# ---- entropy_pool ----
Fig. 1: entropy_pool, signal wires by layer
The bar under the picture is 20 um long.
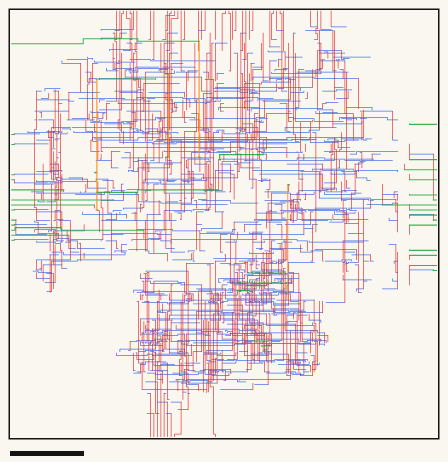

`src/rtl/entropy_pool_pkg.sv`:
```
// Shared sizing for the entropy pool and its round-robin arbiter.
// These mirror the widths already used by the Wishbone muxes.
package entropy_pool_pkg;
    localparam int WB_WIDTH   = 32;
    localparam int DATA_WIDTH = 16;
    localparam int CORES      = 8;
    localparam int LOG_CORES  = 3;
    localparam int CNT_WIDTH  = 8;
endpackage

```
`src/rtl/entropy_pool_rr_arbiter.sv`:
```
// Combinational round-robin pick: scans from ptr upward, wrapping at CORES.
// ptr is expected to stay below CORES.
module rr_arbiter
    import entropy_pool_pkg::*;
#(
    parameter int N_CORES = CORES,
    parameter int PTR_W   = LOG_CORES
) (
    input  logic [N_CORES-1:0] req,
    input  logic [PTR_W-1:0]   ptr,
    output logic               grant_valid,
    output logic [PTR_W-1:0]   grant_idx
);
    int idx;

    always_comb begin
        grant_valid = 1'b0;
        grant_idx   = '0;
        idx         = 0;
        for (int i = 0; i < N_CORES; i++) begin
            idx = int'(ptr) + i;
            if (idx >= N_CORES) idx = idx - N_CORES;
            if (!grant_valid && req[idx]) begin
                grant_valid = 1'b1;
                grant_idx   = PTR_W'(idx);
            end
        end
    end
endmodule

```
`src/rtl/entropy_pool.sv`:
```
// Galois LFSR pool mixed with Wishbone entropy; serves low pool bits to cores
// one cycle after a round-robin grant.
module entropy_pool
    import entropy_pool_pkg::*;
#(
    parameter logic [WB_WIDTH-1:0] POLY = 32'h80200003,
    parameter logic [WB_WIDTH-1:0] SEED = 32'h00000001
) (
    input  logic                  clk,
    input  logic                  rst_n,
    input  logic [WB_WIDTH-1:0]   entropy_word,
    input  logic [CORES-1:0]      core_req,
    output logic [CORES-1:0]      core_ack,
    output logic [DATA_WIDTH-1:0] core_data,
    output logic [CNT_WIDTH-1:0]  absorbed
);
    logic [WB_WIDTH-1:0]  pool, step, mix, pool_next;
    logic [LOG_CORES-1:0] rr_ptr, rr_ptr_next, grant_idx;
    logic                 grant_valid;

    rr_arbiter #(.N_CORES(CORES), .PTR_W(LOG_CORES)) u_arb (
        .req         (core_req),
        .ptr         (rr_ptr),
        .grant_valid (grant_valid),
        .grant_idx   (grant_idx)
    );

    // A zero pool would lock the LFSR, so a zero mix reloads the seed.
    always_comb begin
        step      = (pool >> 1) ^ (pool[0] ? POLY : '0);
        mix       = step ^ entropy_word;
        pool_next = (mix == '0) ? SEED : mix;
    end

    always_comb begin
        rr_ptr_next = rr_ptr;
        if (grant_valid)
            rr_ptr_next = (int'(grant_idx) == CORES - 1) ? '0 : grant_idx + 1'b1;
    end

    always_ff @(posedge clk) begin
        if (!rst_n) begin
            pool      <= SEED;
            rr_ptr    <= '0;
            core_ack  <= '0;
            core_data <= '0;
            absorbed  <= '0;
        end else begin
            pool     <= pool_next;
            rr_ptr   <= rr_ptr_next;
            core_ack <= grant_valid ? (CORES'(1) << grant_idx) : '0;
            if (grant_valid) core_data <= pool[DATA_WIDTH-1:0];
            if (entropy_word != '0 && absorbed != '1) absorbed <= absorbed + 1'b1;
        end
    end
endmodule
```
`config.mk`:
```
export PLATFORM = sky130hd
export DESIGN_NAME = entropy_pool
export DESIGN_NICKNAME = d
export VERILOG_FILES = /design/src/rtl/entropy_pool_pkg.sv /design/src/rtl/entropy_pool_rr_arbiter.sv /design/src/rtl/entropy_pool.sv
export SDC_FILE = /design/constraint.sdc
export NUM_CORES = 1
export LEC_CHECK = 0
export CAP_MARGIN = 20
export CELL_PAD_IN_SITES_DETAIL_PLACEMENT = 0
export CELL_PAD_IN_SITES_GLOBAL_PLACEMENT = 2
export CORE_MARGIN = 4
export CORE_UTILIZATION = 32
export CTS_BUF_LIST = sky130_fd_sc_hd__clkbuf_4 sky130_fd_sc_hd__clkbuf_8 sky130_fd_sc_hd__clkbuf_16
export CTS_CLUSTER_DIAMETER = 80
export DETAILED_ROUTE_END_ITERATION = 16
export PLACE_DENSITY = 0.82
export SLEW_MARGIN = 20
export SYNTH_ARGS = -nofsm -noshare
export SYNTH_HDL_FRONTEND = slang
export SYNTH_SLANG_ARGS = --single-unit
```
`constraint.sdc`:
```
create_clock -name clk -period 4.6 [get_ports clk]
set_input_delay 0.92 -clock clk [delete_from_list [all_inputs] [get_ports clk]]
set_output_delay 0.92 -clock clk [all_outputs]
set_load 0.02 [all_outputs]
```
# ---- uart_tx_feeder ----
$ cat src/rtl/uart_tx_feeder.sv
// Byte FIFO plus send sequencer feeding a UART transmitter.
// Bytes are issued one at a time and paced by the UART's transmission-in-progress flag.
module uart_tx_feeder #(
    parameter int DEPTH_LOG2   = 4,
    parameter int BUSY_TIMEOUT = 8
) (
    input  logic                  clk,
    input  logic                  rst,
    input  logic [7:0]            wr_data,
    input  logic                  wr_en,
    output logic                  full,
    output logic                  empty,
    output logic [DEPTH_LOG2:0]   level,
    output logic                  overflow,
    output logic                  tx_err,
    output logic [7:0]            tx_data,
    output logic                  tx_send,
    input  logic                  tx_busy
);
    localparam int DEPTH = 1 << DEPTH_LOG2;
    localparam int CW    = $clog2(BUSY_TIMEOUT) + 1;

    localparam logic [DEPTH_LOG2:0]   LVL_ONE  = (DEPTH_LOG2+1)'(1);
    localparam logic [DEPTH_LOG2:0]   LVL_FULL = (DEPTH_LOG2+1)'(DEPTH);
    localparam logic [DEPTH_LOG2-1:0] PTR_ONE  = DEPTH_LOG2'(1);
    localparam logic [CW-1:0]         CNT_ONE  = CW'(1);
    localparam logic [CW-1:0]         CNT_LAST = CW'(BUSY_TIMEOUT - 1);

    typedef enum logic [1:0] {IDLE, SEND, WAIT_HI, WAIT_LO} state_t;

    logic [7:0]            mem [DEPTH];
    logic [DEPTH_LOG2-1:0] wr_ptr, rd_ptr;
    logic [DEPTH_LOG2:0]   level_q;
    logic                  push, pop;

    state_t                state_q, state_d;
    logic [CW-1:0]         cnt_q, cnt_d;
    logic [7:0]            data_q, data_d;
    logic                  send_q, send_d;
    logic                  err_q, err_d;

    assign level    = level_q;
    assign full     = (level_q == LVL_FULL);
    assign empty    = (level_q == '0);
    assign tx_data  = data_q;
    assign tx_send  = send_q;
    assign tx_err   = err_q;

    // Write acceptance looks only at full, so a same-cycle pop never frees a slot early.
    assign push = wr_en && !full;
    assign pop  = (state_q == IDLE) && !empty && !tx_busy;

    always_ff @(posedge clk) begin
        if (push)
            mem[wr_ptr] <= wr_data;
    end

    always_ff @(posedge clk) begin
        if (rst) begin
            wr_ptr   <= '0;
            rd_ptr   <= '0;
            level_q  <= '0;
            overflow <= 1'b0;
        end else begin
            if (push)
                wr_ptr <= wr_ptr + PTR_ONE;
            if (pop)
                rd_ptr <= rd_ptr + PTR_ONE;
            if (push && !pop)
                level_q <= level_q + LVL_ONE;
            else if (pop && !push)
                level_q <= level_q - LVL_ONE;
            if (wr_en && full)
                overflow <= 1'b1;
        end
    end

    always_ff @(posedge clk) begin
        if (rst) begin
            state_q <= IDLE;
            cnt_q   <= '0;
            data_q  <= 8'h00;
            send_q  <= 1'b0;
            err_q   <= 1'b0;
        end else begin
            state_q <= state_d;
            cnt_q   <= cnt_d;
            data_q  <= data_d;
            send_q  <= send_d;
            err_q   <= err_d;
        end
    end

    always_comb begin
        state_d = state_q;
        cnt_d   = cnt_q;
        data_d  = data_q;
        send_d  = 1'b0;
        err_d   = err_q;
        case (state_q)
            IDLE: begin
                // Waiting for !tx_busy also lets a frame started before a reset finish.
                if (pop) begin
                    data_d  = mem[rd_ptr];
                    send_d  = 1'b1;
                    state_d = SEND;
                end
            end
            SEND: begin
                cnt_d   = '0;
                state_d = WAIT_HI;
            end
            WAIT_HI: begin
                if (tx_busy) begin
                    state_d = WAIT_LO;
                end else if (cnt_q == CNT_LAST) begin
                    err_d   = 1'b1;
                    state_d = IDLE;
                end else begin
                    cnt_d = cnt_q + CNT_ONE;
                end
            end
            WAIT_LO: begin
                if (!tx_busy)
                    state_d = IDLE;
            end
            default: state_d = IDLE;
        endcase
    end
endmodule

$ cat config.mk
export PLATFORM = sky130hd
export DESIGN_NAME = uart_tx_feeder
export DESIGN_NICKNAME = d
export VERILOG_FILES = /design/src/rtl/uart_tx_feeder.sv
export SDC_FILE = /design/constraint.sdc
export NUM_CORES = 1
export LEC_CHECK = 0
export ABC_AREA = 1
export CAP_MARGIN = 5
export CORE_MARGIN = 1.5
export CORE_UTILIZATION = 45
export DETAILED_ROUTE_END_ITERATION = 8
export PLACE_DENSITY = 0.73
export SETUP_SLACK_MARGIN = 0.15
export SLEW_MARGIN = 30
export SYNTH_ARGS = -nofsm -noshare
export SYNTH_HDL_FRONTEND = slang
export SYNTH_SLANG_ARGS = --single-unit
$ cat constraint.sdc
create_clock -name clk -period 2 [get_ports clk]
set_clock_uncertainty 0.1 [all_clocks]
set_input_delay 0.4 -clock clk [delete_from_list [all_inputs] [get_ports clk]]
set_output_delay 0.4 -clock clk [all_outputs]
set_load 0.02 [all_outputs]
# ---- regfile_wb_arbiter ----
<file path="config.mk">
export PLATFORM = sky130hd
export DESIGN_NAME = regfile_wb_arbiter
export DESIGN_NICKNAME = d
export VERILOG_FILES = /design/src/rtl/regfile_wb_arbiter.sv
export SDC_FILE = /design/constraint.sdc
export NUM_CORES = 1
export LEC_CHECK = 0
export ABC_AREA = 1
export CORE_ASPECT_RATIO = 1.75
export CORE_UTILIZATION = 37
export CTS_CLUSTER_DIAMETER = 40
export CTS_CLUSTER_SIZE = 10
export DETAILED_ROUTE_END_ITERATION = 10
export PLACE_DENSITY = 0.77
export SETUP_SLACK_MARGIN = 0.15
export SYNTH_ARGS = -nofsm -noshare
export SYNTH_HDL_FRONTEND = slang
export SYNTH_SLANG_ARGS = --single-unit
</file>
<file path="constraint.sdc">
create_clock -name clk -period 1.8 [get_ports clk]
set_clock_uncertainty 0.1 [all_clocks]
set_input_delay 0.36 -clock clk [delete_from_list [all_inputs] [get_ports clk]]
set_output_delay 0.36 -clock clk [all_outputs]
set_load 0.1 [all_outputs]
</file>
<file path="src/rtl/regfile_wb_arbiter.sv">
// Register-file writeback arbiter with a registered write port and a pending-write scoreboard.
// Define WB_RR_ARB_EN for round-robin arbitration; otherwise the lowest valid index wins.
module regfile_wb_arbiter #(
  parameter int NUM_REQ  = 3,
  parameter int DATA_W   = 32,
  parameter int ADDR_W   = 4,
  parameter int ZERO_REG = 14
) (
  input  logic                      clk,
  input  logic                      rst,
  input  logic [NUM_REQ-1:0]        wb_valid,
  input  logic [NUM_REQ*ADDR_W-1:0] wb_rd,
  input  logic [NUM_REQ*DATA_W-1:0] wb_data,
  output logic [NUM_REQ-1:0]        wb_ready,
  input  logic                      iss_valid,
  input  logic [ADDR_W-1:0]         iss_rd,
  input  logic [ADDR_W-1:0]         iss_rs1,
  input  logic [ADDR_W-1:0]         iss_rs2,
  output logic                      iss_hazard,
  output logic [(1<<ADDR_W)-1:0]    pending,
  output logic                      rf_write,
  output logic [ADDR_W-1:0]         rf_rd,
  output logic [DATA_W-1:0]         rf_wdata
);

  localparam int IDX_W = (NUM_REQ > 1) ? $clog2(NUM_REQ) : 1;
  localparam int NREG  = 1 << ADDR_W;
  localparam logic [ADDR_W-1:0] ZREG = ADDR_W'(ZERO_REG);

  logic [IDX_W-1:0]  w_gnt_idx;
  logic              w_gnt_any;
  logic              w_xfer;
  logic [ADDR_W-1:0] w_win_rd;
  logic [DATA_W-1:0] w_win_data;
  logic              w_set;
  logic [NREG-1:0]   w_pend_nxt;

  logic              r_wr_vld_p1;
  logic [ADDR_W-1:0] r_rd_p1;
  logic [DATA_W-1:0] r_wdata_p1;
  logic [NREG-1:0]   r_pending;

  // ---- stage p0: arbitration ----
`ifdef WB_RR_ARB_EN
  logic [IDX_W-1:0] r_last;
  logic [IDX_W-1:0] w_cand;

  // Search begins one past the last winner so every valid requester is served within NUM_REQ grants.
  always_comb begin
    w_gnt_any = 1'b0;
    w_gnt_idx = '0;
    w_cand    = '0;
    for (int k = 1; k <= NUM_REQ; k++) begin
      w_cand = IDX_W'((int'(r_last) + k) % NUM_REQ);
      if (!w_gnt_any && wb_valid[w_cand]) begin
        w_gnt_any = 1'b1;
        w_gnt_idx = w_cand;
      end
    end
  end

  always_ff @(posedge clk) begin
    if (rst)         r_last <= IDX_W'(NUM_REQ - 1);
    else if (w_xfer) r_last <= w_gnt_idx;
  end
`else
  always_comb begin
    w_gnt_any = 1'b0;
    w_gnt_idx = '0;
    for (int i = NUM_REQ - 1; i >= 0; i--) begin
      if (wb_valid[i]) begin
        w_gnt_any = 1'b1;
        w_gnt_idx = IDX_W'(i);
      end
    end
  end
`endif

  always_comb begin
    wb_ready = '0;
    if (w_gnt_any && !rst) wb_ready[w_gnt_idx] = 1'b1;
  end

  assign w_xfer     = w_gnt_any & ~rst;
  assign w_win_rd   = wb_rd[w_gnt_idx*ADDR_W +: ADDR_W];
  assign w_win_data = wb_data[w_gnt_idx*DATA_W +: DATA_W];

  // ---- stage p1: registered register-file write port ----
  always_ff @(posedge clk) begin
    if (rst) begin
      r_wr_vld_p1 <= 1'b0;
      r_rd_p1     <= '0;
      r_wdata_p1  <= '0;
    end else begin
      r_wr_vld_p1 <= w_xfer && (w_win_rd != ZREG);
      if (w_xfer) begin
        r_rd_p1    <= w_win_rd;
        r_wdata_p1 <= w_win_data;
      end
    end
  end

  // Masking with rst drops the in-flight write so a reset never lands a stale value in the file.
  assign rf_write = r_wr_vld_p1 & ~rst;
  assign rf_rd    = r_rd_p1;
  assign rf_wdata = r_wdata_p1;

  // ---- scoreboard ----
  assign iss_hazard = iss_valid & (r_pending[iss_rs1] | r_pending[iss_rs2] | r_pending[iss_rd]);
  assign w_set      = iss_valid & ~iss_hazard & (iss_rd != ZREG);

  // Clear first, then set, so a claim in the same cycle as the retiring write survives.
  always_comb begin
    w_pend_nxt = r_pending;
    if (rf_write) w_pend_nxt[rf_rd] = 1'b0;
    if (w_set)    w_pend_nxt[iss_rd] = 1'b1;
    w_pend_nxt[ZREG] = 1'b0;
  end

  always_ff @(posedge clk) begin
    if (rst) r_pending <= '0;
    else     r_pending <= w_pend_nxt;
  end

  assign pending = r_pending;

endmodule

</file>
# ---- enc_16to4_pending_flat ----
--- src/rtl/enc_16to4_pending_if.sv ---
// Request/grant bundle for the sequential 16-to-4 pending encoder.
// master: event sources plus consumer; slave: the encoder itself.
interface enc_16to4_pending_if #(
   parameter int unsigned W = 4
);
   localparam int unsigned N = 1 << W;

   logic         en;
   logic [N-1:0] req;
   logic         ack;
   logic         ovf_clr;
   logic [W-1:0] o;
   logic         valid;
   logic [N-1:0] pend;
   logic         ovf;

   modport master (
      output en, req, ack, ovf_clr,
      input  o, valid, pend, ovf
   );

   modport slave (
      input  en, req, ack, ovf_clr,
      output o, valid, pend, ovf
   );
endinterface

--- src/rtl/enc_16to4_pending.sv ---
// Sticky pending register with one-at-a-time encoded presentation and valid/ack handshake.
// Define PRIO_RR_EN for round-robin selection; otherwise the lowest pending index wins.
module enc_16to4_pending #(
   parameter int unsigned W = 4
) (
   input logic                clk,
   input logic                rst,
   enc_16to4_pending_if.slave bus
);
   localparam int unsigned N = 1 << W;

   typedef enum logic {IDLE, PRESENT} state_t;

   state_t       state, state_nx;
   logic [N-1:0] p, p_nx, clr, set;
   logic [W-1:0] o_q, o_nx, sel, idx;
   logic         valid_q, valid_nx;
   logic         ovf_q, ovf_nx;
   logic         accept;

   assign accept = (state == PRESENT) && bus.ack;
   assign set    = bus.en ? bus.req : '0;

   always_comb begin
      clr = '0;
      if (accept) clr[o_q] = 1'b1;
   end

   // A bit set and cleared on the same edge stays pending, and only counts as
   // an overflow when it is not the one being retired.
   assign p_nx   = (p & ~clr) | set;
   assign ovf_nx = (|(set & p & ~clr)) | (ovf_q & ~bus.ovf_clr);

`ifdef PRIO_RR_EN
   logic [W-1:0] ptr;
   logic         found;

   always_ff @(posedge clk or posedge rst) begin
      if (rst)         ptr <= '1;
      else if (accept) ptr <= o_q;
   end

   // Search starts one past the last accepted index and wraps; ptr itself is tried last.
   always_comb begin
      sel   = '0;
      idx   = '0;
      found = 1'b0;
      for (int unsigned i = 0; i < N; i++) begin
         idx = ptr + W'(i + 1);
         if (!found && p[idx]) begin
            sel   = idx;
            found = 1'b1;
         end
      end
   end
`else
   // Scan high to low so the lowest set index is the final assignment.
   always_comb begin
      sel = '0;
      idx = '0;
      for (int unsigned i = 0; i < N; i++) begin
         idx = W'(N - 1 - i);
         if (p[idx]) sel = idx;
      end
   end
`endif

   always_comb begin
      state_nx = state;
      o_nx     = o_q;
      valid_nx = valid_q;
      case (state)
         IDLE: begin
            if (|p) begin
               o_nx     = sel;
               valid_nx = 1'b1;
               state_nx = PRESENT;
            end
         end
         PRESENT: begin
            if (bus.ack) begin
               valid_nx = 1'b0;
               state_nx = IDLE;
            end
         end
         default: state_nx = IDLE;
      endcase
   end

   always_ff @(posedge clk or posedge rst) begin
      if (rst) begin
         state   <= IDLE;
         p       <= '0;
         o_q     <= '0;
         valid_q <= 1'b0;
         ovf_q   <= 1'b0;
      end else begin
         state   <= state_nx;
         p       <= p_nx;
         o_q     <= o_nx;
         valid_q <= valid_nx;
         ovf_q   <= ovf_nx;
      end
   end

   assign bus.o     = o_q;
   assign bus.valid = valid_q;
   assign bus.pend  = p;
   assign bus.ovf   = ovf_q;
endmodule

--- src/flat_wrapper.sv ---
// flat-port wrapper written by rule: the top's interface ports become plain ports
module enc_16to4_pending_flat 
#(
   parameter int unsigned W = 4
)
  (clk, rst, bus_en, bus_req, bus_ack, bus_ovf_clr, bus_o, bus_valid, bus_pend, bus_ovf);
  enc_16to4_pending_if #(.W(W)) bus_i ();
  input logic clk;
  input logic rst;
  input wire logic [$bits(bus_i.en)-1:0] bus_en;
  input wire logic [$bits(bus_i.req)-1:0] bus_req;
  input wire logic [$bits(bus_i.ack)-1:0] bus_ack;
  input wire logic [$bits(bus_i.ovf_clr)-1:0] bus_ovf_clr;
  output wire logic [$bits(bus_i.o)-1:0] bus_o;
  output wire logic [$bits(bus_i.valid)-1:0] bus_valid;
  output wire logic [$bits(bus_i.pend)-1:0] bus_pend;
  output wire logic [$bits(bus_i.ovf)-1:0] bus_ovf;
  assign bus_i.en = bus_en;
  assign bus_i.req = bus_req;
  assign bus_i.ack = bus_ack;
  assign bus_i.ovf_clr = bus_ovf_clr;
  assign bus_o = bus_i.o;
  assign bus_valid = bus_i.valid;
  assign bus_pend = bus_i.pend;
  assign bus_ovf = bus_i.ovf;
  enc_16to4_pending #(.W(W)) u_core (.clk(clk), .rst(rst), .bus(bus_i));
endmodule
--- config.mk ---
export PLATFORM = sky130hd
export DESIGN_NAME = enc_16to4_pending_flat
export DESIGN_NICKNAME = d
export VERILOG_FILES = /design/src/rtl/enc_16to4_pending_if.sv /design/src/rtl/enc_16to4_pending.sv /design/src/flat_wrapper.sv
export SDC_FILE = /design/constraint.sdc
export NUM_CORES = 1
export LEC_CHECK = 0
export ABC_AREA = 1
export CAP_MARGIN = 5
export CORE_ASPECT_RATIO = 1.5
export CORE_MARGIN = 4
export CORE_UTILIZATION = 45
export DETAILED_ROUTE_END_ITERATION = 16
export GPL_TIMING_DRIVEN = 0
export PLACE_DENSITY = 0.88
export SLEW_MARGIN = 20
export SYNTH_ARGS = -nofsm -noshare
export SYNTH_HDL_FRONTEND = slang
export SYNTH_SLANG_ARGS = --single-unit
--- constraint.sdc ---
create_clock -name clk -period 1.6 [get_ports clk]
set_input_delay 0.24 -clock clk [delete_from_list [all_inputs] [get_ports clk]]
set_output_delay 0.24 -clock clk [all_outputs]
set_load 0.02 [all_outputs]
# ---- challenge_poly_stream ----
===== config.mk =====
export PLATFORM = sky130hd
export DESIGN_NAME = challenge_poly_stream
export DESIGN_NICKNAME = d
export VERILOG_FILES = /design/src/rtl/challenge_poly_stream.sv
export SDC_FILE = /design/constraint.sdc
export NUM_CORES = 1
export LEC_CHECK = 0
export ABC_AREA = 1
export CORE_MARGIN = 2
export CORE_UTILIZATION = 49
export DETAILED_ROUTE_END_ITERATION = 12
export PLACE_DENSITY = 0.79
export SLEW_MARGIN = 10
export SYNTH_ARGS = -nofsm -noshare
export SYNTH_HDL_FRONTEND = slang
export SYNTH_SLANG_ARGS = --single-unit

===== constraint.sdc =====
create_clock -name clk -period 10.4 [get_ports clk]
set_input_delay 2.6 -clock clk [delete_from_list [all_inputs] [get_ports clk]]
set_output_delay 2.6 -clock clk [all_outputs]
set_load 0.1 [all_outputs]

===== src/rtl/challenge_poly_stream.sv =====
// Streams the challenge polynomial c out of BRAM one coefficient at a time, mapping {0,+1,-1}
// into [0,Q) and checking that exactly TAU coefficients are nonzero.
module challenge_poly_stream #(
  parameter int unsigned N               = 256,
  parameter int unsigned COEFF_WIDTH     = 24,
  parameter int unsigned WORD_LEN        = 96,
  parameter int unsigned ADDR_POLY_WIDTH = 7,
  parameter int unsigned TAU             = 60,
  parameter int unsigned Q               = 8380417
) (
  input  logic                       clk,
  input  logic                       rst,
  input  logic                       start,
  output logic [ADDR_POLY_WIDTH-1:0] addr_poly_c,
  input  logic [WORD_LEN-1:0]        dout_poly_c,
  output logic [COEFF_WIDTH-1:0]     coeff_out,
  output logic                       coeff_valid,
  input  logic                       coeff_ready,
  output logic [7:0]                 coeff_idx,
  output logic                       coeff_last,
  output logic                       done,
  output logic                       weight_err
);

  localparam int unsigned CoeffPerWord = WORD_LEN / COEFF_WIDTH;
  localparam int unsigned LaneW        = $clog2(CoeffPerWord);
  localparam int unsigned LastWord     = N / CoeffPerWord - 1;
  localparam int unsigned LastLane     = CoeffPerWord - 1;

  localparam logic [COEFF_WIDTH-1:0] CoeffZero   = '0;
  localparam logic [COEFF_WIDTH-1:0] CoeffPlus   = COEFF_WIDTH'(1);
  localparam logic [COEFF_WIDTH-1:0] CoeffMinus  = '1;
  localparam logic [COEFF_WIDTH-1:0] CoeffQMinus = COEFF_WIDTH'(Q - 1);

  typedef enum logic [2:0] {StIdle, StFetch, StLatch, StEmit, StFinish} state_e;

  state_e                     state_q;
  logic [ADDR_POLY_WIDTH-1:0] word_ptr_q;
  logic [LaneW-1:0]           lane_q;
  logic [WORD_LEN-1:0]        word_q;
  logic [8:0]                 weight_q;
  logic                       illegal_q;
  logic                       weight_err_q;

  logic [COEFF_WIDTH-1:0] lanes [CoeffPerWord];
  logic [COEFF_WIDTH-1:0] lane_coeff;
  logic [COEFF_WIDTH-1:0] mapped;
  logic                   is_zero, is_pos, is_neg;
  logic                   emit, xfer, at_last_lane, at_last_word;
  logic [8:0]             weight_nxt;
  logic                   illegal_nxt;

  for (genvar j = 0; j < CoeffPerWord; j++) begin : g_lane
    assign lanes[j] = word_q[j*COEFF_WIDTH +: COEFF_WIDTH];
  end

  always_comb begin
    lane_coeff   = lanes[lane_q];
    is_zero      = (lane_coeff == CoeffZero);
    is_pos       = (lane_coeff == CoeffPlus);
    is_neg       = (lane_coeff == CoeffMinus);
    mapped       = is_pos ? CoeffPlus : (is_neg ? CoeffQMinus : CoeffZero);
    emit         = (state_q == StEmit);
    xfer         = emit && coeff_ready;
    at_last_lane = (lane_q == LaneW'(LastLane));
    at_last_word = (word_ptr_q == ADDR_POLY_WIDTH'(LastWord));
    weight_nxt   = weight_q + {8'd0, is_pos | is_neg};
    illegal_nxt  = illegal_q | ~(is_zero | is_pos | is_neg);
  end

  always_ff @(posedge clk or posedge rst) begin
    if (rst) begin
      state_q      <= StIdle;
      word_ptr_q   <= '0;
      lane_q       <= '0;
      word_q       <= '0;
      weight_q     <= '0;
      illegal_q    <= 1'b0;
      weight_err_q <= 1'b0;
    end else begin
      unique case (state_q)
        StIdle: begin
          if (start) begin
            state_q      <= StFetch;
            word_ptr_q   <= '0;
            lane_q       <= '0;
            weight_q     <= '0;
            illegal_q    <= 1'b0;
            weight_err_q <= 1'b0;
          end
        end
        StFetch: state_q <= StLatch;
        StLatch: begin
          word_q  <= dout_poly_c;
          lane_q  <= '0;
          state_q <= StEmit;
        end
        StEmit: begin
          if (xfer) begin
            weight_q  <= weight_nxt;
            illegal_q <= illegal_nxt;
            if (!at_last_lane) begin
              lane_q <= lane_q + LaneW'(1);
            end else if (!at_last_word) begin
              word_ptr_q <= word_ptr_q + ADDR_POLY_WIDTH'(1);
              state_q    <= StFetch;
            end else begin
              // Fold in the final coefficient so the verdict is ready alongside done.
              weight_err_q <= illegal_nxt || (weight_nxt != 9'(TAU));
              state_q      <= StFinish;
            end
          end
        end
        StFinish: state_q <= StIdle;
        default:  state_q <= StIdle;
      endcase
    end
  end

  assign addr_poly_c = word_ptr_q;
  assign coeff_valid = emit;
  assign coeff_out   = emit ? mapped : '0;
  assign coeff_idx   = emit ? 8'(int'(word_ptr_q) * int'(CoeffPerWord) + int'(lane_q)) : 8'd0;
  assign coeff_last  = emit && at_last_lane && at_last_word;
  assign done        = (state_q == StFinish);
  assign weight_err  = weight_err_q;

endmodule


Fig. 2: challenge_poly_stream, sizing map
The bar under the picture is 20 um long.
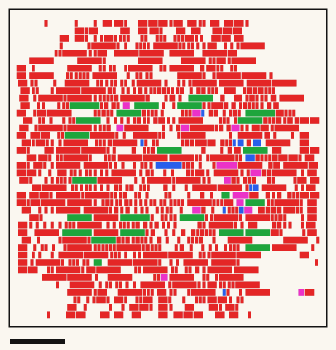
| colour | size | cells | share | most used |
|---|---|---|---|---|
| magenta | x3 and x4 | 14 | 1.5% | clkinv_4 |
| green | x6 and larger | 24 | 2.5% | clkbuf_16 |
| red | x1 and smaller | 896 | 95% | nand2_1 |
| blue | x2 | 12 | 1.3% | inv_2 |

Fig. 3: challenge_poly_stream, the metal 4 layer
Supply wires on this layer in grey.
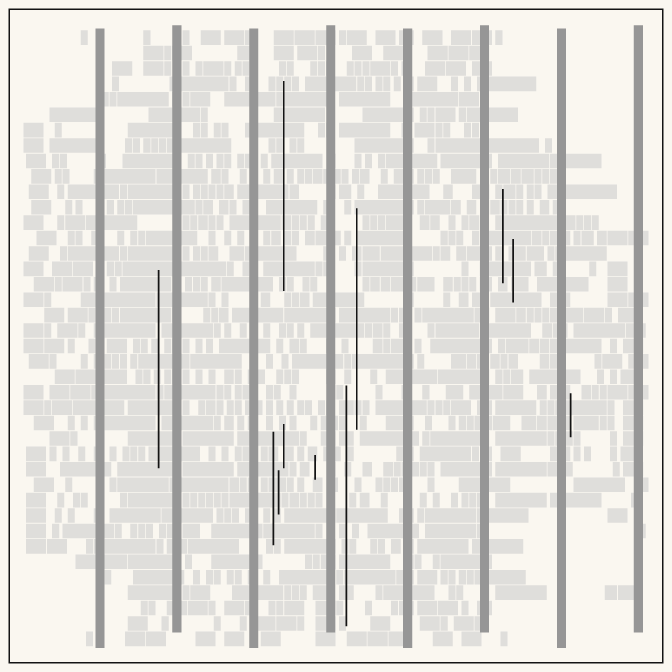
wire length on this layer: 226 um
share of all routed wire: 1.5%
longest straight run: 42.2 um
main direction: vertical

==> impl_metrics.py, challenge_poly_stream <==
# Flow results
metrics = {
    "clocking": {
        "clk_latency_ps": 410,
        "cts_setup_buffers": 0,
        "postCtsHoldBufs": 0,
        "clockBufferDepth": 2,
        "cts-root-buf": "clkbuf_16",
    },
    "outcome": {
        "outcome": "finished clean",
    },
    "logic_synthesis": {
        "synth_cells": 829,
        "ys_seq_elements": 119,
        "ys_sh_simple_pct": 38.4,
        "xor_area_share_pct": 0.725,
        "syn_area_per_cell_um2": 7.29,
        "yosys-top-cells-count": "nand2_1 (451), dfrtp_1 (119), nand3_1 (65), nor2_1 (46), inv_1 (29)",
        "enable_flop_cells": 0,
    },
    "setup_path": {
        "crit_chain": "inv_2 > nand2_1 > nand3_1 > nand2_1 > nor2_1 > nand2_1 > nor2_1 > nand3_1 > nor2_1 > clkdlybuf4s50_1",
        "crit_path_end_kind": "primary output",
        "cp.arrival_ps": 4460,
        "reg2reg_depth": 22,
    },
    "sta": {
        "tightestPinTransition_ps": 978,
        "rsz0062_at_grt": "false",
    },
    "routing": {
        "route.met3.wl_um": 803,
    },
    "pwr": {
        "comb-power_uw": 947,
        "p_per_area_nw_per_um2": 306,
        "vdd_ir_drop_max_mv": 0.140,
        "p_seq_share_pct": 35.0,
        "power.net_switching_mw": 1.03,
        "p_leak_nw": 3.92,
    },
    "die": {
        "fp_util_pct": 50.3,
        "core-area_um2": 12000,
    },
    "final_layout": {
        "final_cells": 1093,
        "antenna_cells": 0,
    },
    "place": {
        "dp_cells": 1062,
    },
    "global_route": {
        "grt_usage_pct": 23.2,
    },
}
-- challenge_poly_stream: tightest hold or removal path, cell delays in order (launching register included) --
cell	delay, ps
dfrtp_1	340
nand2_1	50
nand2_1	50
-- challenge_poly_stream: metal layers --
metal	track usage, %	vias to the layer above
li1	-	2741
met1	33.0	2515
met2	36.5	192
met3	4.80	25
met4	6.27	0
met5	0	-
-- challenge_poly_stream: layout by cell type (no fill, tap or decap), types with 5 or more instances in the layout --
master / synthesis / layout
nand3_1: 65 / 65
conb_1: 1 / 13
clkdlybuf4s50_1: 0 / 129
nor2_1: 46 / 46
nand2_1: 451 / 451
dfrtp_1: 119 / 118
o21ai_0: 12 / 12
inv_1: 29 / 28
o22ai_1: 6 / 6
xor2_1: 5 / 5
clkbuf_16: 0 / 17
clkinv_4: 0 / 5
inv_2: 6 / 6
-- challenge_poly_stream: area by class of cell --
cell class                      instances  area (um^2)
Clock buffer                           17          425
Clock inverter                         14          201
Fill cell                            1001         4130
Inverter                               35          134
Multi-Input combinational cell        629         2650
Sequential cell                       119         2980
Tap cell                              147          184
Timing Repair Buffer                  132         1310
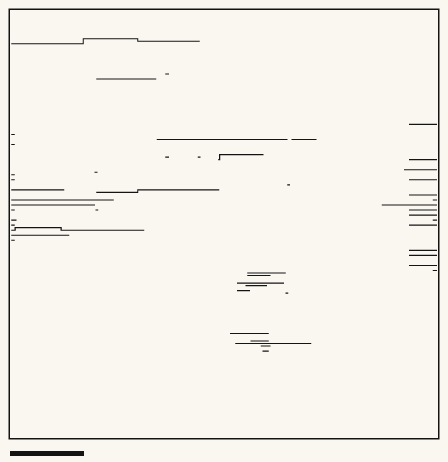
Fig. 4. Met3 routing (entropy_pool).
The bar under the picture is 20 um long.
wire length on this layer: 456 um
share of all routed wire: 4.9%
nets with wire on the layer: 42
main direction: horizontal

## Picture notes: Fig. 1
| colour | layer | wire length |
|---|---|---|
| green | M3 | 456 um |
| red | M2 | 4360 um |
| orange | M4 | 118 um |
| blue | M1 | 4380 um |
WL final: 9310 um
DR WL/cell: 15.6 um
Via Count: 3002
Overall Global Routing Usage: 14.5%

==> impl_metrics.py, entropy_pool <==
# Flow results
metrics = {
    "global_route": {
        "grt_overflow": 0,
        "grt_pass1_vias": 3041,
    },
    "outcome": {
        "outcome": "finished clean",
    },
    "logic_synthesis": {
        "yosys_warnings": 0,
        "yosysCellCount": 377,
        "ys_seq_elements": 67,
        "ys_types": 57,
        "synthesis.nets": 427,
        "top_cell": "dfxtp_1",
        "largest_area_cell": "dfxtp_1",
    },
    "place": {
        "port_buffers": 73,
    },
    "clocking": {
        "clockBufferDepth": 2,
    },
    "pwr": {
        "p_per_area_nw_per_um2": 552,
        "power.net_switching_uw": 991,
        "comb-power_mw": 1.30,
    },
    "sta": {
        "fin_tns_setup_ps": 0,
        "fmax_ghz": 0.254,
    },
    "final_layout": {
        "drive_gt1_share_pct": 8.81,
        "largest_reg_flops": 32,
    },
    "hold_path": {
        "holdCritStartpoint": "core_data[1]",
    },
}
entropy_pool: layout make-up:
class | instances | area (um^2) | area share (%)
sequential | 67 | 1340 | 27.5
multi-input combinational | 279 | 2230 | 45.8
clock inverter | 5 | 52.6 | 1.08
inverter | 12 | 45.0 | 0.924
tap | 143 | 179 | 3.67
clock buffer | 11 | 246 | 5.06
timing repair buffer | 80 | 778 | 16.0
entropy_pool: metal layers:
| layer | track usage [%] | vias to the layer above | share of wire (%) |
|---|---|---|---|
| met3 | 4.02 | 10 | 4.9 |
| met5 | 0 | - | 0 |
| met4 | 3.91 | 0 | 1.3 |
| met1 | 19.1 | 1430 | 47 |
| li1 | - | 1495 | - |
| met2 | 23.3 | 67 | 47 |
entropy_pool: worst paths after layout:
| path | slack (ps) | endpoint |
|---|---|---|
| setup / recovery | 660 | rr_ptr[0] |
| hold / removal | 510 | core_data[1] |
| setup reg to reg | 690 | rr_ptr[0] |
| hold reg to reg | 510 | core_data[1] |
entropy_pool: worst max-delay path: stages:
cell             delay, ps
clkdlybuf4s50_1        530
mux4_1                 610
mux2_2                 310
o21bai_1               160
a221o_1                350
o21a_1                 220
or2_1                  260
ha_1                   230
ha_1                   190
nand3b_1               170
o32ai_2                210
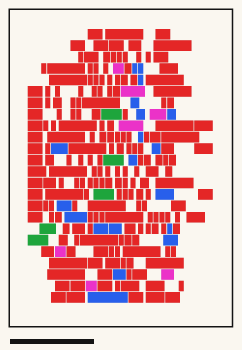
Fig. 5. Sizing map (enc_16to4_pending_flat).
The bar under the picture is 20 um long.
| colour | size | cells | share | most used |
|---|---|---|---|---|
| green | x6 and larger | 5 | 2.2% | clkbuf_8 |
| blue | x2 | 19 | 8.4% | inv_2 |
| red | x1 and smaller | 195 | 86% | nand2_1 |
| magenta | x3 and x4 | 7 | 3.1% | buf_4 |

==> impl_metrics.py, enc_16to4_pending_flat <==
# Flow results
metrics = {
    "sta": {
        "hold_viol": 0,
        "timing.hold.ws_ps": 269,
        "max_slew_margin_pct": 40.0,
        "finalCritPeriodShare_pct": 97.6,
    },
    "routing": {
        "drtAntennaViolNets": 0,
        "met1_length_um": 1370,
    },
    "clocking": {
        "clk_latency_ps": 260,
        "clockBufferDepth": 2,
        "cts-root-buf": "clkbuf_8",
    },
    "die": {
        "io_pins": 43,
        "rows": 24,
    },
    "global_route": {
        "busiest_layer": "met2",
        "grt_antenna_before_repair": 0,
        "grt_usage_pct": 18.5,
        "grt_pass1_wl_um": 5490,
    },
    "pwr": {
        "power_sequential_uw": 808,
        "clkPwrFrac_pct": 18.5,
    },
    "logic_synthesis": {
        "largest_area_cell": "dfrtp_1",
        "yosysCellCount": 178,
        "syn_area_per_cell_um2": 7.59,
    },
    "hold_path": {
        "hold_depth": 3,
    },
    "flow_run": {
        "cap_violations": 0,
    },
    "setup_path": {
        "cp-endpoint": "bus_pend[10]",
        "required_ps": 1360,
    },
    "final_layout": {
        "fill_cells": 258,
    },
    "outcome": {
        "outcome": "finished clean",
    },
}
[enc_16to4_pending_flat: layout make-up]
class / count / area [um^2] / share of cell area [%]
multi-input cells: 124 / 649 / 34.0
well taps: 39 / 48.8 / 2.56
clock buffers: 4 / 45.0 / 2.36
flip-flops and latches: 23 / 577 / 30.2
repair buffers: 44 / 454 / 23.8
inverters: 29 / 109 / 5.70
plain buffers: 2 / 25.0 / 1.31
[enc_16to4_pending_flat: kinds of logic after synthesis]
kind of cell,count (synthesis),share of synthesized area [%]
compound gates,21,11.5
simple gates,103,36.0
buf+inv,31,9.91
flops,23,42.6
[enc_16to4_pending_flat: how the worst min path moves through the flow]
stage | from | end | slack, ps
after global placement | u_core.bus.valid | u_core.bus.valid | 480
after CTS | bus_en | u_core.bus.pend[6] | 270
after global routing | bus_en | u_core.bus.pend[1] | 290
after detailed placement | u_core.bus.valid | u_core.bus.valid | 510
final | bus_en | u_core.bus.pend[6] | 270
after floorplan | rst | u_core.bus.o[0] | 240
[enc_16to4_pending_flat: repair_timing]
item                       CTS  global route
pin swaps                    0             3
buffers inserted             0             3
setup endpoints to repair    1            10
gates resized                1            13
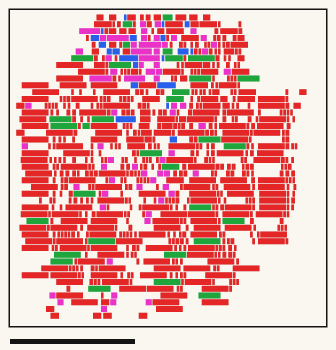
Fig. 6. Sizing map (uart_tx_feeder).
The bar under the picture is 50 um long.
| colour | size | cells | share | most used |
|---|---|---|---|---|
| red | x1 and smaller | 678 | 85% | nand2_1 |
| magenta | x3 and x4 | 65 | 8.2% | buf_4 |
| blue | x2 | 20 | 2.5% | inv_2 |
| green | x6 and larger | 32 | 4.0% | clkbuf_16 |
area growth from synthesis to layout: 22.9%
Final WS setup: -19.1 ps
Signal buffers: 85
Final Cell Area: 8470 um^2

==> impl_metrics.py, uart_tx_feeder <==
# Flow results
metrics = {
    "sta": {
        "setup_slack_ps": -19.1,
        "finalSetupViolations": 2,
        "rsz0062_at_grt": "true",
    },
    "final_layout": {
        "regArea_um2": 4460,
        "buf_share_pct": 8.86,
        "fill_cells": 1277,
        "seq_share_pct": 52.7,
        "lay_top_count": "nand2_1",
        "final_cells": 983,
        "final_cell_mix": "nand2_1 (228), edfxtp_1 (128), nand3_1 (95)",
    },
    "setup_path": {
        "r2r-start": "level[2]",
    },
    "outcome": {
        "violations": "negative setup slack",
        "outcome": "finished, violations left",
    },
    "hold_path": {
        "worstHoldPathType": "reg2reg",
    },
    "pwr": {
        "finalPower_mw": 10.9,
        "p_sw_share_pct": 31.9,
        "p_int_mw": 7.42,
    },
    "clocking": {
        "clockBufferDepth": 2,
    },
    "logic_synthesis": {
        "largest_area_cell": "edfxtp_1",
        "yosysTopAreaCellShare_pct": 55.7,
    },
}
==> uart_tx_feeder: registers in the layout (all words and copies together) (netlist names) <==
register,cells
wr_ptr,4
tx_send,1
state_q,2
overflow,1
tx_err,1
tx_data,8
level,5
mem,128
cnt_q,4
rd_ptr,4
==> uart_tx_feeder: critical path: cells and delay by family (launching register included) <==
| family | cells | cell delay [ps] |
|---|---|---|
| AND-OR/OR-AND | 1 | 140 |
| XOR/XNOR | 1 | 140 |
| adder cells (fa/ha/maj) | 2 | 570 |
| buffers and inverters | 3 | 170 |
| flip-flops | 1 | 370 |
| AND/OR/NAND/NOR | 5 | 450 |
==> uart_tx_feeder: routing by layer <==
| metal | global-route usage [%] | vias up | part of all wire, % |
|---|---|---|---|
| li1 | - | 2439 | - |
| met1 | 24.1 | 2300 | 40 |
| met2 | 34.4 | 141 | 51 |
| met3 | 4.60 | 37 | 5.7 |
| met4 | 10.6 | 0 | 3.5 |
| met5 | 0 | - | 0 |
==> uart_tx_feeder: logic make-up after synthesis <==
logic type               share of synthesized area [%]
XOR/XNOR                                          1.02
buffers and inverters                             7.91
flip-flops                                        64.4
AND-OR/OR-AND                                     2.23
AND/OR/NAND/NOR                                   22.3
adder cells (fa/ha/maj)                           2.10
Fig. 7: regfile_wb_arbiter, the metal 4 layer
Supply wires on this layer in grey.
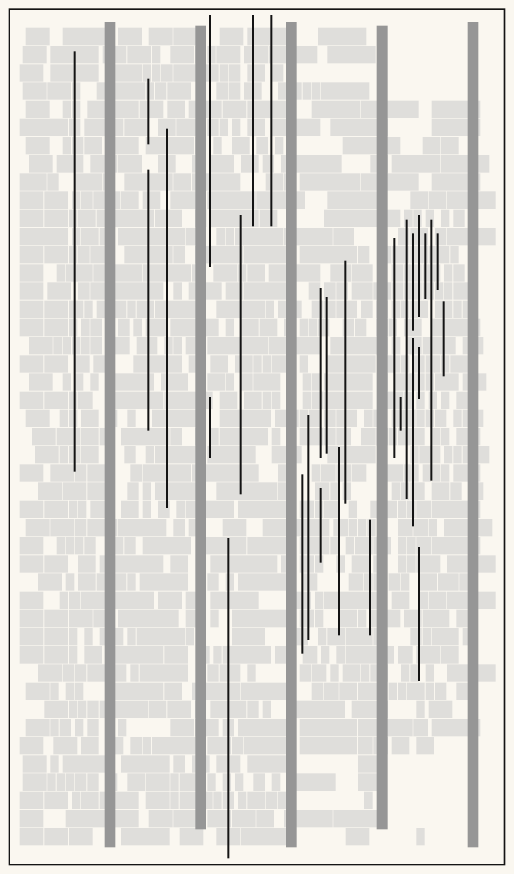
nets with wire on the layer: 29
share of all routed wire: 5.7%
Via Count: 4685
WL final: 14100 um

==> impl_metrics.py, regfile_wb_arbiter <==
# Flow results
metrics = {
    "outcome": {
        "outcome": "finished, violations left",
        "violations": "negative setup slack",
    },
    "setup_path": {
        "critPathTopFamily": "simple AND/OR/NAND/NOR gates",
        "crit_type": "reg2out",
        "crit_path_end_kind": "primary output",
    },
    "final_layout": {
        "clock_area_share_pct": 2.24,
        "comb_share_pct": 31.3,
        "buf_share_pct": 45.1,
        "lay_top_count": "nand2_1",
        "final_cell_mix": "nand2_1 (172), clkdlybuf4s50_1 (110), buf_12 (60)",
    },
    "global_route": {
        "grt_max_degree": 28,
        "grt_antenna_before_repair": 0,
        "grt_pass1_wl_um": 21900,
    },
    "logic_synthesis": {
        "ys_seq_elements": 52,
        "top_cell": "nand2_1",
        "largest_area_cell": "dfxtp_1",
        "synth_seq_share_pct": 31.1,
        "area_leaders": "dfxtp_1 (31%), nand2_1 (20%), nand3_1 (9.4%)",
    },
    "place": {
        "port_buffers": 181,
        "dp_hpwl_um": 10900,
    },
    "sta": {
        "finalSetupViolations": 9,
        "setup_slack_ps": -232,
    },
    "routing": {
        "vias_per_cell": 5.34,
        "routedWlPerCell_um": 16.0,
    },
}
## regfile_wb_arbiter: sequential cells by signal, indices dropped and copies added, names as in the netlist
signal	flops
pending	15
r_wr_vld_p1	1
rf_rd	4
rf_wdata	32
## regfile_wb_arbiter: kinds of logic (layout without fill, tap and decap cells)
kind of cell	count (synthesis)	after routing	share of synthesized area (%)
flops	52	52	31.1
other cells	1	1	0.112
compound gates	106	106	19.0
buf+inv	76	303	11.5
simple gates	299	299	38.3
## regfile_wb_arbiter: layer usage
layer | part of all wire, % | track usage (%)
met5 | 0 | 0
met4 | 5.7 | 17.2
met3 | 8.0 | 10.3
met2 | 54 | 55.9
met1 | 33 | 29.4
## regfile_wb_arbiter: path summary, 6_finish.rpt
| path | start | to | slack [ps] | cells past startpoint |
|---|---|---|---|---|
| setup / recovery | pending[12] | iss_hazard | -230 | 9 |
| hold / removal | rst | rf_wdata[14] | 400 | 2 |
| setup reg to reg | pending[12] | pending[7] | -160 | 14 |
| hold reg to reg | rf_wdata[12] | rf_wdata[12] | 400 | 2 |
## regfile_wb_arbiter: power breakdown
group	switching, mW	leakage [nW]	internal [mW]
clock	0.398	0.0766	0.548
sequential	0.0847	0.439	1.20
combinational	0.960	2.30	0.744

==> layout pictures side by side <==
Signal wires by layer.
panel A
The bar under the picture is 20 um long.
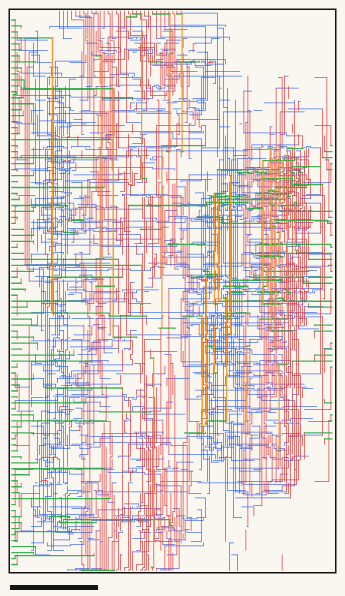
panel B
The bar under the picture is 20 um long.
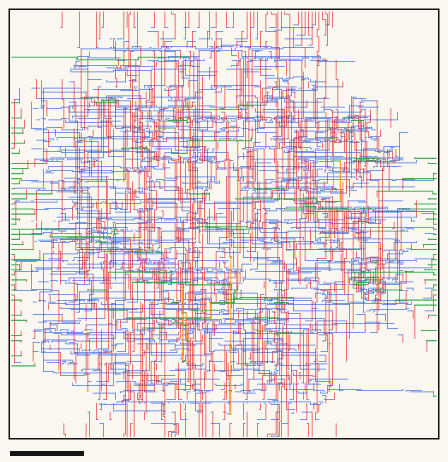
panel C
The bar under the picture is 20 um long.
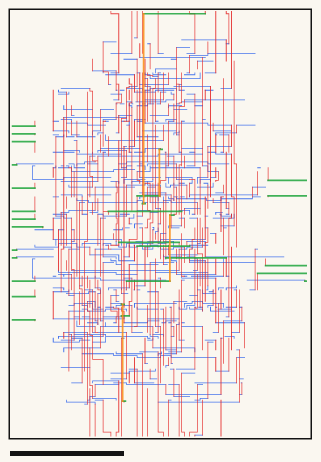
panel D
The bar under the picture is 50 um long.
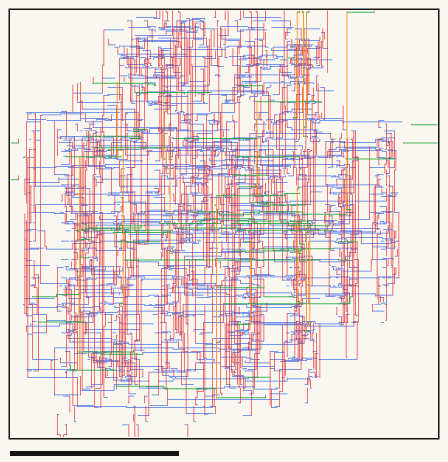
- enc_16to4_pending_flat = panel C
- uart_tx_feeder = panel D
- challenge_poly_stream = panel B
- regfile_wb_arbiter = panel A
Of these, least wire: panel C

Key to panel A:
| colour | layer | wire length |
|---|---|---|
| blue | M1 | 4600 um |
| orange | M4 | 796 um |
| red | M2 | 7540 um |
| green | M3 | 1130 um |


# ---- ram_nib_reader ----
Fig. 8: ram_nib_reader, signal wires by layer
The bar under the picture is 20 um long.
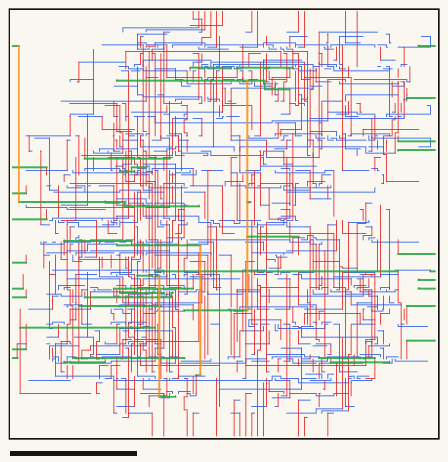

### config.mk
export PLATFORM = sky130hd
export DESIGN_NAME = ram_nib_reader
export DESIGN_NICKNAME = d
export VERILOG_FILES = /design/src/rtl/ram_nib_reader_pkg.sv /design/src/rtl/ram_nib_reader_nib_unpacker.sv /design/src/rtl/ram_nib_reader.sv
export SDC_FILE = /design/constraint.sdc
export NUM_CORES = 1
export LEC_CHECK = 0
export ABC_AREA = 1
export CORE_UTILIZATION = 51
export CTS_BUF_LIST = sky130_fd_sc_hd__clkbuf_16
export CTS_CLUSTER_DIAMETER = 200
export CTS_CLUSTER_SIZE = 25
export DETAILED_ROUTE_END_ITERATION = 8
export PLACE_DENSITY = 0.8
export SLEW_MARGIN = 30
export SYNTH_ARGS = -nofsm -noshare
export SYNTH_HDL_FRONTEND = slang
export SYNTH_HIERARCHICAL = 1
export SYNTH_SLANG_ARGS = --single-unit
### constraint.sdc
create_clock -name i_clk -period 2.05 [get_ports i_clk]
set_input_delay 0.41 -clock i_clk [delete_from_list [all_inputs] [get_ports i_clk]]
set_output_delay 0.41 -clock i_clk [all_outputs]
set_load 0.02 [all_outputs]
### src/rtl/ram_nib_reader_pkg.sv
// rtl/ram_nib_reader_pkg.sv - shared nib geometry, colour codes and reader state encoding
package ram_nib_reader_pkg;

    // Packing geometry shared with the cartridge RAM writer.
    localparam int NIB_WIDTH     = 2;
    localparam int NIBS_PER_WORD = 6;

    typedef logic [NIB_WIDTH-1:0] nib_t;

    // Colour codes carried by each nib; also used by the colour detector and RAM writer.
    localparam nib_t COLOR_RED    = 2'd0;
    localparam nib_t COLOR_GREEN  = 2'd1;
    localparam nib_t COLOR_BLUE   = 2'd2;
    localparam nib_t COLOR_YELLOW = 2'd3;

    // Reader FSM encoding.
    localparam logic [2:0] ST_IDLE     = 3'd0;
    localparam logic [2:0] ST_WAIT_RAM = 3'd1;
    localparam logic [2:0] ST_LOAD     = 3'd2;
    localparam logic [2:0] ST_EMIT     = 3'd3;
    localparam logic [2:0] ST_DONE     = 3'd4;

endpackage

### src/rtl/ram_nib_reader_nib_unpacker.sv
// rtl/ram_nib_reader_nib_unpacker.sv - word shift register that presents nibs MSB-first
module nib_unpacker #(
    parameter int DATA_WIDTH    = 12,
    parameter int NIB_WIDTH     = 2,
    parameter int NIBS_PER_WORD = 6,
    parameter int IDX_WIDTH     = $clog2(NIBS_PER_WORD)
) (
    input  logic                  i_clk,
    input  logic                  i_reset,
    input  logic                  i_load,
    input  logic                  i_shift,
    input  logic [DATA_WIDTH-1:0] i_data,
    output logic [NIB_WIDTH-1:0]  o_nib,
    output logic                  o_last
);

    logic [DATA_WIDTH-1:0] r_shift;
    logic [IDX_WIDTH-1:0]  r_idx;

    // Load a fresh word, or move the next nib into the top slot after each accepted nib.
    always_ff @(posedge i_clk) begin
        if (!i_reset) begin
            r_shift <= '0;
            r_idx   <= '0;
        end else if (i_load) begin
            r_shift <= i_data;
            r_idx   <= '0;
        end else if (i_shift) begin
            r_shift <= {r_shift[DATA_WIDTH-NIB_WIDTH-1:0], {NIB_WIDTH{1'b0}}};
            r_idx   <= r_idx + IDX_WIDTH'(1);
        end
    end

    // The current nib is always the top slot of the register, so it is a flop output.
    assign o_nib  = r_shift[DATA_WIDTH-1 -: NIB_WIDTH];
    assign o_last = (r_idx == IDX_WIDTH'(NIBS_PER_WORD - 1));

endmodule

### src/rtl/ram_nib_reader.sv
// rtl/ram_nib_reader.sv - fetches a run of RAM words and streams their colour nibs
module ram_nib_reader #(
    parameter int ADDR_WIDTH    = 8,
    parameter int DATA_WIDTH    = 12,
    parameter int NIB_WIDTH     = 2,
    parameter int NIBS_PER_WORD = 6
) (
    input  logic                  i_clk,
    input  logic                  i_reset,
    input  logic                  i_startReader,
    input  logic [ADDR_WIDTH-1:0] i_startAddress,
    input  logic [ADDR_WIDTH-1:0] i_wordCount,
    output logic [ADDR_WIDTH-1:0] o_ramAddress,
    input  logic [DATA_WIDTH-1:0] i_ramData,
    output logic [NIB_WIDTH-1:0]  o_nib,
    output logic                  o_nibValid,
    input  logic                  i_nibReady,
    output logic                  o_busy,
    output logic                  o_readerComplete
);

    import ram_nib_reader_pkg::*;

    logic [2:0]            r_state;
    logic [ADDR_WIDTH-1:0] r_ram_address;
    logic [ADDR_WIDTH-1:0] r_words_left;
    logic                  r_nib_valid;
    logic                  r_busy;
    logic                  r_complete;

    logic                  w_handshake;
    logic                  w_last;
    logic                  w_load;
    logic                  w_shift;
    logic [NIB_WIDTH-1:0]  w_nib;

    // A nib is consumed only while it is being offered; ready alone does nothing.
    assign w_handshake = r_nib_valid && i_nibReady;
    assign w_load      = (r_state == ST_LOAD);
    assign w_shift     = (r_state == ST_EMIT) && w_handshake && !w_last;

    nib_unpacker #(
        .DATA_WIDTH    (DATA_WIDTH),
        .NIB_WIDTH     (NIB_WIDTH),
        .NIBS_PER_WORD (NIBS_PER_WORD)
    ) u_unpacker (
        .i_clk   (i_clk),
        .i_reset (i_reset),
        .i_load  (w_load),
        .i_shift (w_shift),
        .i_data  (i_ramData),
        .o_nib   (w_nib),
        .o_last  (w_last)
    );

    // Run sequencing: address/word counters and the valid/busy/complete flags.
    always_ff @(posedge i_clk) begin
        if (!i_reset) begin
            r_state       <= ST_IDLE;
            r_ram_address <= '0;
            r_words_left  <= '0;
            r_nib_valid   <= 1'b0;
            r_busy        <= 1'b0;
            r_complete    <= 1'b0;
        end else begin
            case (r_state)
                ST_IDLE: begin
                    r_complete <= 1'b0;
                    if (i_startReader) begin
                        if (i_wordCount == '0) begin
                            // Empty run: skip RAM entirely, just report completion.
                            r_state <= ST_DONE;
                        end else begin
                            r_words_left  <= i_wordCount;
                            r_ram_address <= i_startAddress;
                            r_busy        <= 1'b1;
                            r_state       <= ST_WAIT_RAM;
                        end
                    end
                end
                ST_WAIT_RAM: begin
                    // RAM registers the address this cycle; data appears next cycle.
                    r_state <= ST_LOAD;
                end
                ST_LOAD: begin
                    r_nib_valid <= 1'b1;
                    r_state     <= ST_EMIT;
                end
                ST_EMIT: begin
                    if (w_handshake && w_last) begin
                        r_nib_valid  <= 1'b0;
                        r_words_left <= r_words_left - ADDR_WIDTH'(1);
                        if (r_words_left == ADDR_WIDTH'(1)) begin
                            r_state <= ST_DONE;
                        end else begin
                            // Wraps modulo the address width by design.
                            r_ram_address <= r_ram_address + ADDR_WIDTH'(1);
                            r_state       <= ST_WAIT_RAM;
                        end
                    end
                end
                ST_DONE: begin
                    r_busy     <= 1'b0;
                    r_complete <= 1'b1;
                    r_state    <= ST_IDLE;
                end
                default: begin
                    r_state <= ST_IDLE;
                end
            endcase
        end
    end

    assign o_ramAddress     = r_ram_address;
    assign o_nib            = w_nib;
    assign o_nibValid       = r_nib_valid;
    assign o_busy           = r_busy;
    assign o_readerComplete = r_complete;

endmodule

# ---- change_dispenser ----
==> src/rtl/change_dispenser.sv <==
// Change dispenser: pays an owed amount (in 5-cent units) from a big-coin (10c)
// and a small-coin (5c) hopper, preferring big coins, with an acknowledge timeout.
module change_dispenser #(
    parameter int AMT_W      = 6,
    parameter int STOCK_W    = 4,
    parameter int BIG_INIT   = 8,
    parameter int SMALL_INIT = 8,
    parameter int TIMEOUT    = 16
) (
    input  logic               clk,
    input  logic               rst,
    input  logic               req,
    input  logic [AMT_W-1:0]   amount,
    input  logic               refill,
    input  logic               hop_ack,
    output logic               eject_big,
    output logic               eject_small,
    output logic               busy,
    output logic               done,
    output logic               short,
    output logic               fault,
    output logic [AMT_W-1:0]   remain,
    output logic [STOCK_W-1:0] stock_big,
    output logic [STOCK_W-1:0] stock_small
);

    typedef enum logic [1:0] {
        IDLE,
        SELECT,
        WAIT_ACK
    } state_t;

    // The wait counter only ever holds 0 .. TIMEOUT-1.
    localparam int TMR_W = (TIMEOUT > 1) ? $clog2(TIMEOUT) : 1;
    localparam logic [TMR_W-1:0]   TMR_LAST     = TMR_W'(TIMEOUT - 1);
    localparam logic [STOCK_W-1:0] BIG_RELOAD   = STOCK_W'(BIG_INIT);
    localparam logic [STOCK_W-1:0] SMALL_RELOAD = STOCK_W'(SMALL_INIT);
    localparam logic [AMT_W-1:0]   BIG_VALUE    = AMT_W'(2);
    localparam logic [AMT_W-1:0]   SMALL_VALUE  = AMT_W'(1);

    state_t             state;
    state_t             state_nx;
    logic [TMR_W-1:0]   timer;
    logic [TMR_W-1:0]   timer_nx;
    logic [AMT_W-1:0]   remain_nx;
    logic [STOCK_W-1:0] stock_big_nx;
    logic [STOCK_W-1:0] stock_small_nx;
    logic               eject_big_nx;
    logic               eject_small_nx;
    logic               busy_nx;
    logic               done_nx;
    logic               short_nx;
    logic               fault_nx;
    logic               big_ok;
    logic               small_ok;

    // A big coin is only usable when at least two units are owed, so a
    // remainder of one can never be overpaid.
    assign big_ok   = (remain >= BIG_VALUE) && (stock_big != '0);
    assign small_ok = (remain != '0) && (stock_small != '0);

    // Next-state and next-output logic; every output is computed here and
    // registered below so nothing combinational reaches the ports.
    always_comb begin
        state_nx       = state;
        timer_nx       = timer;
        remain_nx      = remain;
        stock_big_nx   = stock_big;
        stock_small_nx = stock_small;
        eject_big_nx   = eject_big;
        eject_small_nx = eject_small;
        done_nx        = 1'b0;
        short_nx       = 1'b0;
        fault_nx       = 1'b0;

        case (state)
            IDLE: begin
                eject_big_nx   = 1'b0;
                eject_small_nx = 1'b0;
                timer_nx       = '0;
                if (req) begin
                    remain_nx = amount;
                    state_nx  = SELECT;
                end else if (refill) begin
                    stock_big_nx   = BIG_RELOAD;
                    stock_small_nx = SMALL_RELOAD;
                end
            end

            SELECT: begin
                eject_big_nx   = 1'b0;
                eject_small_nx = 1'b0;
                timer_nx       = '0;
                if (remain == '0) begin
                    state_nx = IDLE;
                    done_nx  = 1'b1;
                end else if (big_ok) begin
                    eject_big_nx = 1'b1;
                    state_nx     = WAIT_ACK;
                end else if (small_ok) begin
                    eject_small_nx = 1'b1;
                    state_nx       = WAIT_ACK;
                end else begin
                    state_nx = IDLE;
                    done_nx  = 1'b1;
                    short_nx = 1'b1;
                end
            end

            WAIT_ACK: begin
                if (hop_ack) begin
                    eject_big_nx   = 1'b0;
                    eject_small_nx = 1'b0;
                    timer_nx       = '0;
                    state_nx       = SELECT;
                    if (eject_big) begin
                        stock_big_nx = stock_big - STOCK_W'(1);
                        remain_nx    = remain - BIG_VALUE;
                    end else begin
                        stock_small_nx = stock_small - STOCK_W'(1);
                        remain_nx      = remain - SMALL_VALUE;
                    end
                end else if (timer == TMR_LAST) begin
                    eject_big_nx   = 1'b0;
                    eject_small_nx = 1'b0;
                    timer_nx       = '0;
                    state_nx       = IDLE;
                    done_nx        = 1'b1;
                    fault_nx       = 1'b1;
                end else begin
                    timer_nx = timer + TMR_W'(1);
                end
            end

            default: begin
                eject_big_nx   = 1'b0;
                eject_small_nx = 1'b0;
                timer_nx       = '0;
                state_nx       = IDLE;
            end
        endcase

        busy_nx = (state_nx != IDLE);
    end

    // State and output registers; reset reloads the hoppers and aborts any
    // payout in progress, including one waiting on the hopper.
    always_ff @(posedge clk) begin
        if (rst) begin
            state       <= IDLE;
            timer       <= '0;
            remain      <= '0;
            stock_big   <= BIG_RELOAD;
            stock_small <= SMALL_RELOAD;
            eject_big   <= 1'b0;
            eject_small <= 1'b0;
            busy        <= 1'b0;
            done        <= 1'b0;
            short       <= 1'b0;
            fault       <= 1'b0;
        end else begin
            state       <= state_nx;
            timer       <= timer_nx;
            remain      <= remain_nx;
            stock_big   <= stock_big_nx;
            stock_small <= stock_small_nx;
            eject_big   <= eject_big_nx;
            eject_small <= eject_small_nx;
            busy        <= busy_nx;
            done        <= done_nx;
            short       <= short_nx;
            fault       <= fault_nx;
        end
    end

endmodule
==> config.mk <==
export PLATFORM = sky130hd
export DESIGN_NAME = change_dispenser
export DESIGN_NICKNAME = d
export VERILOG_FILES = /design/src/rtl/change_dispenser.sv
export SDC_FILE = /design/constraint.sdc
export NUM_CORES = 1
export LEC_CHECK = 0
export CAP_MARGIN = 20
export CELL_PAD_IN_SITES_DETAIL_PLACEMENT = 0
export CELL_PAD_IN_SITES_GLOBAL_PLACEMENT = 1
export CORE_MARGIN = 3
export CORE_UTILIZATION = 37
export CTS_CLUSTER_DIAMETER = 30
export DETAILED_ROUTE_END_ITERATION = 10
export GPL_TIMING_DRIVEN = 0
export PLACE_DENSITY = 0.76
export REMOVE_ABC_BUFFERS = 1
export SLEW_MARGIN = 30
export SYNTH_ARGS = -nofsm -noshare
export SYNTH_HDL_FRONTEND = slang
export SYNTH_SLANG_ARGS = --single-unit
==> constraint.sdc <==
create_clock -name clk -period 2.1 [get_ports clk]
set_input_delay 0.21 -clock clk [delete_from_list [all_inputs] [get_ports clk]]
set_output_delay 0.21 -clock clk [all_outputs]
set_load 0.03 [all_outputs]
# ---- mesm6_membus_arb ----
## config.mk

```make
export PLATFORM = sky130hd
export DESIGN_NAME = mesm6_membus_arb
export DESIGN_NICKNAME = d
export VERILOG_FILES = /design/src/rtl/mesm6_membus_arb.sv
export SDC_FILE = /design/constraint.sdc
export NUM_CORES = 1
export LEC_CHECK = 0
export ABC_AREA = 1
export CORE_MARGIN = 3
export CORE_UTILIZATION = 34
export DETAILED_ROUTE_END_ITERATION = 12
export PLACE_DENSITY = 0.69
export SYNTH_ARGS = -nofsm -noshare
export SYNTH_HDL_FRONTEND = slang
export SYNTH_SLANG_ARGS = --single-unit
```

## constraint.sdc

```tcl
create_clock -name clk -period 1.9 [get_ports clk]
set_clock_uncertainty 0.1 [all_clocks]
set_input_delay 0.38 -clock clk [delete_from_list [all_inputs] [get_ports clk]]
set_output_delay 0.38 -clock clk [all_outputs]
set_load 0.01 [all_outputs]
```

## src/rtl/mesm6_membus_arb.sv

```systemverilog
// Two-port arbiter sharing one single-ported word memory between the instruction and data buses.
// Define MESM6_IBUF_EN to add a one-word instruction buffer that completes repeated fetches without memory.
module mesm6_membus_arb #(
  parameter int unsigned ADDR_BITS = 15,
  parameter int unsigned DATA_BITS = 48
) (
  input  logic                 clk,
  input  logic                 reset,
  input  logic                 ibus_fetch,
  input  logic [ADDR_BITS-1:0] ibus_addr,
  output logic [DATA_BITS-1:0] ibus_input,
  output logic                 ibus_done,
  input  logic                 dbus_read,
  input  logic                 dbus_write,
  input  logic [ADDR_BITS-1:0] dbus_addr,
  input  logic [DATA_BITS-1:0] dbus_output,
  output logic [DATA_BITS-1:0] dbus_input,
  output logic                 dbus_done,
  output logic                 mem_valid,
  output logic                 mem_write,
  output logic [ADDR_BITS-1:0] mem_addr,
  output logic [DATA_BITS-1:0] mem_wdata,
  input  logic [DATA_BITS-1:0] mem_rdata,
  input  logic                 mem_ready
);

  typedef enum logic [2:0] {
    S_IDLE,
    S_IACC,
    S_DACC,
    S_IRESP,
    S_DRESP
  } state_t;

  state_t                 state_q, state_d;
  logic [ADDR_BITS-1:0]   addr_q, addr_d;
  logic [DATA_BITS-1:0]   wdata_q, wdata_d;
  logic                   write_q, write_d;
  logic [DATA_BITS-1:0]   ibus_input_q, ibus_input_d;
  logic [DATA_BITS-1:0]   dbus_input_q, dbus_input_d;

  logic                   ibuf_hit;
  logic [DATA_BITS-1:0]   ibuf_rd_data;

`ifdef MESM6_IBUF_EN
  logic [ADDR_BITS-1:0]   ibuf_tag_q, ibuf_tag_d;
  logic [DATA_BITS-1:0]   ibuf_data_q, ibuf_data_d;
  logic                   ibuf_valid_q, ibuf_valid_d;

  assign ibuf_hit     = ibuf_valid_q && (ibuf_tag_q == ibus_addr);
  assign ibuf_rd_data = ibuf_data_q;
`else
  assign ibuf_hit     = 1'b0;
  assign ibuf_rd_data = '0;
`endif

  always_comb begin
    state_d      = state_q;
    addr_d       = addr_q;
    wdata_d      = wdata_q;
    write_d      = write_q;
    ibus_input_d = ibus_input_q;
    dbus_input_d = dbus_input_q;
`ifdef MESM6_IBUF_EN
    ibuf_tag_d   = ibuf_tag_q;
    ibuf_data_d  = ibuf_data_q;
    ibuf_valid_d = ibuf_valid_q;
`endif
    case (state_q)
      S_IDLE: begin
        // Data requests win; read+write together is treated as a write.
        if (dbus_read || dbus_write) begin
          addr_d  = dbus_addr;
          wdata_d = dbus_output;
          write_d = dbus_write;
          state_d = S_DACC;
        end else if (ibus_fetch) begin
          if (ibuf_hit) begin
            ibus_input_d = ibuf_rd_data;
            state_d      = S_IRESP;
          end else begin
            addr_d  = ibus_addr;
            write_d = 1'b0;
            state_d = S_IACC;
          end
        end
      end
      S_IACC: begin
        if (mem_ready) begin
          ibus_input_d = mem_rdata;
`ifdef MESM6_IBUF_EN
          ibuf_tag_d   = addr_q;
          ibuf_data_d  = mem_rdata;
          ibuf_valid_d = 1'b1;
`endif
          state_d      = S_IRESP;
        end
      end
      S_DACC: begin
        if (mem_ready) begin
          if (!write_q) begin
            dbus_input_d = mem_rdata;
          end
`ifdef MESM6_IBUF_EN
          if (write_q && (addr_q == ibuf_tag_q)) begin
            ibuf_valid_d = 1'b0;
          end
`endif
          state_d = S_DRESP;
        end
      end
      S_IRESP: state_d = S_IDLE;
      S_DRESP: state_d = S_IDLE;
      default: state_d = S_IDLE;
    endcase
  end

  always_ff @(posedge clk) begin
    if (reset) begin
      state_q      <= S_IDLE;
      addr_q       <= '0;
      wdata_q      <= '0;
      write_q      <= 1'b0;
      ibus_input_q <= '0;
      dbus_input_q <= '0;
    end else begin
      state_q      <= state_d;
      addr_q       <= addr_d;
      wdata_q      <= wdata_d;
      write_q      <= write_d;
      ibus_input_q <= ibus_input_d;
      dbus_input_q <= dbus_input_d;
    end
  end

`ifdef MESM6_IBUF_EN
  always_ff @(posedge clk) begin
    if (reset) begin
      ibuf_tag_q   <= '0;
      ibuf_data_q  <= '0;
      ibuf_valid_q <= 1'b0;
    end else begin
      ibuf_tag_q   <= ibuf_tag_d;
      ibuf_data_q  <= ibuf_data_d;
      ibuf_valid_q <= ibuf_valid_d;
    end
  end
`endif

  // All outputs derive from registered state only, so no input reaches them combinationally.
  assign mem_valid  = (state_q == S_IACC) || (state_q == S_DACC);
  assign mem_write  = write_q && (state_q == S_DACC);
  assign mem_addr   = addr_q;
  assign mem_wdata  = wdata_q;
  assign ibus_done  = (state_q == S_IRESP);
  assign dbus_done  = (state_q == S_DRESP);
  assign ibus_input = ibus_input_q;
  assign dbus_input = dbus_input_q;

endmodule

```

# ---- generic_sync_fifo ----
===== src/rtl/generic_fifo_pkg.sv =====
// Shared definitions for the generic single-clock FIFO: read-mode encodings
// and the fill-count width helper.
package generic_fifo_pkg;

  localparam int FIFO_MODE_NORMAL    = 0;
  localparam int FIFO_MODE_SHOWAHEAD = 1;

  // Fill count must represent 0..depth inclusive, hence one extra bit.
  function automatic int fifo_usedw_width(input int depth);
    return $clog2(depth) + 1;
  endfunction

endpackage


===== src/rtl/generic_sdp_ram.sv =====
// Simple dual-port RAM: one write port, one read port with registered,
// enabled output. The array itself carries no reset so it maps to block RAM.
module generic_sdp_ram
  import generic_fifo_pkg::*;
#(
  parameter int WIDTH      = 8,
  parameter int DEPTH      = 16,
  parameter int ADDR_WIDTH = $clog2(DEPTH)
) (
  input  logic                  clock,
  input  logic                  aclr,
  input  logic                  sclr,
  input  logic                  wr_en,
  input  logic [ADDR_WIDTH-1:0] wr_addr,
  input  logic [WIDTH-1:0]      wr_data,
  input  logic                  rd_en,
  input  logic [ADDR_WIDTH-1:0] rd_addr,
  output logic [WIDTH-1:0]      rd_data
);

  logic [WIDTH-1:0] mem [DEPTH];

  always_ff @(posedge clock) begin
    if (wr_en) mem[wr_addr] <= wr_data;
  end

  // Only the output register is cleared; it is the FIFO's q.
  always_ff @(posedge clock or posedge aclr) begin
    if (aclr)       rd_data <= '0;
    else if (sclr)  rd_data <= '0;
    else if (rd_en) rd_data <= mem[rd_addr];
  end

endmodule


===== src/rtl/generic_sync_fifo.sv =====
// Single-clock FIFO with normal or show-ahead read mode, fill count, almost
// flags and sticky error flags. Define GENERIC_SYNC_FIFO_WATERMARK_EN to add max_usedw.
module generic_sync_fifo
  import generic_fifo_pkg::*;
#(
  parameter int WIDTH       = 8,
  parameter int DEPTH       = 16,
  parameter int USEDW_WIDTH = fifo_usedw_width(DEPTH),
  parameter int SHOWAHEAD   = FIFO_MODE_NORMAL
) (
  input  logic                   clock,
  input  logic                   aclr,
  input  logic                   sclr,
  input  logic [WIDTH-1:0]       data,
  input  logic                   wrreq,
  input  logic                   rdreq,
  output logic [WIDTH-1:0]       q,
  output logic                   empty,
  output logic                   full,
  output logic [USEDW_WIDTH-1:0] usedw,
  input  logic [USEDW_WIDTH-1:0] almost_full_thr,
  input  logic [USEDW_WIDTH-1:0] almost_empty_thr,
  output logic                   almost_full,
  output logic                   almost_empty,
  output logic                   overflow,
  output logic                   underflow
`ifdef GENERIC_SYNC_FIFO_WATERMARK_EN
  ,
  output logic [USEDW_WIDTH-1:0] max_usedw,
  input  logic                   watermark_clr
`endif
);

  localparam int AW = $clog2(DEPTH);
  localparam logic [USEDW_WIDTH-1:0] DEPTH_CNT = USEDW_WIDTH'(DEPTH);

  logic [AW-1:0]          wr_ptr_reg, rd_ptr_reg;
  logic [USEDW_WIDTH-1:0] usedw_reg, usedw_next;
  logic [USEDW_WIDTH-1:0] ram_words;
  logic                   ram_empty_reg, ram_empty_next;
  logic                   q_valid_reg, q_valid_next;
  logic                   overflow_reg, underflow_reg;
  logic                   empty_int, full_int;
  logic                   wr_acc, rd_acc, ram_rd;

  // ram_empty tracks words old enough to be read from RAM; a word written on
  // one edge only becomes readable on the next, avoiding read-during-write.
  always_comb begin
    full_int       = (usedw_reg == DEPTH_CNT);
    empty_int      = ram_empty_reg;
    ram_rd         = 1'b0;
    ram_words      = usedw_reg;
    usedw_next     = usedw_reg;
    q_valid_next   = q_valid_reg;
    if (SHOWAHEAD == FIFO_MODE_SHOWAHEAD) empty_int = !q_valid_reg;
    wr_acc = wrreq && !full_int && !sclr;
    rd_acc = rdreq && !empty_int && !sclr;
    if (SHOWAHEAD == FIFO_MODE_SHOWAHEAD) begin
      // Prefetch whenever the output register is free or being popped.
      ram_rd    = !ram_empty_reg && (!q_valid_reg || rd_acc) && !sclr;
      ram_words = usedw_reg - USEDW_WIDTH'(q_valid_reg);
      if (ram_rd)      q_valid_next = 1'b1;
      else if (rd_acc) q_valid_next = 1'b0;
    end else begin
      ram_rd = rd_acc;
    end
    case ({wr_acc, rd_acc})
      2'b10:   usedw_next = usedw_reg + USEDW_WIDTH'(1);
      2'b01:   usedw_next = usedw_reg - USEDW_WIDTH'(1);
      default: usedw_next = usedw_reg;
    endcase
    ram_empty_next = ((ram_words - USEDW_WIDTH'(ram_rd)) == '0);
  end

  always_ff @(posedge clock or posedge aclr) begin
    if (aclr) begin
      wr_ptr_reg    <= '0;
      rd_ptr_reg    <= '0;
      usedw_reg     <= '0;
      ram_empty_reg <= 1'b1;
      q_valid_reg   <= 1'b0;
      overflow_reg  <= 1'b0;
      underflow_reg <= 1'b0;
    end else if (sclr) begin
      wr_ptr_reg    <= '0;
      rd_ptr_reg    <= '0;
      usedw_reg     <= '0;
      ram_empty_reg <= 1'b1;
      q_valid_reg   <= 1'b0;
      overflow_reg  <= 1'b0;
      underflow_reg <= 1'b0;
    end else begin
      if (wr_acc) wr_ptr_reg <= wr_ptr_reg + AW'(1);
      if (ram_rd) rd_ptr_reg <= rd_ptr_reg + AW'(1);
      usedw_reg     <= usedw_next;
      ram_empty_reg <= ram_empty_next;
      q_valid_reg   <= q_valid_next;
      if (wrreq && full_int)  overflow_reg  <= 1'b1;
      if (rdreq && empty_int) underflow_reg <= 1'b1;
    end
  end

  generic_sdp_ram #(
    .WIDTH(WIDTH),
    .DEPTH(DEPTH),
    .ADDR_WIDTH(AW)
  ) u_ram (
    .clock  (clock),
    .aclr   (aclr),
    .sclr   (sclr),
    .wr_en  (wr_acc),
    .wr_addr(wr_ptr_reg),
    .wr_data(data),
    .rd_en  (ram_rd),
    .rd_addr(rd_ptr_reg),
    .rd_data(q)
  );

  assign empty        = empty_int;
  assign full         = full_int;
  assign usedw        = usedw_reg;
  assign almost_full  = (usedw_reg >= almost_full_thr);
  assign almost_empty = (usedw_reg < almost_empty_thr);
  assign overflow     = overflow_reg;
  assign underflow    = underflow_reg;

`ifdef GENERIC_SYNC_FIFO_WATERMARK_EN
  logic [USEDW_WIDTH-1:0] max_usedw_reg;

  always_ff @(posedge clock or posedge aclr) begin
    if (aclr)                          max_usedw_reg <= '0;
    else if (sclr)                     max_usedw_reg <= '0;
    else if (watermark_clr)            max_usedw_reg <= usedw_reg;
    else if (usedw_reg > max_usedw_reg) max_usedw_reg <= usedw_reg;
  end

  assign max_usedw = max_usedw_reg;
`endif

endmodule


===== config.mk =====
export PLATFORM = sky130hd
export DESIGN_NAME = generic_sync_fifo
export DESIGN_NICKNAME = d
export VERILOG_FILES = /design/src/rtl/generic_fifo_pkg.sv /design/src/rtl/generic_sdp_ram.sv /design/src/rtl/generic_sync_fifo.sv
export SDC_FILE = /design/constraint.sdc
export NUM_CORES = 1
export LEC_CHECK = 0
export CELL_PAD_IN_SITES_DETAIL_PLACEMENT = 1
export CELL_PAD_IN_SITES_GLOBAL_PLACEMENT = 1
export CORE_ASPECT_RATIO = 0.8
export CORE_MARGIN = 2
export CORE_UTILIZATION = 25
export CTS_BUF_LIST = sky130_fd_sc_hd__clkbuf_16
export DETAILED_ROUTE_END_ITERATION = 12
export GPL_TIMING_DRIVEN = 0
export PLACE_DENSITY_LB_ADDON = 0.1
export SLEW_MARGIN = 30
export SYNTH_ARGS = -nofsm -noshare
export SYNTH_HDL_FRONTEND = slang
export SYNTH_SLANG_ARGS = --single-unit

===== constraint.sdc =====
create_clock -name clock -period 2.4 [get_ports clock]
set_clock_uncertainty 0.05 [all_clocks]
set_input_delay 0.48 -clock clock [delete_from_list [all_inputs] [get_ports clock]]
set_output_delay 0.48 -clock clock [all_outputs]
set_load 0.1 [all_outputs]

Fig. 9: ram_nib_reader, sizing map
The bar under the picture is 20 um long.
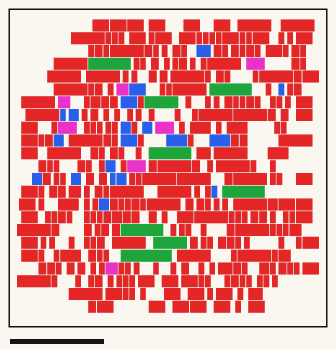
| colour | size | cells | share | most used |
|---|---|---|---|---|
| magenta | x3 and x4 | 7 | 1.8% | nor2_4 |
| blue | x2 | 19 | 5.0% | nand2_2 |
| red | x1 and smaller | 345 | 91% | nand2_1 |
| green | x6 and larger | 8 | 2.1% | clkbuf_16 |
area growth from synthesis to layout: 29.2%
Final Cell Area: 2800 um^2
Signal buffers: 49
Final WS setup: 284 ps

Notes on Fig. 8 above:
| colour | layer | wire length |
|---|---|---|
| red | M2 | 2260 um |
| orange | M4 | 100 um |
| green | M3 | 347 um |
| blue | M1 | 2290 um |
DR WL/cell: 11.6 um
WL final: 5000 um
Overall Global Routing Usage: 24.9%
Via Count: 2201

==> impl_metrics.py, ram_nib_reader <==
# Flow results
metrics = {
    "outcome": {
        "outcome": "finished clean",
    },
    "die": {
        "rows": 23,
        "dieArea_um2": 4520,
    },
    "global_route": {
        "grt_max_degree": 21,
        "grt_pass1_wl_um": 8490,
    },
    "setup_path": {
        "crit_cells": 1,
        "reg2reg_depth": 10,
        "path_max_fanout": 5,
        "worst_path_largest_cell_delay_ps": 650,
    },
    "logic_synthesis": {
        "synthesis.nets": 371,
        "syn_area_per_cell_um2": 6.49,
        "synthAoiAreaFrac_pct": 9.98,
        "yosysTopAreaCellShare_pct": 34.2,
        "netlist_area_um2": 2170,
    },
    "sta": {
        "max_slew_margin_pct": 66.1,
        "tightestPinTransition_ps": 506,
        "final.min_clock_period_ps": 1770,
        "finalCritPeriodShare_pct": 86.2,
    },
    "final_layout": {
        "antenna_cells": 0,
        "largest_cell_class": "logic gates",
        "final_cell_mix": "nand2_1 (93), nor2_1 (48), clkdlybuf4s50_1 (44)",
    },
    "hold_path": {
        "worstHoldPathType": "reg2reg",
        "holdCritStartpoint": "o_busy",
    },
    "clocking": {
        "htreeDepth": 2,
    },
}
-- ram_nib_reader: cells by family after synthesis --
logic type	Yosys count
xor+xnor	3
fa+ha+maj	5
flops	37
buf+inv	51
compound gates	41
simple gates	197
-- ram_nib_reader: flip-flops by register name, summed over array words and instances, names as in the netlist --
register / cells
o_busy: 1
u_unpacker/r_idx: 3
u_unpacker/r_shift: 12
o_ramAddress: 8
o_readerComplete: 1
r_state: 3
o_nibValid: 1
r_words_left: 8
-- ram_nib_reader: power by group --
part	leakage, nW	total [mW]	switching [mW]	internal [mW]
sequential	0.304	1.17	0.217	0.956
clock	0.0826	0.848	0.283	0.565
combinational	0.933	1.71	1.05	0.665
total	1.32	3.73	1.55	2.19
-- ram_nib_reader: metal layers --
metal | up-vias | share of wire [%] | track usage, %
met2 | 72 | 45 | 40.5
met3 | 10 | 6.9 | 5.91
met1 | 978 | 46 | 31.7
met5 | - | 0 | 0
met4 | 0 | 2.0 | 9.04
li1 | 1141 | - | -
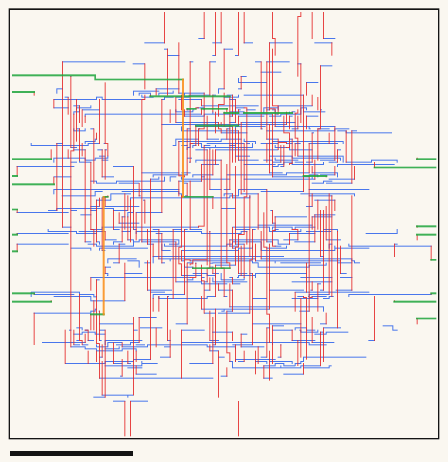
Fig. 10. Signal wires by layer (change_dispenser).
The bar under the picture is 20 um long.
| colour | layer | wire length |
|---|---|---|
| blue | M1 | 1730 um |
| green | M3 | 140 um |
| orange | M4 | 38.1 um |
| red | M2 | 1580 um |

==> impl_metrics.py, change_dispenser <==
# Flow results
metrics = {
    "flow_run": {
        "tool_warnings": 32,
        "cap_violations": 0,
    },
    "logic_synthesis": {
        "ys_seq_elements": 26,
        "area_leaders": "dfxtp_1 (35%), ha_1 (11%), inv_1 (4.0%)",
        "syn_area_per_cell_um2": 8.45,
    },
    "setup_path": {
        "crit_type": "reg2reg",
        "critPathTopFamily": "simple AND/OR/NAND/NOR gates",
    },
    "pwr": {
        "vdd_ir_drop_max_mv": 0.691,
    },
    "sta": {
        "hold_viol": 0,
        "rsz0062_at_grt": "false",
    },
    "clocking": {
        "clockBufferDepth": 2,
        "cts-root-buf": "clkbuf_8",
    },
    "outcome": {
        "outcome": "finished clean",
    },
    "hold_path": {
        "holdCritStartpoint": "timer[0]",
    },
    "final_layout": {
        "largest_cell_class": "logic gates",
        "syn_to_final_growth_pct": 27.6,
    },
    "place": {
        "place_congestion": 0.837,
    },
}
change_dispenser: cell families (layout without fill, tap and decap cells):
kind of cell / count (synthesis) / count (layout) / share of synthesized area (%)
adders and majority gates: 13 / 13 / 10.9
and+or+nand+nor: 65 / 65 / 23.8
muxes: 1 / 1 / 0.673
xor gates and xnor gates: 4 / 4 / 2.36
DFF: 26 / 26 / 35.0
AOI/OAI and AO/OA: 44 / 44 / 20.7
buffers and inverters: 23 / 50 / 6.56
change_dispenser: sequential cells by signal (all words and copies together), names as in the netlist, 2 cells and up:
signal       flops
remain           6
stock_big        4
stock_small      4
timer            4
state            2
change_dispenser: worst max-delay path by stage:
stage,start,to,slack [ps],depth (start not counted)
finish,state[0],stock_small[3],110,6
global route,state[0],remain[5],30,6
CTS,state[0],stock_small[3],70,6
detailed placement,state[0],stock_small[3],-250,6
global placement,state[0],stock_small[3],-230,6
floorplan,state[0],stock_small[3],160,6
change_dispenser: what timing repair did:
item / CTS / global route
resized: 2 / 1
setup buffers: 0 / 0
pin swaps: 0 / 0
endpoints found under the setup margin: 12 / 3
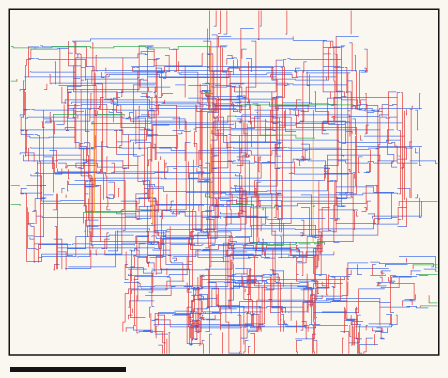
Fig. 11. Signal wires by layer (generic_sync_fifo).
The bar under the picture is 50 um long.
| colour | layer | wire length |
|---|---|---|
| green | M3 | 349 um |
| orange | M4 | 161 um |
| red | M2 | 7840 um |
| blue | M1 | 8590 um |

==> impl_metrics.py, generic_sync_fifo <==
# Flow results
metrics = {
    "setup_path": {
        "crit_path_top_delay_cell": "dfrtp_4",
        "critPathTopFamily": "AND-OR/OR-AND gates",
        "critPathBufInv": 2,
        "crit_type": "reg2out",
    },
    "routing": {
        "routedWlPerCell_um": 21.5,
        "highest_layer": "met4",
        "route.met3.wl_um": 348,
        "routed-via-count": 3596,
    },
    "global_route": {
        "globalRouteMet1Util_pct": 18.8,
        "grt_overflow": 0,
    },
    "pwr": {
        "p_leak_nw": 2.87,
        "power.group.top": "the clock network",
        "p_sw_share_pct": 26.3,
        "powerClk_mw": 3.00,
    },
    "clocking": {
        "cts_setup_buffers": 11,
        "cts-root-buf": "clkbuf_16",
        "htreeDepth": 4,
        "clk_pin_slew_ps": 60,
        "tritoncts": "done",
        "clk_latency_ps": 430,
    },
    "logic_synthesis": {
        "ff_type": "edfxtp_1",
        "synth_seq_share_pct": 68.7,
        "yosysCellCount": 380,
        "area_leaders": "edfxtp_1 (59%), mux4_2 (11%), dfrtp_1 (8.9%)",
        "syn_area_per_cell_um2": 17.0,
        "synthArstFlopShare_pct": 15.8,
        "top_cell": "edfxtp_1",
    },
    "die": {
        "rows": 52,
        "die_w_um": 184,
        "tapCellCount": 324,
        "io_pins": 42,
    },
    "outcome": {
        "outcome": "finished, violations left",
        "violations": "negative setup slack",
    },
    "final_layout": {
        "numSequentialCells": 152,
        "regArea_um2": 4460,
        "stdcell_area_um2": 8330,
        "comb_cells": 194,
        "nNonClkBuffers": 73,
        "clock_area_share_pct": 7.96,
    },
    "sta": {
        "setup_slack_ps": -335,
        "finalSetupViolations": 6,
        "fmax_ghz": 0.366,
        "timing.hold.ws_ps": 367,
        "finalCritPeriodShare_pct": 114,
    },
    "place": {
        "port_buffers": 39,
    },
}
[generic_sync_fifo: cell families (layout without fill, tap and decap cells)]
logic type                 after synthesis  after routing  synth area share (%)
and+or+nand+nor                         80             80                  6.09
adders and majority gates               17             17                  3.29
xor gates and xnor gates                11             11                  1.78
buffers and inverters                   34            118                  2.19
AOI/OAI and AO/OA                       36             36                  4.02
muxes                                   50             50                  13.9
DFF                                    152            152                  68.7
[generic_sync_fifo: worst reg2reg max path, cell delays in order (launching register included)]
cell     delay [ps]
dfrtp_4         510
or4b_4          570
o21a_1          200
buf_6           130
nor3_4          140
xor2_1          190
ha_2            240
nor2_2           60
nor3_2          150
a21oi_1          90
o31ai_1         200
a21oi_1         100
[generic_sync_fifo: worst max path at each step]
stage | cells after the start | slack, ps | startpoint | endpoint
finish | 8 | -340 | usedw[0] | almost_full
global route | 11 | -470 | usedw[0] | usedw[4]
CTS | 8 | -370 | usedw[0] | almost_full
detailed placement | 8 | -1210 | almost_empty_thr[1] | almost_empty
global placement | 8 | -1200 | almost_empty_thr[1] | almost_empty
floorplan | 11 | -360 | usedw[0] | usedw[4]
Fig. 12: mesm6_membus_arb, signal wires by layer
The bar under the picture is 50 um long.
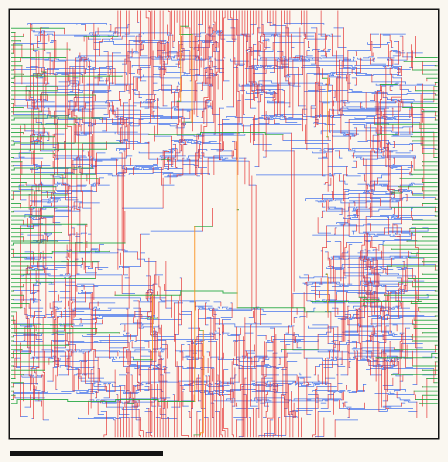
| colour | layer | wire length |
|---|---|---|
| red | M2 | 9150 um |
| orange | M4 | 255 um |
| green | M3 | 1840 um |
| blue | M1 | 7840 um |
Overall Global Routing Usage: 19.3%
DR WL/cell: 14.5 um
Via Count: 6060
WL final: 19100 um

==> impl_metrics.py, mesm6_membus_arb <==
# Flow results
metrics = {
    "die": {
        "dieArea_um2": 19500,
    },
    "sta": {
        "rsz0062_at_grt": "false",
        "slew_viol_final": 0,
        "fmax_ghz": 0.545,
    },
    "final_layout": {
        "inverters": 60,
        "comb_share_pct": 22.8,
        "comb_area_um2": 2290,
        "nNonClkBuffers": 331,
        "regArea_um2": 3260,
    },
    "logic_synthesis": {
        "xor_area_share_pct": 0,
        "yosysCellCount": 785,
        "largest_area_cell": "dfxtp_1",
        "syn_area_per_cell_um2": 7.73,
        "yosysTopAreaCellShare_pct": 53.8,
        "ys_types": 22,
        "synthAoiAreaFrac_pct": 17.3,
    },
    "place": {
        "dp_hpwl_um": 13900,
        "port_buffers": 294,
    },
    "routing": {
        "vias_per_cell": 4.61,
        "drc": 0,
        "drtAntennaViolNets": 0,
    },
    "clocking": {
        "postCtsHoldBufs": 0,
        "numCtsBuffers": 17,
        "clk_latency_ps": 410,
        "clk_pin_slew_ps": 70,
        "clockBufferDepth": 2,
    },
    "setup_path": {
        "critPathTopFamily": "buffers and inverters",
        "reg2reg_depth": 8,
        "r2r-start": "state_q[1]",
        "path_max_fanout": 2,
    },
    "pwr": {
        "vdd_ir_drop_max_mv": 0.648,
        "p_int_mw": 8.94,
        "p_seq_share_pct": 35.0,
        "power.group.top": "combinational cells",
        "clkPwrFrac_pct": 27.0,
    },
    "outcome": {
        "outcome": "finished clean",
    },
    "global_route": {
        "grt_overflow": 0,
        "grt_max_degree": 73,
        "grt_pass1_vias": 5857,
    },
    "flow_run": {
        "tool_warnings": 26,
    },
    "hold_path": {
        "holdCritStartpoint": "ibus_input[29]",
    },
}
[mesm6_membus_arb: metrics by stage]
step	setup WS (ps)	setup TNS (ps)	instances	power, mW	area [um^2]
5_1_grt	6.60	0	1315	14.1	10000
3_3_place_gp	32.9	0	1281	9.74	9420
3_5_place_dp	-7.34	-7.34	1281	9.80	9420
6_report	66.3	0	1315	13.2	10000
2_1_floorplan	554	0	785	7.02	6070
4_1_cts	4.98	0	1313	13.4	10000
[mesm6_membus_arb: cells in the final DEF (no fill, tap or decap)]
cell type / instances
clkdlybuf4s50_1: 289
dfxtp_1: 162
nor2_1: 130
o21ai_0: 105
nand2_1: 101
a21oi_1: 99
nand3_1: 52
inv_1: 52
buf_4: 24
clkbuf_16: 17
buf_12: 13
inv_2: 8
o21ai_1: 6
clkinvlp_4: 4
inv_6: 4
nor3_1: 3
bufinv_16: 3
buf_2: 3
nand3_4: 2
nand2_2: 2
clkinv_4: 2
clkbuf_2: 2
nor2_2: 1
nand3_2: 1
nand4_4: 1
nor2_4: 1
clkbuf_8: 1
clkbuf_1: 1
dfxtp_2: 1
[mesm6_membus_arb: timing repair]
action,in CTS,in global routing
buffers inserted,0,2
setup endpoints to repair,4,3
gates resized,14,4
endpoints found under the hold margin,0,0


==> gallery <==
Pin map.
shot_01.png
The bar under the picture is 20 um long. Pins as bars across the die edge, other pins in grey.
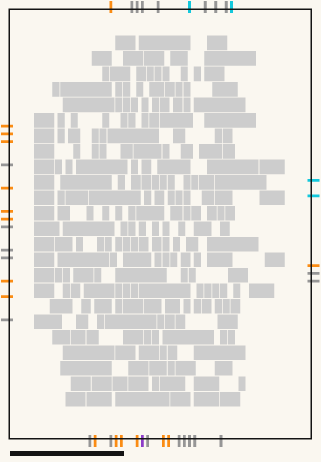
shot_02.png
The bar under the picture is 20 um long. Pins as bars across the die edge, other pins in grey.
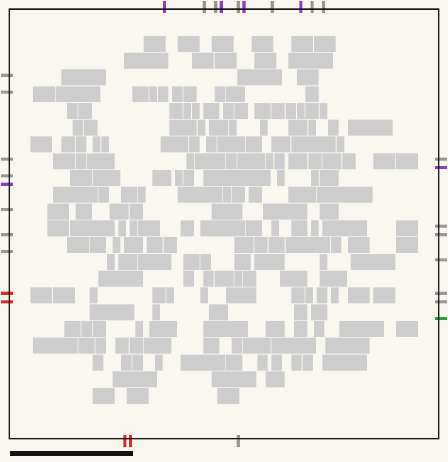
shot_03.png
The bar under the picture is 20 um long. Pins as bars across the die edge, other pins in grey.
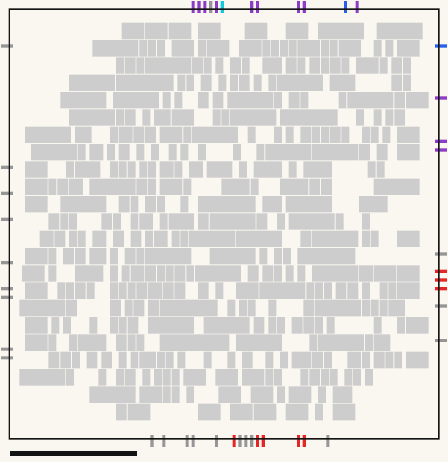
shot_04.png
The bar under the picture is 50 um long. Pins as bars across the die edge, other pins in grey.
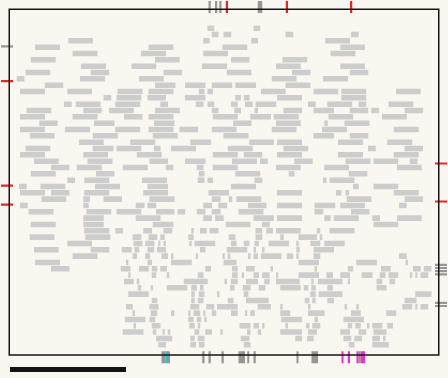
shot_05.png
The bar under the picture is 20 um long. Pins as bars across the die edge, other pins in grey.
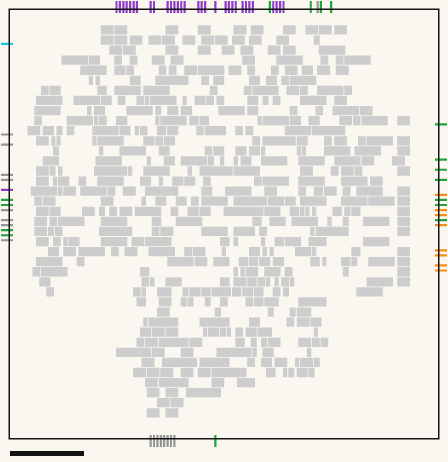
shot_01.png is enc_16to4_pending_flat.
shot_04.png is generic_sync_fifo.
shot_03.png is ram_nib_reader.
shot_05.png is entropy_pool.
shot_02.png is change_dispenser.
The one with the most pins is shot_05.png.
The one with the largest die is shot_04.png.


## Gallery

Placed standard cells.
Plate I
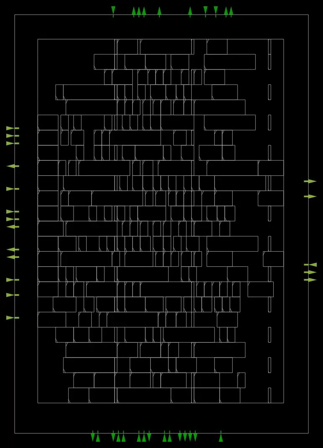
Plate II
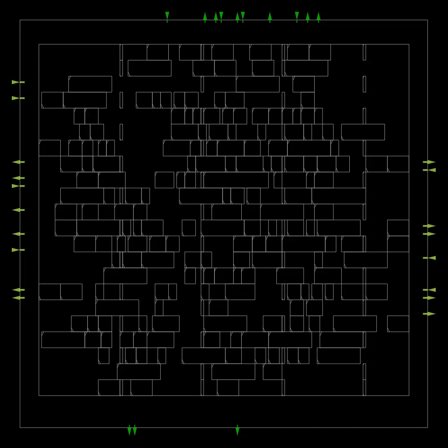
Plate III
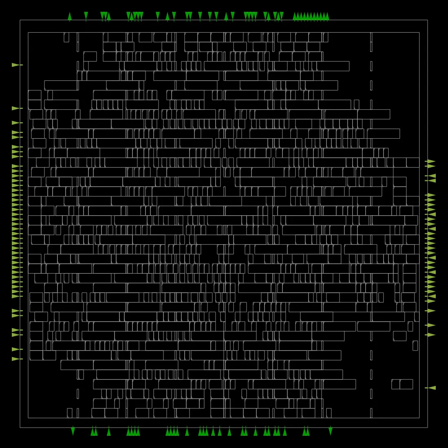
Plate IV
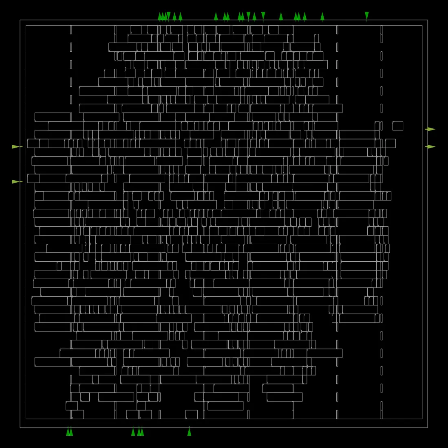
Plate V
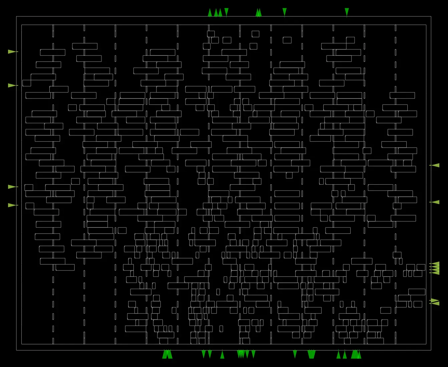
Plate VI
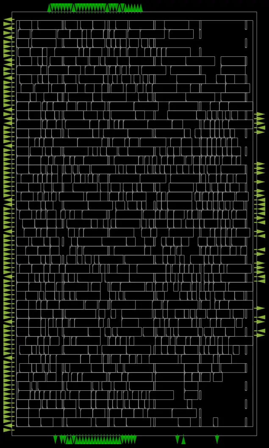
- Plate II = change_dispenser
- Plate V = generic_sync_fifo
- Plate I = enc_16to4_pending_flat
- Plate IV = uart_tx_feeder
- Plate VI = regfile_wb_arbiter
- Plate III = challenge_poly_stream
The one with the lowest utilization is Plate V.
The one with the highest utilization is Plate VI.

Power figures rest on the tool's default switching activity, not on a simulated workload.
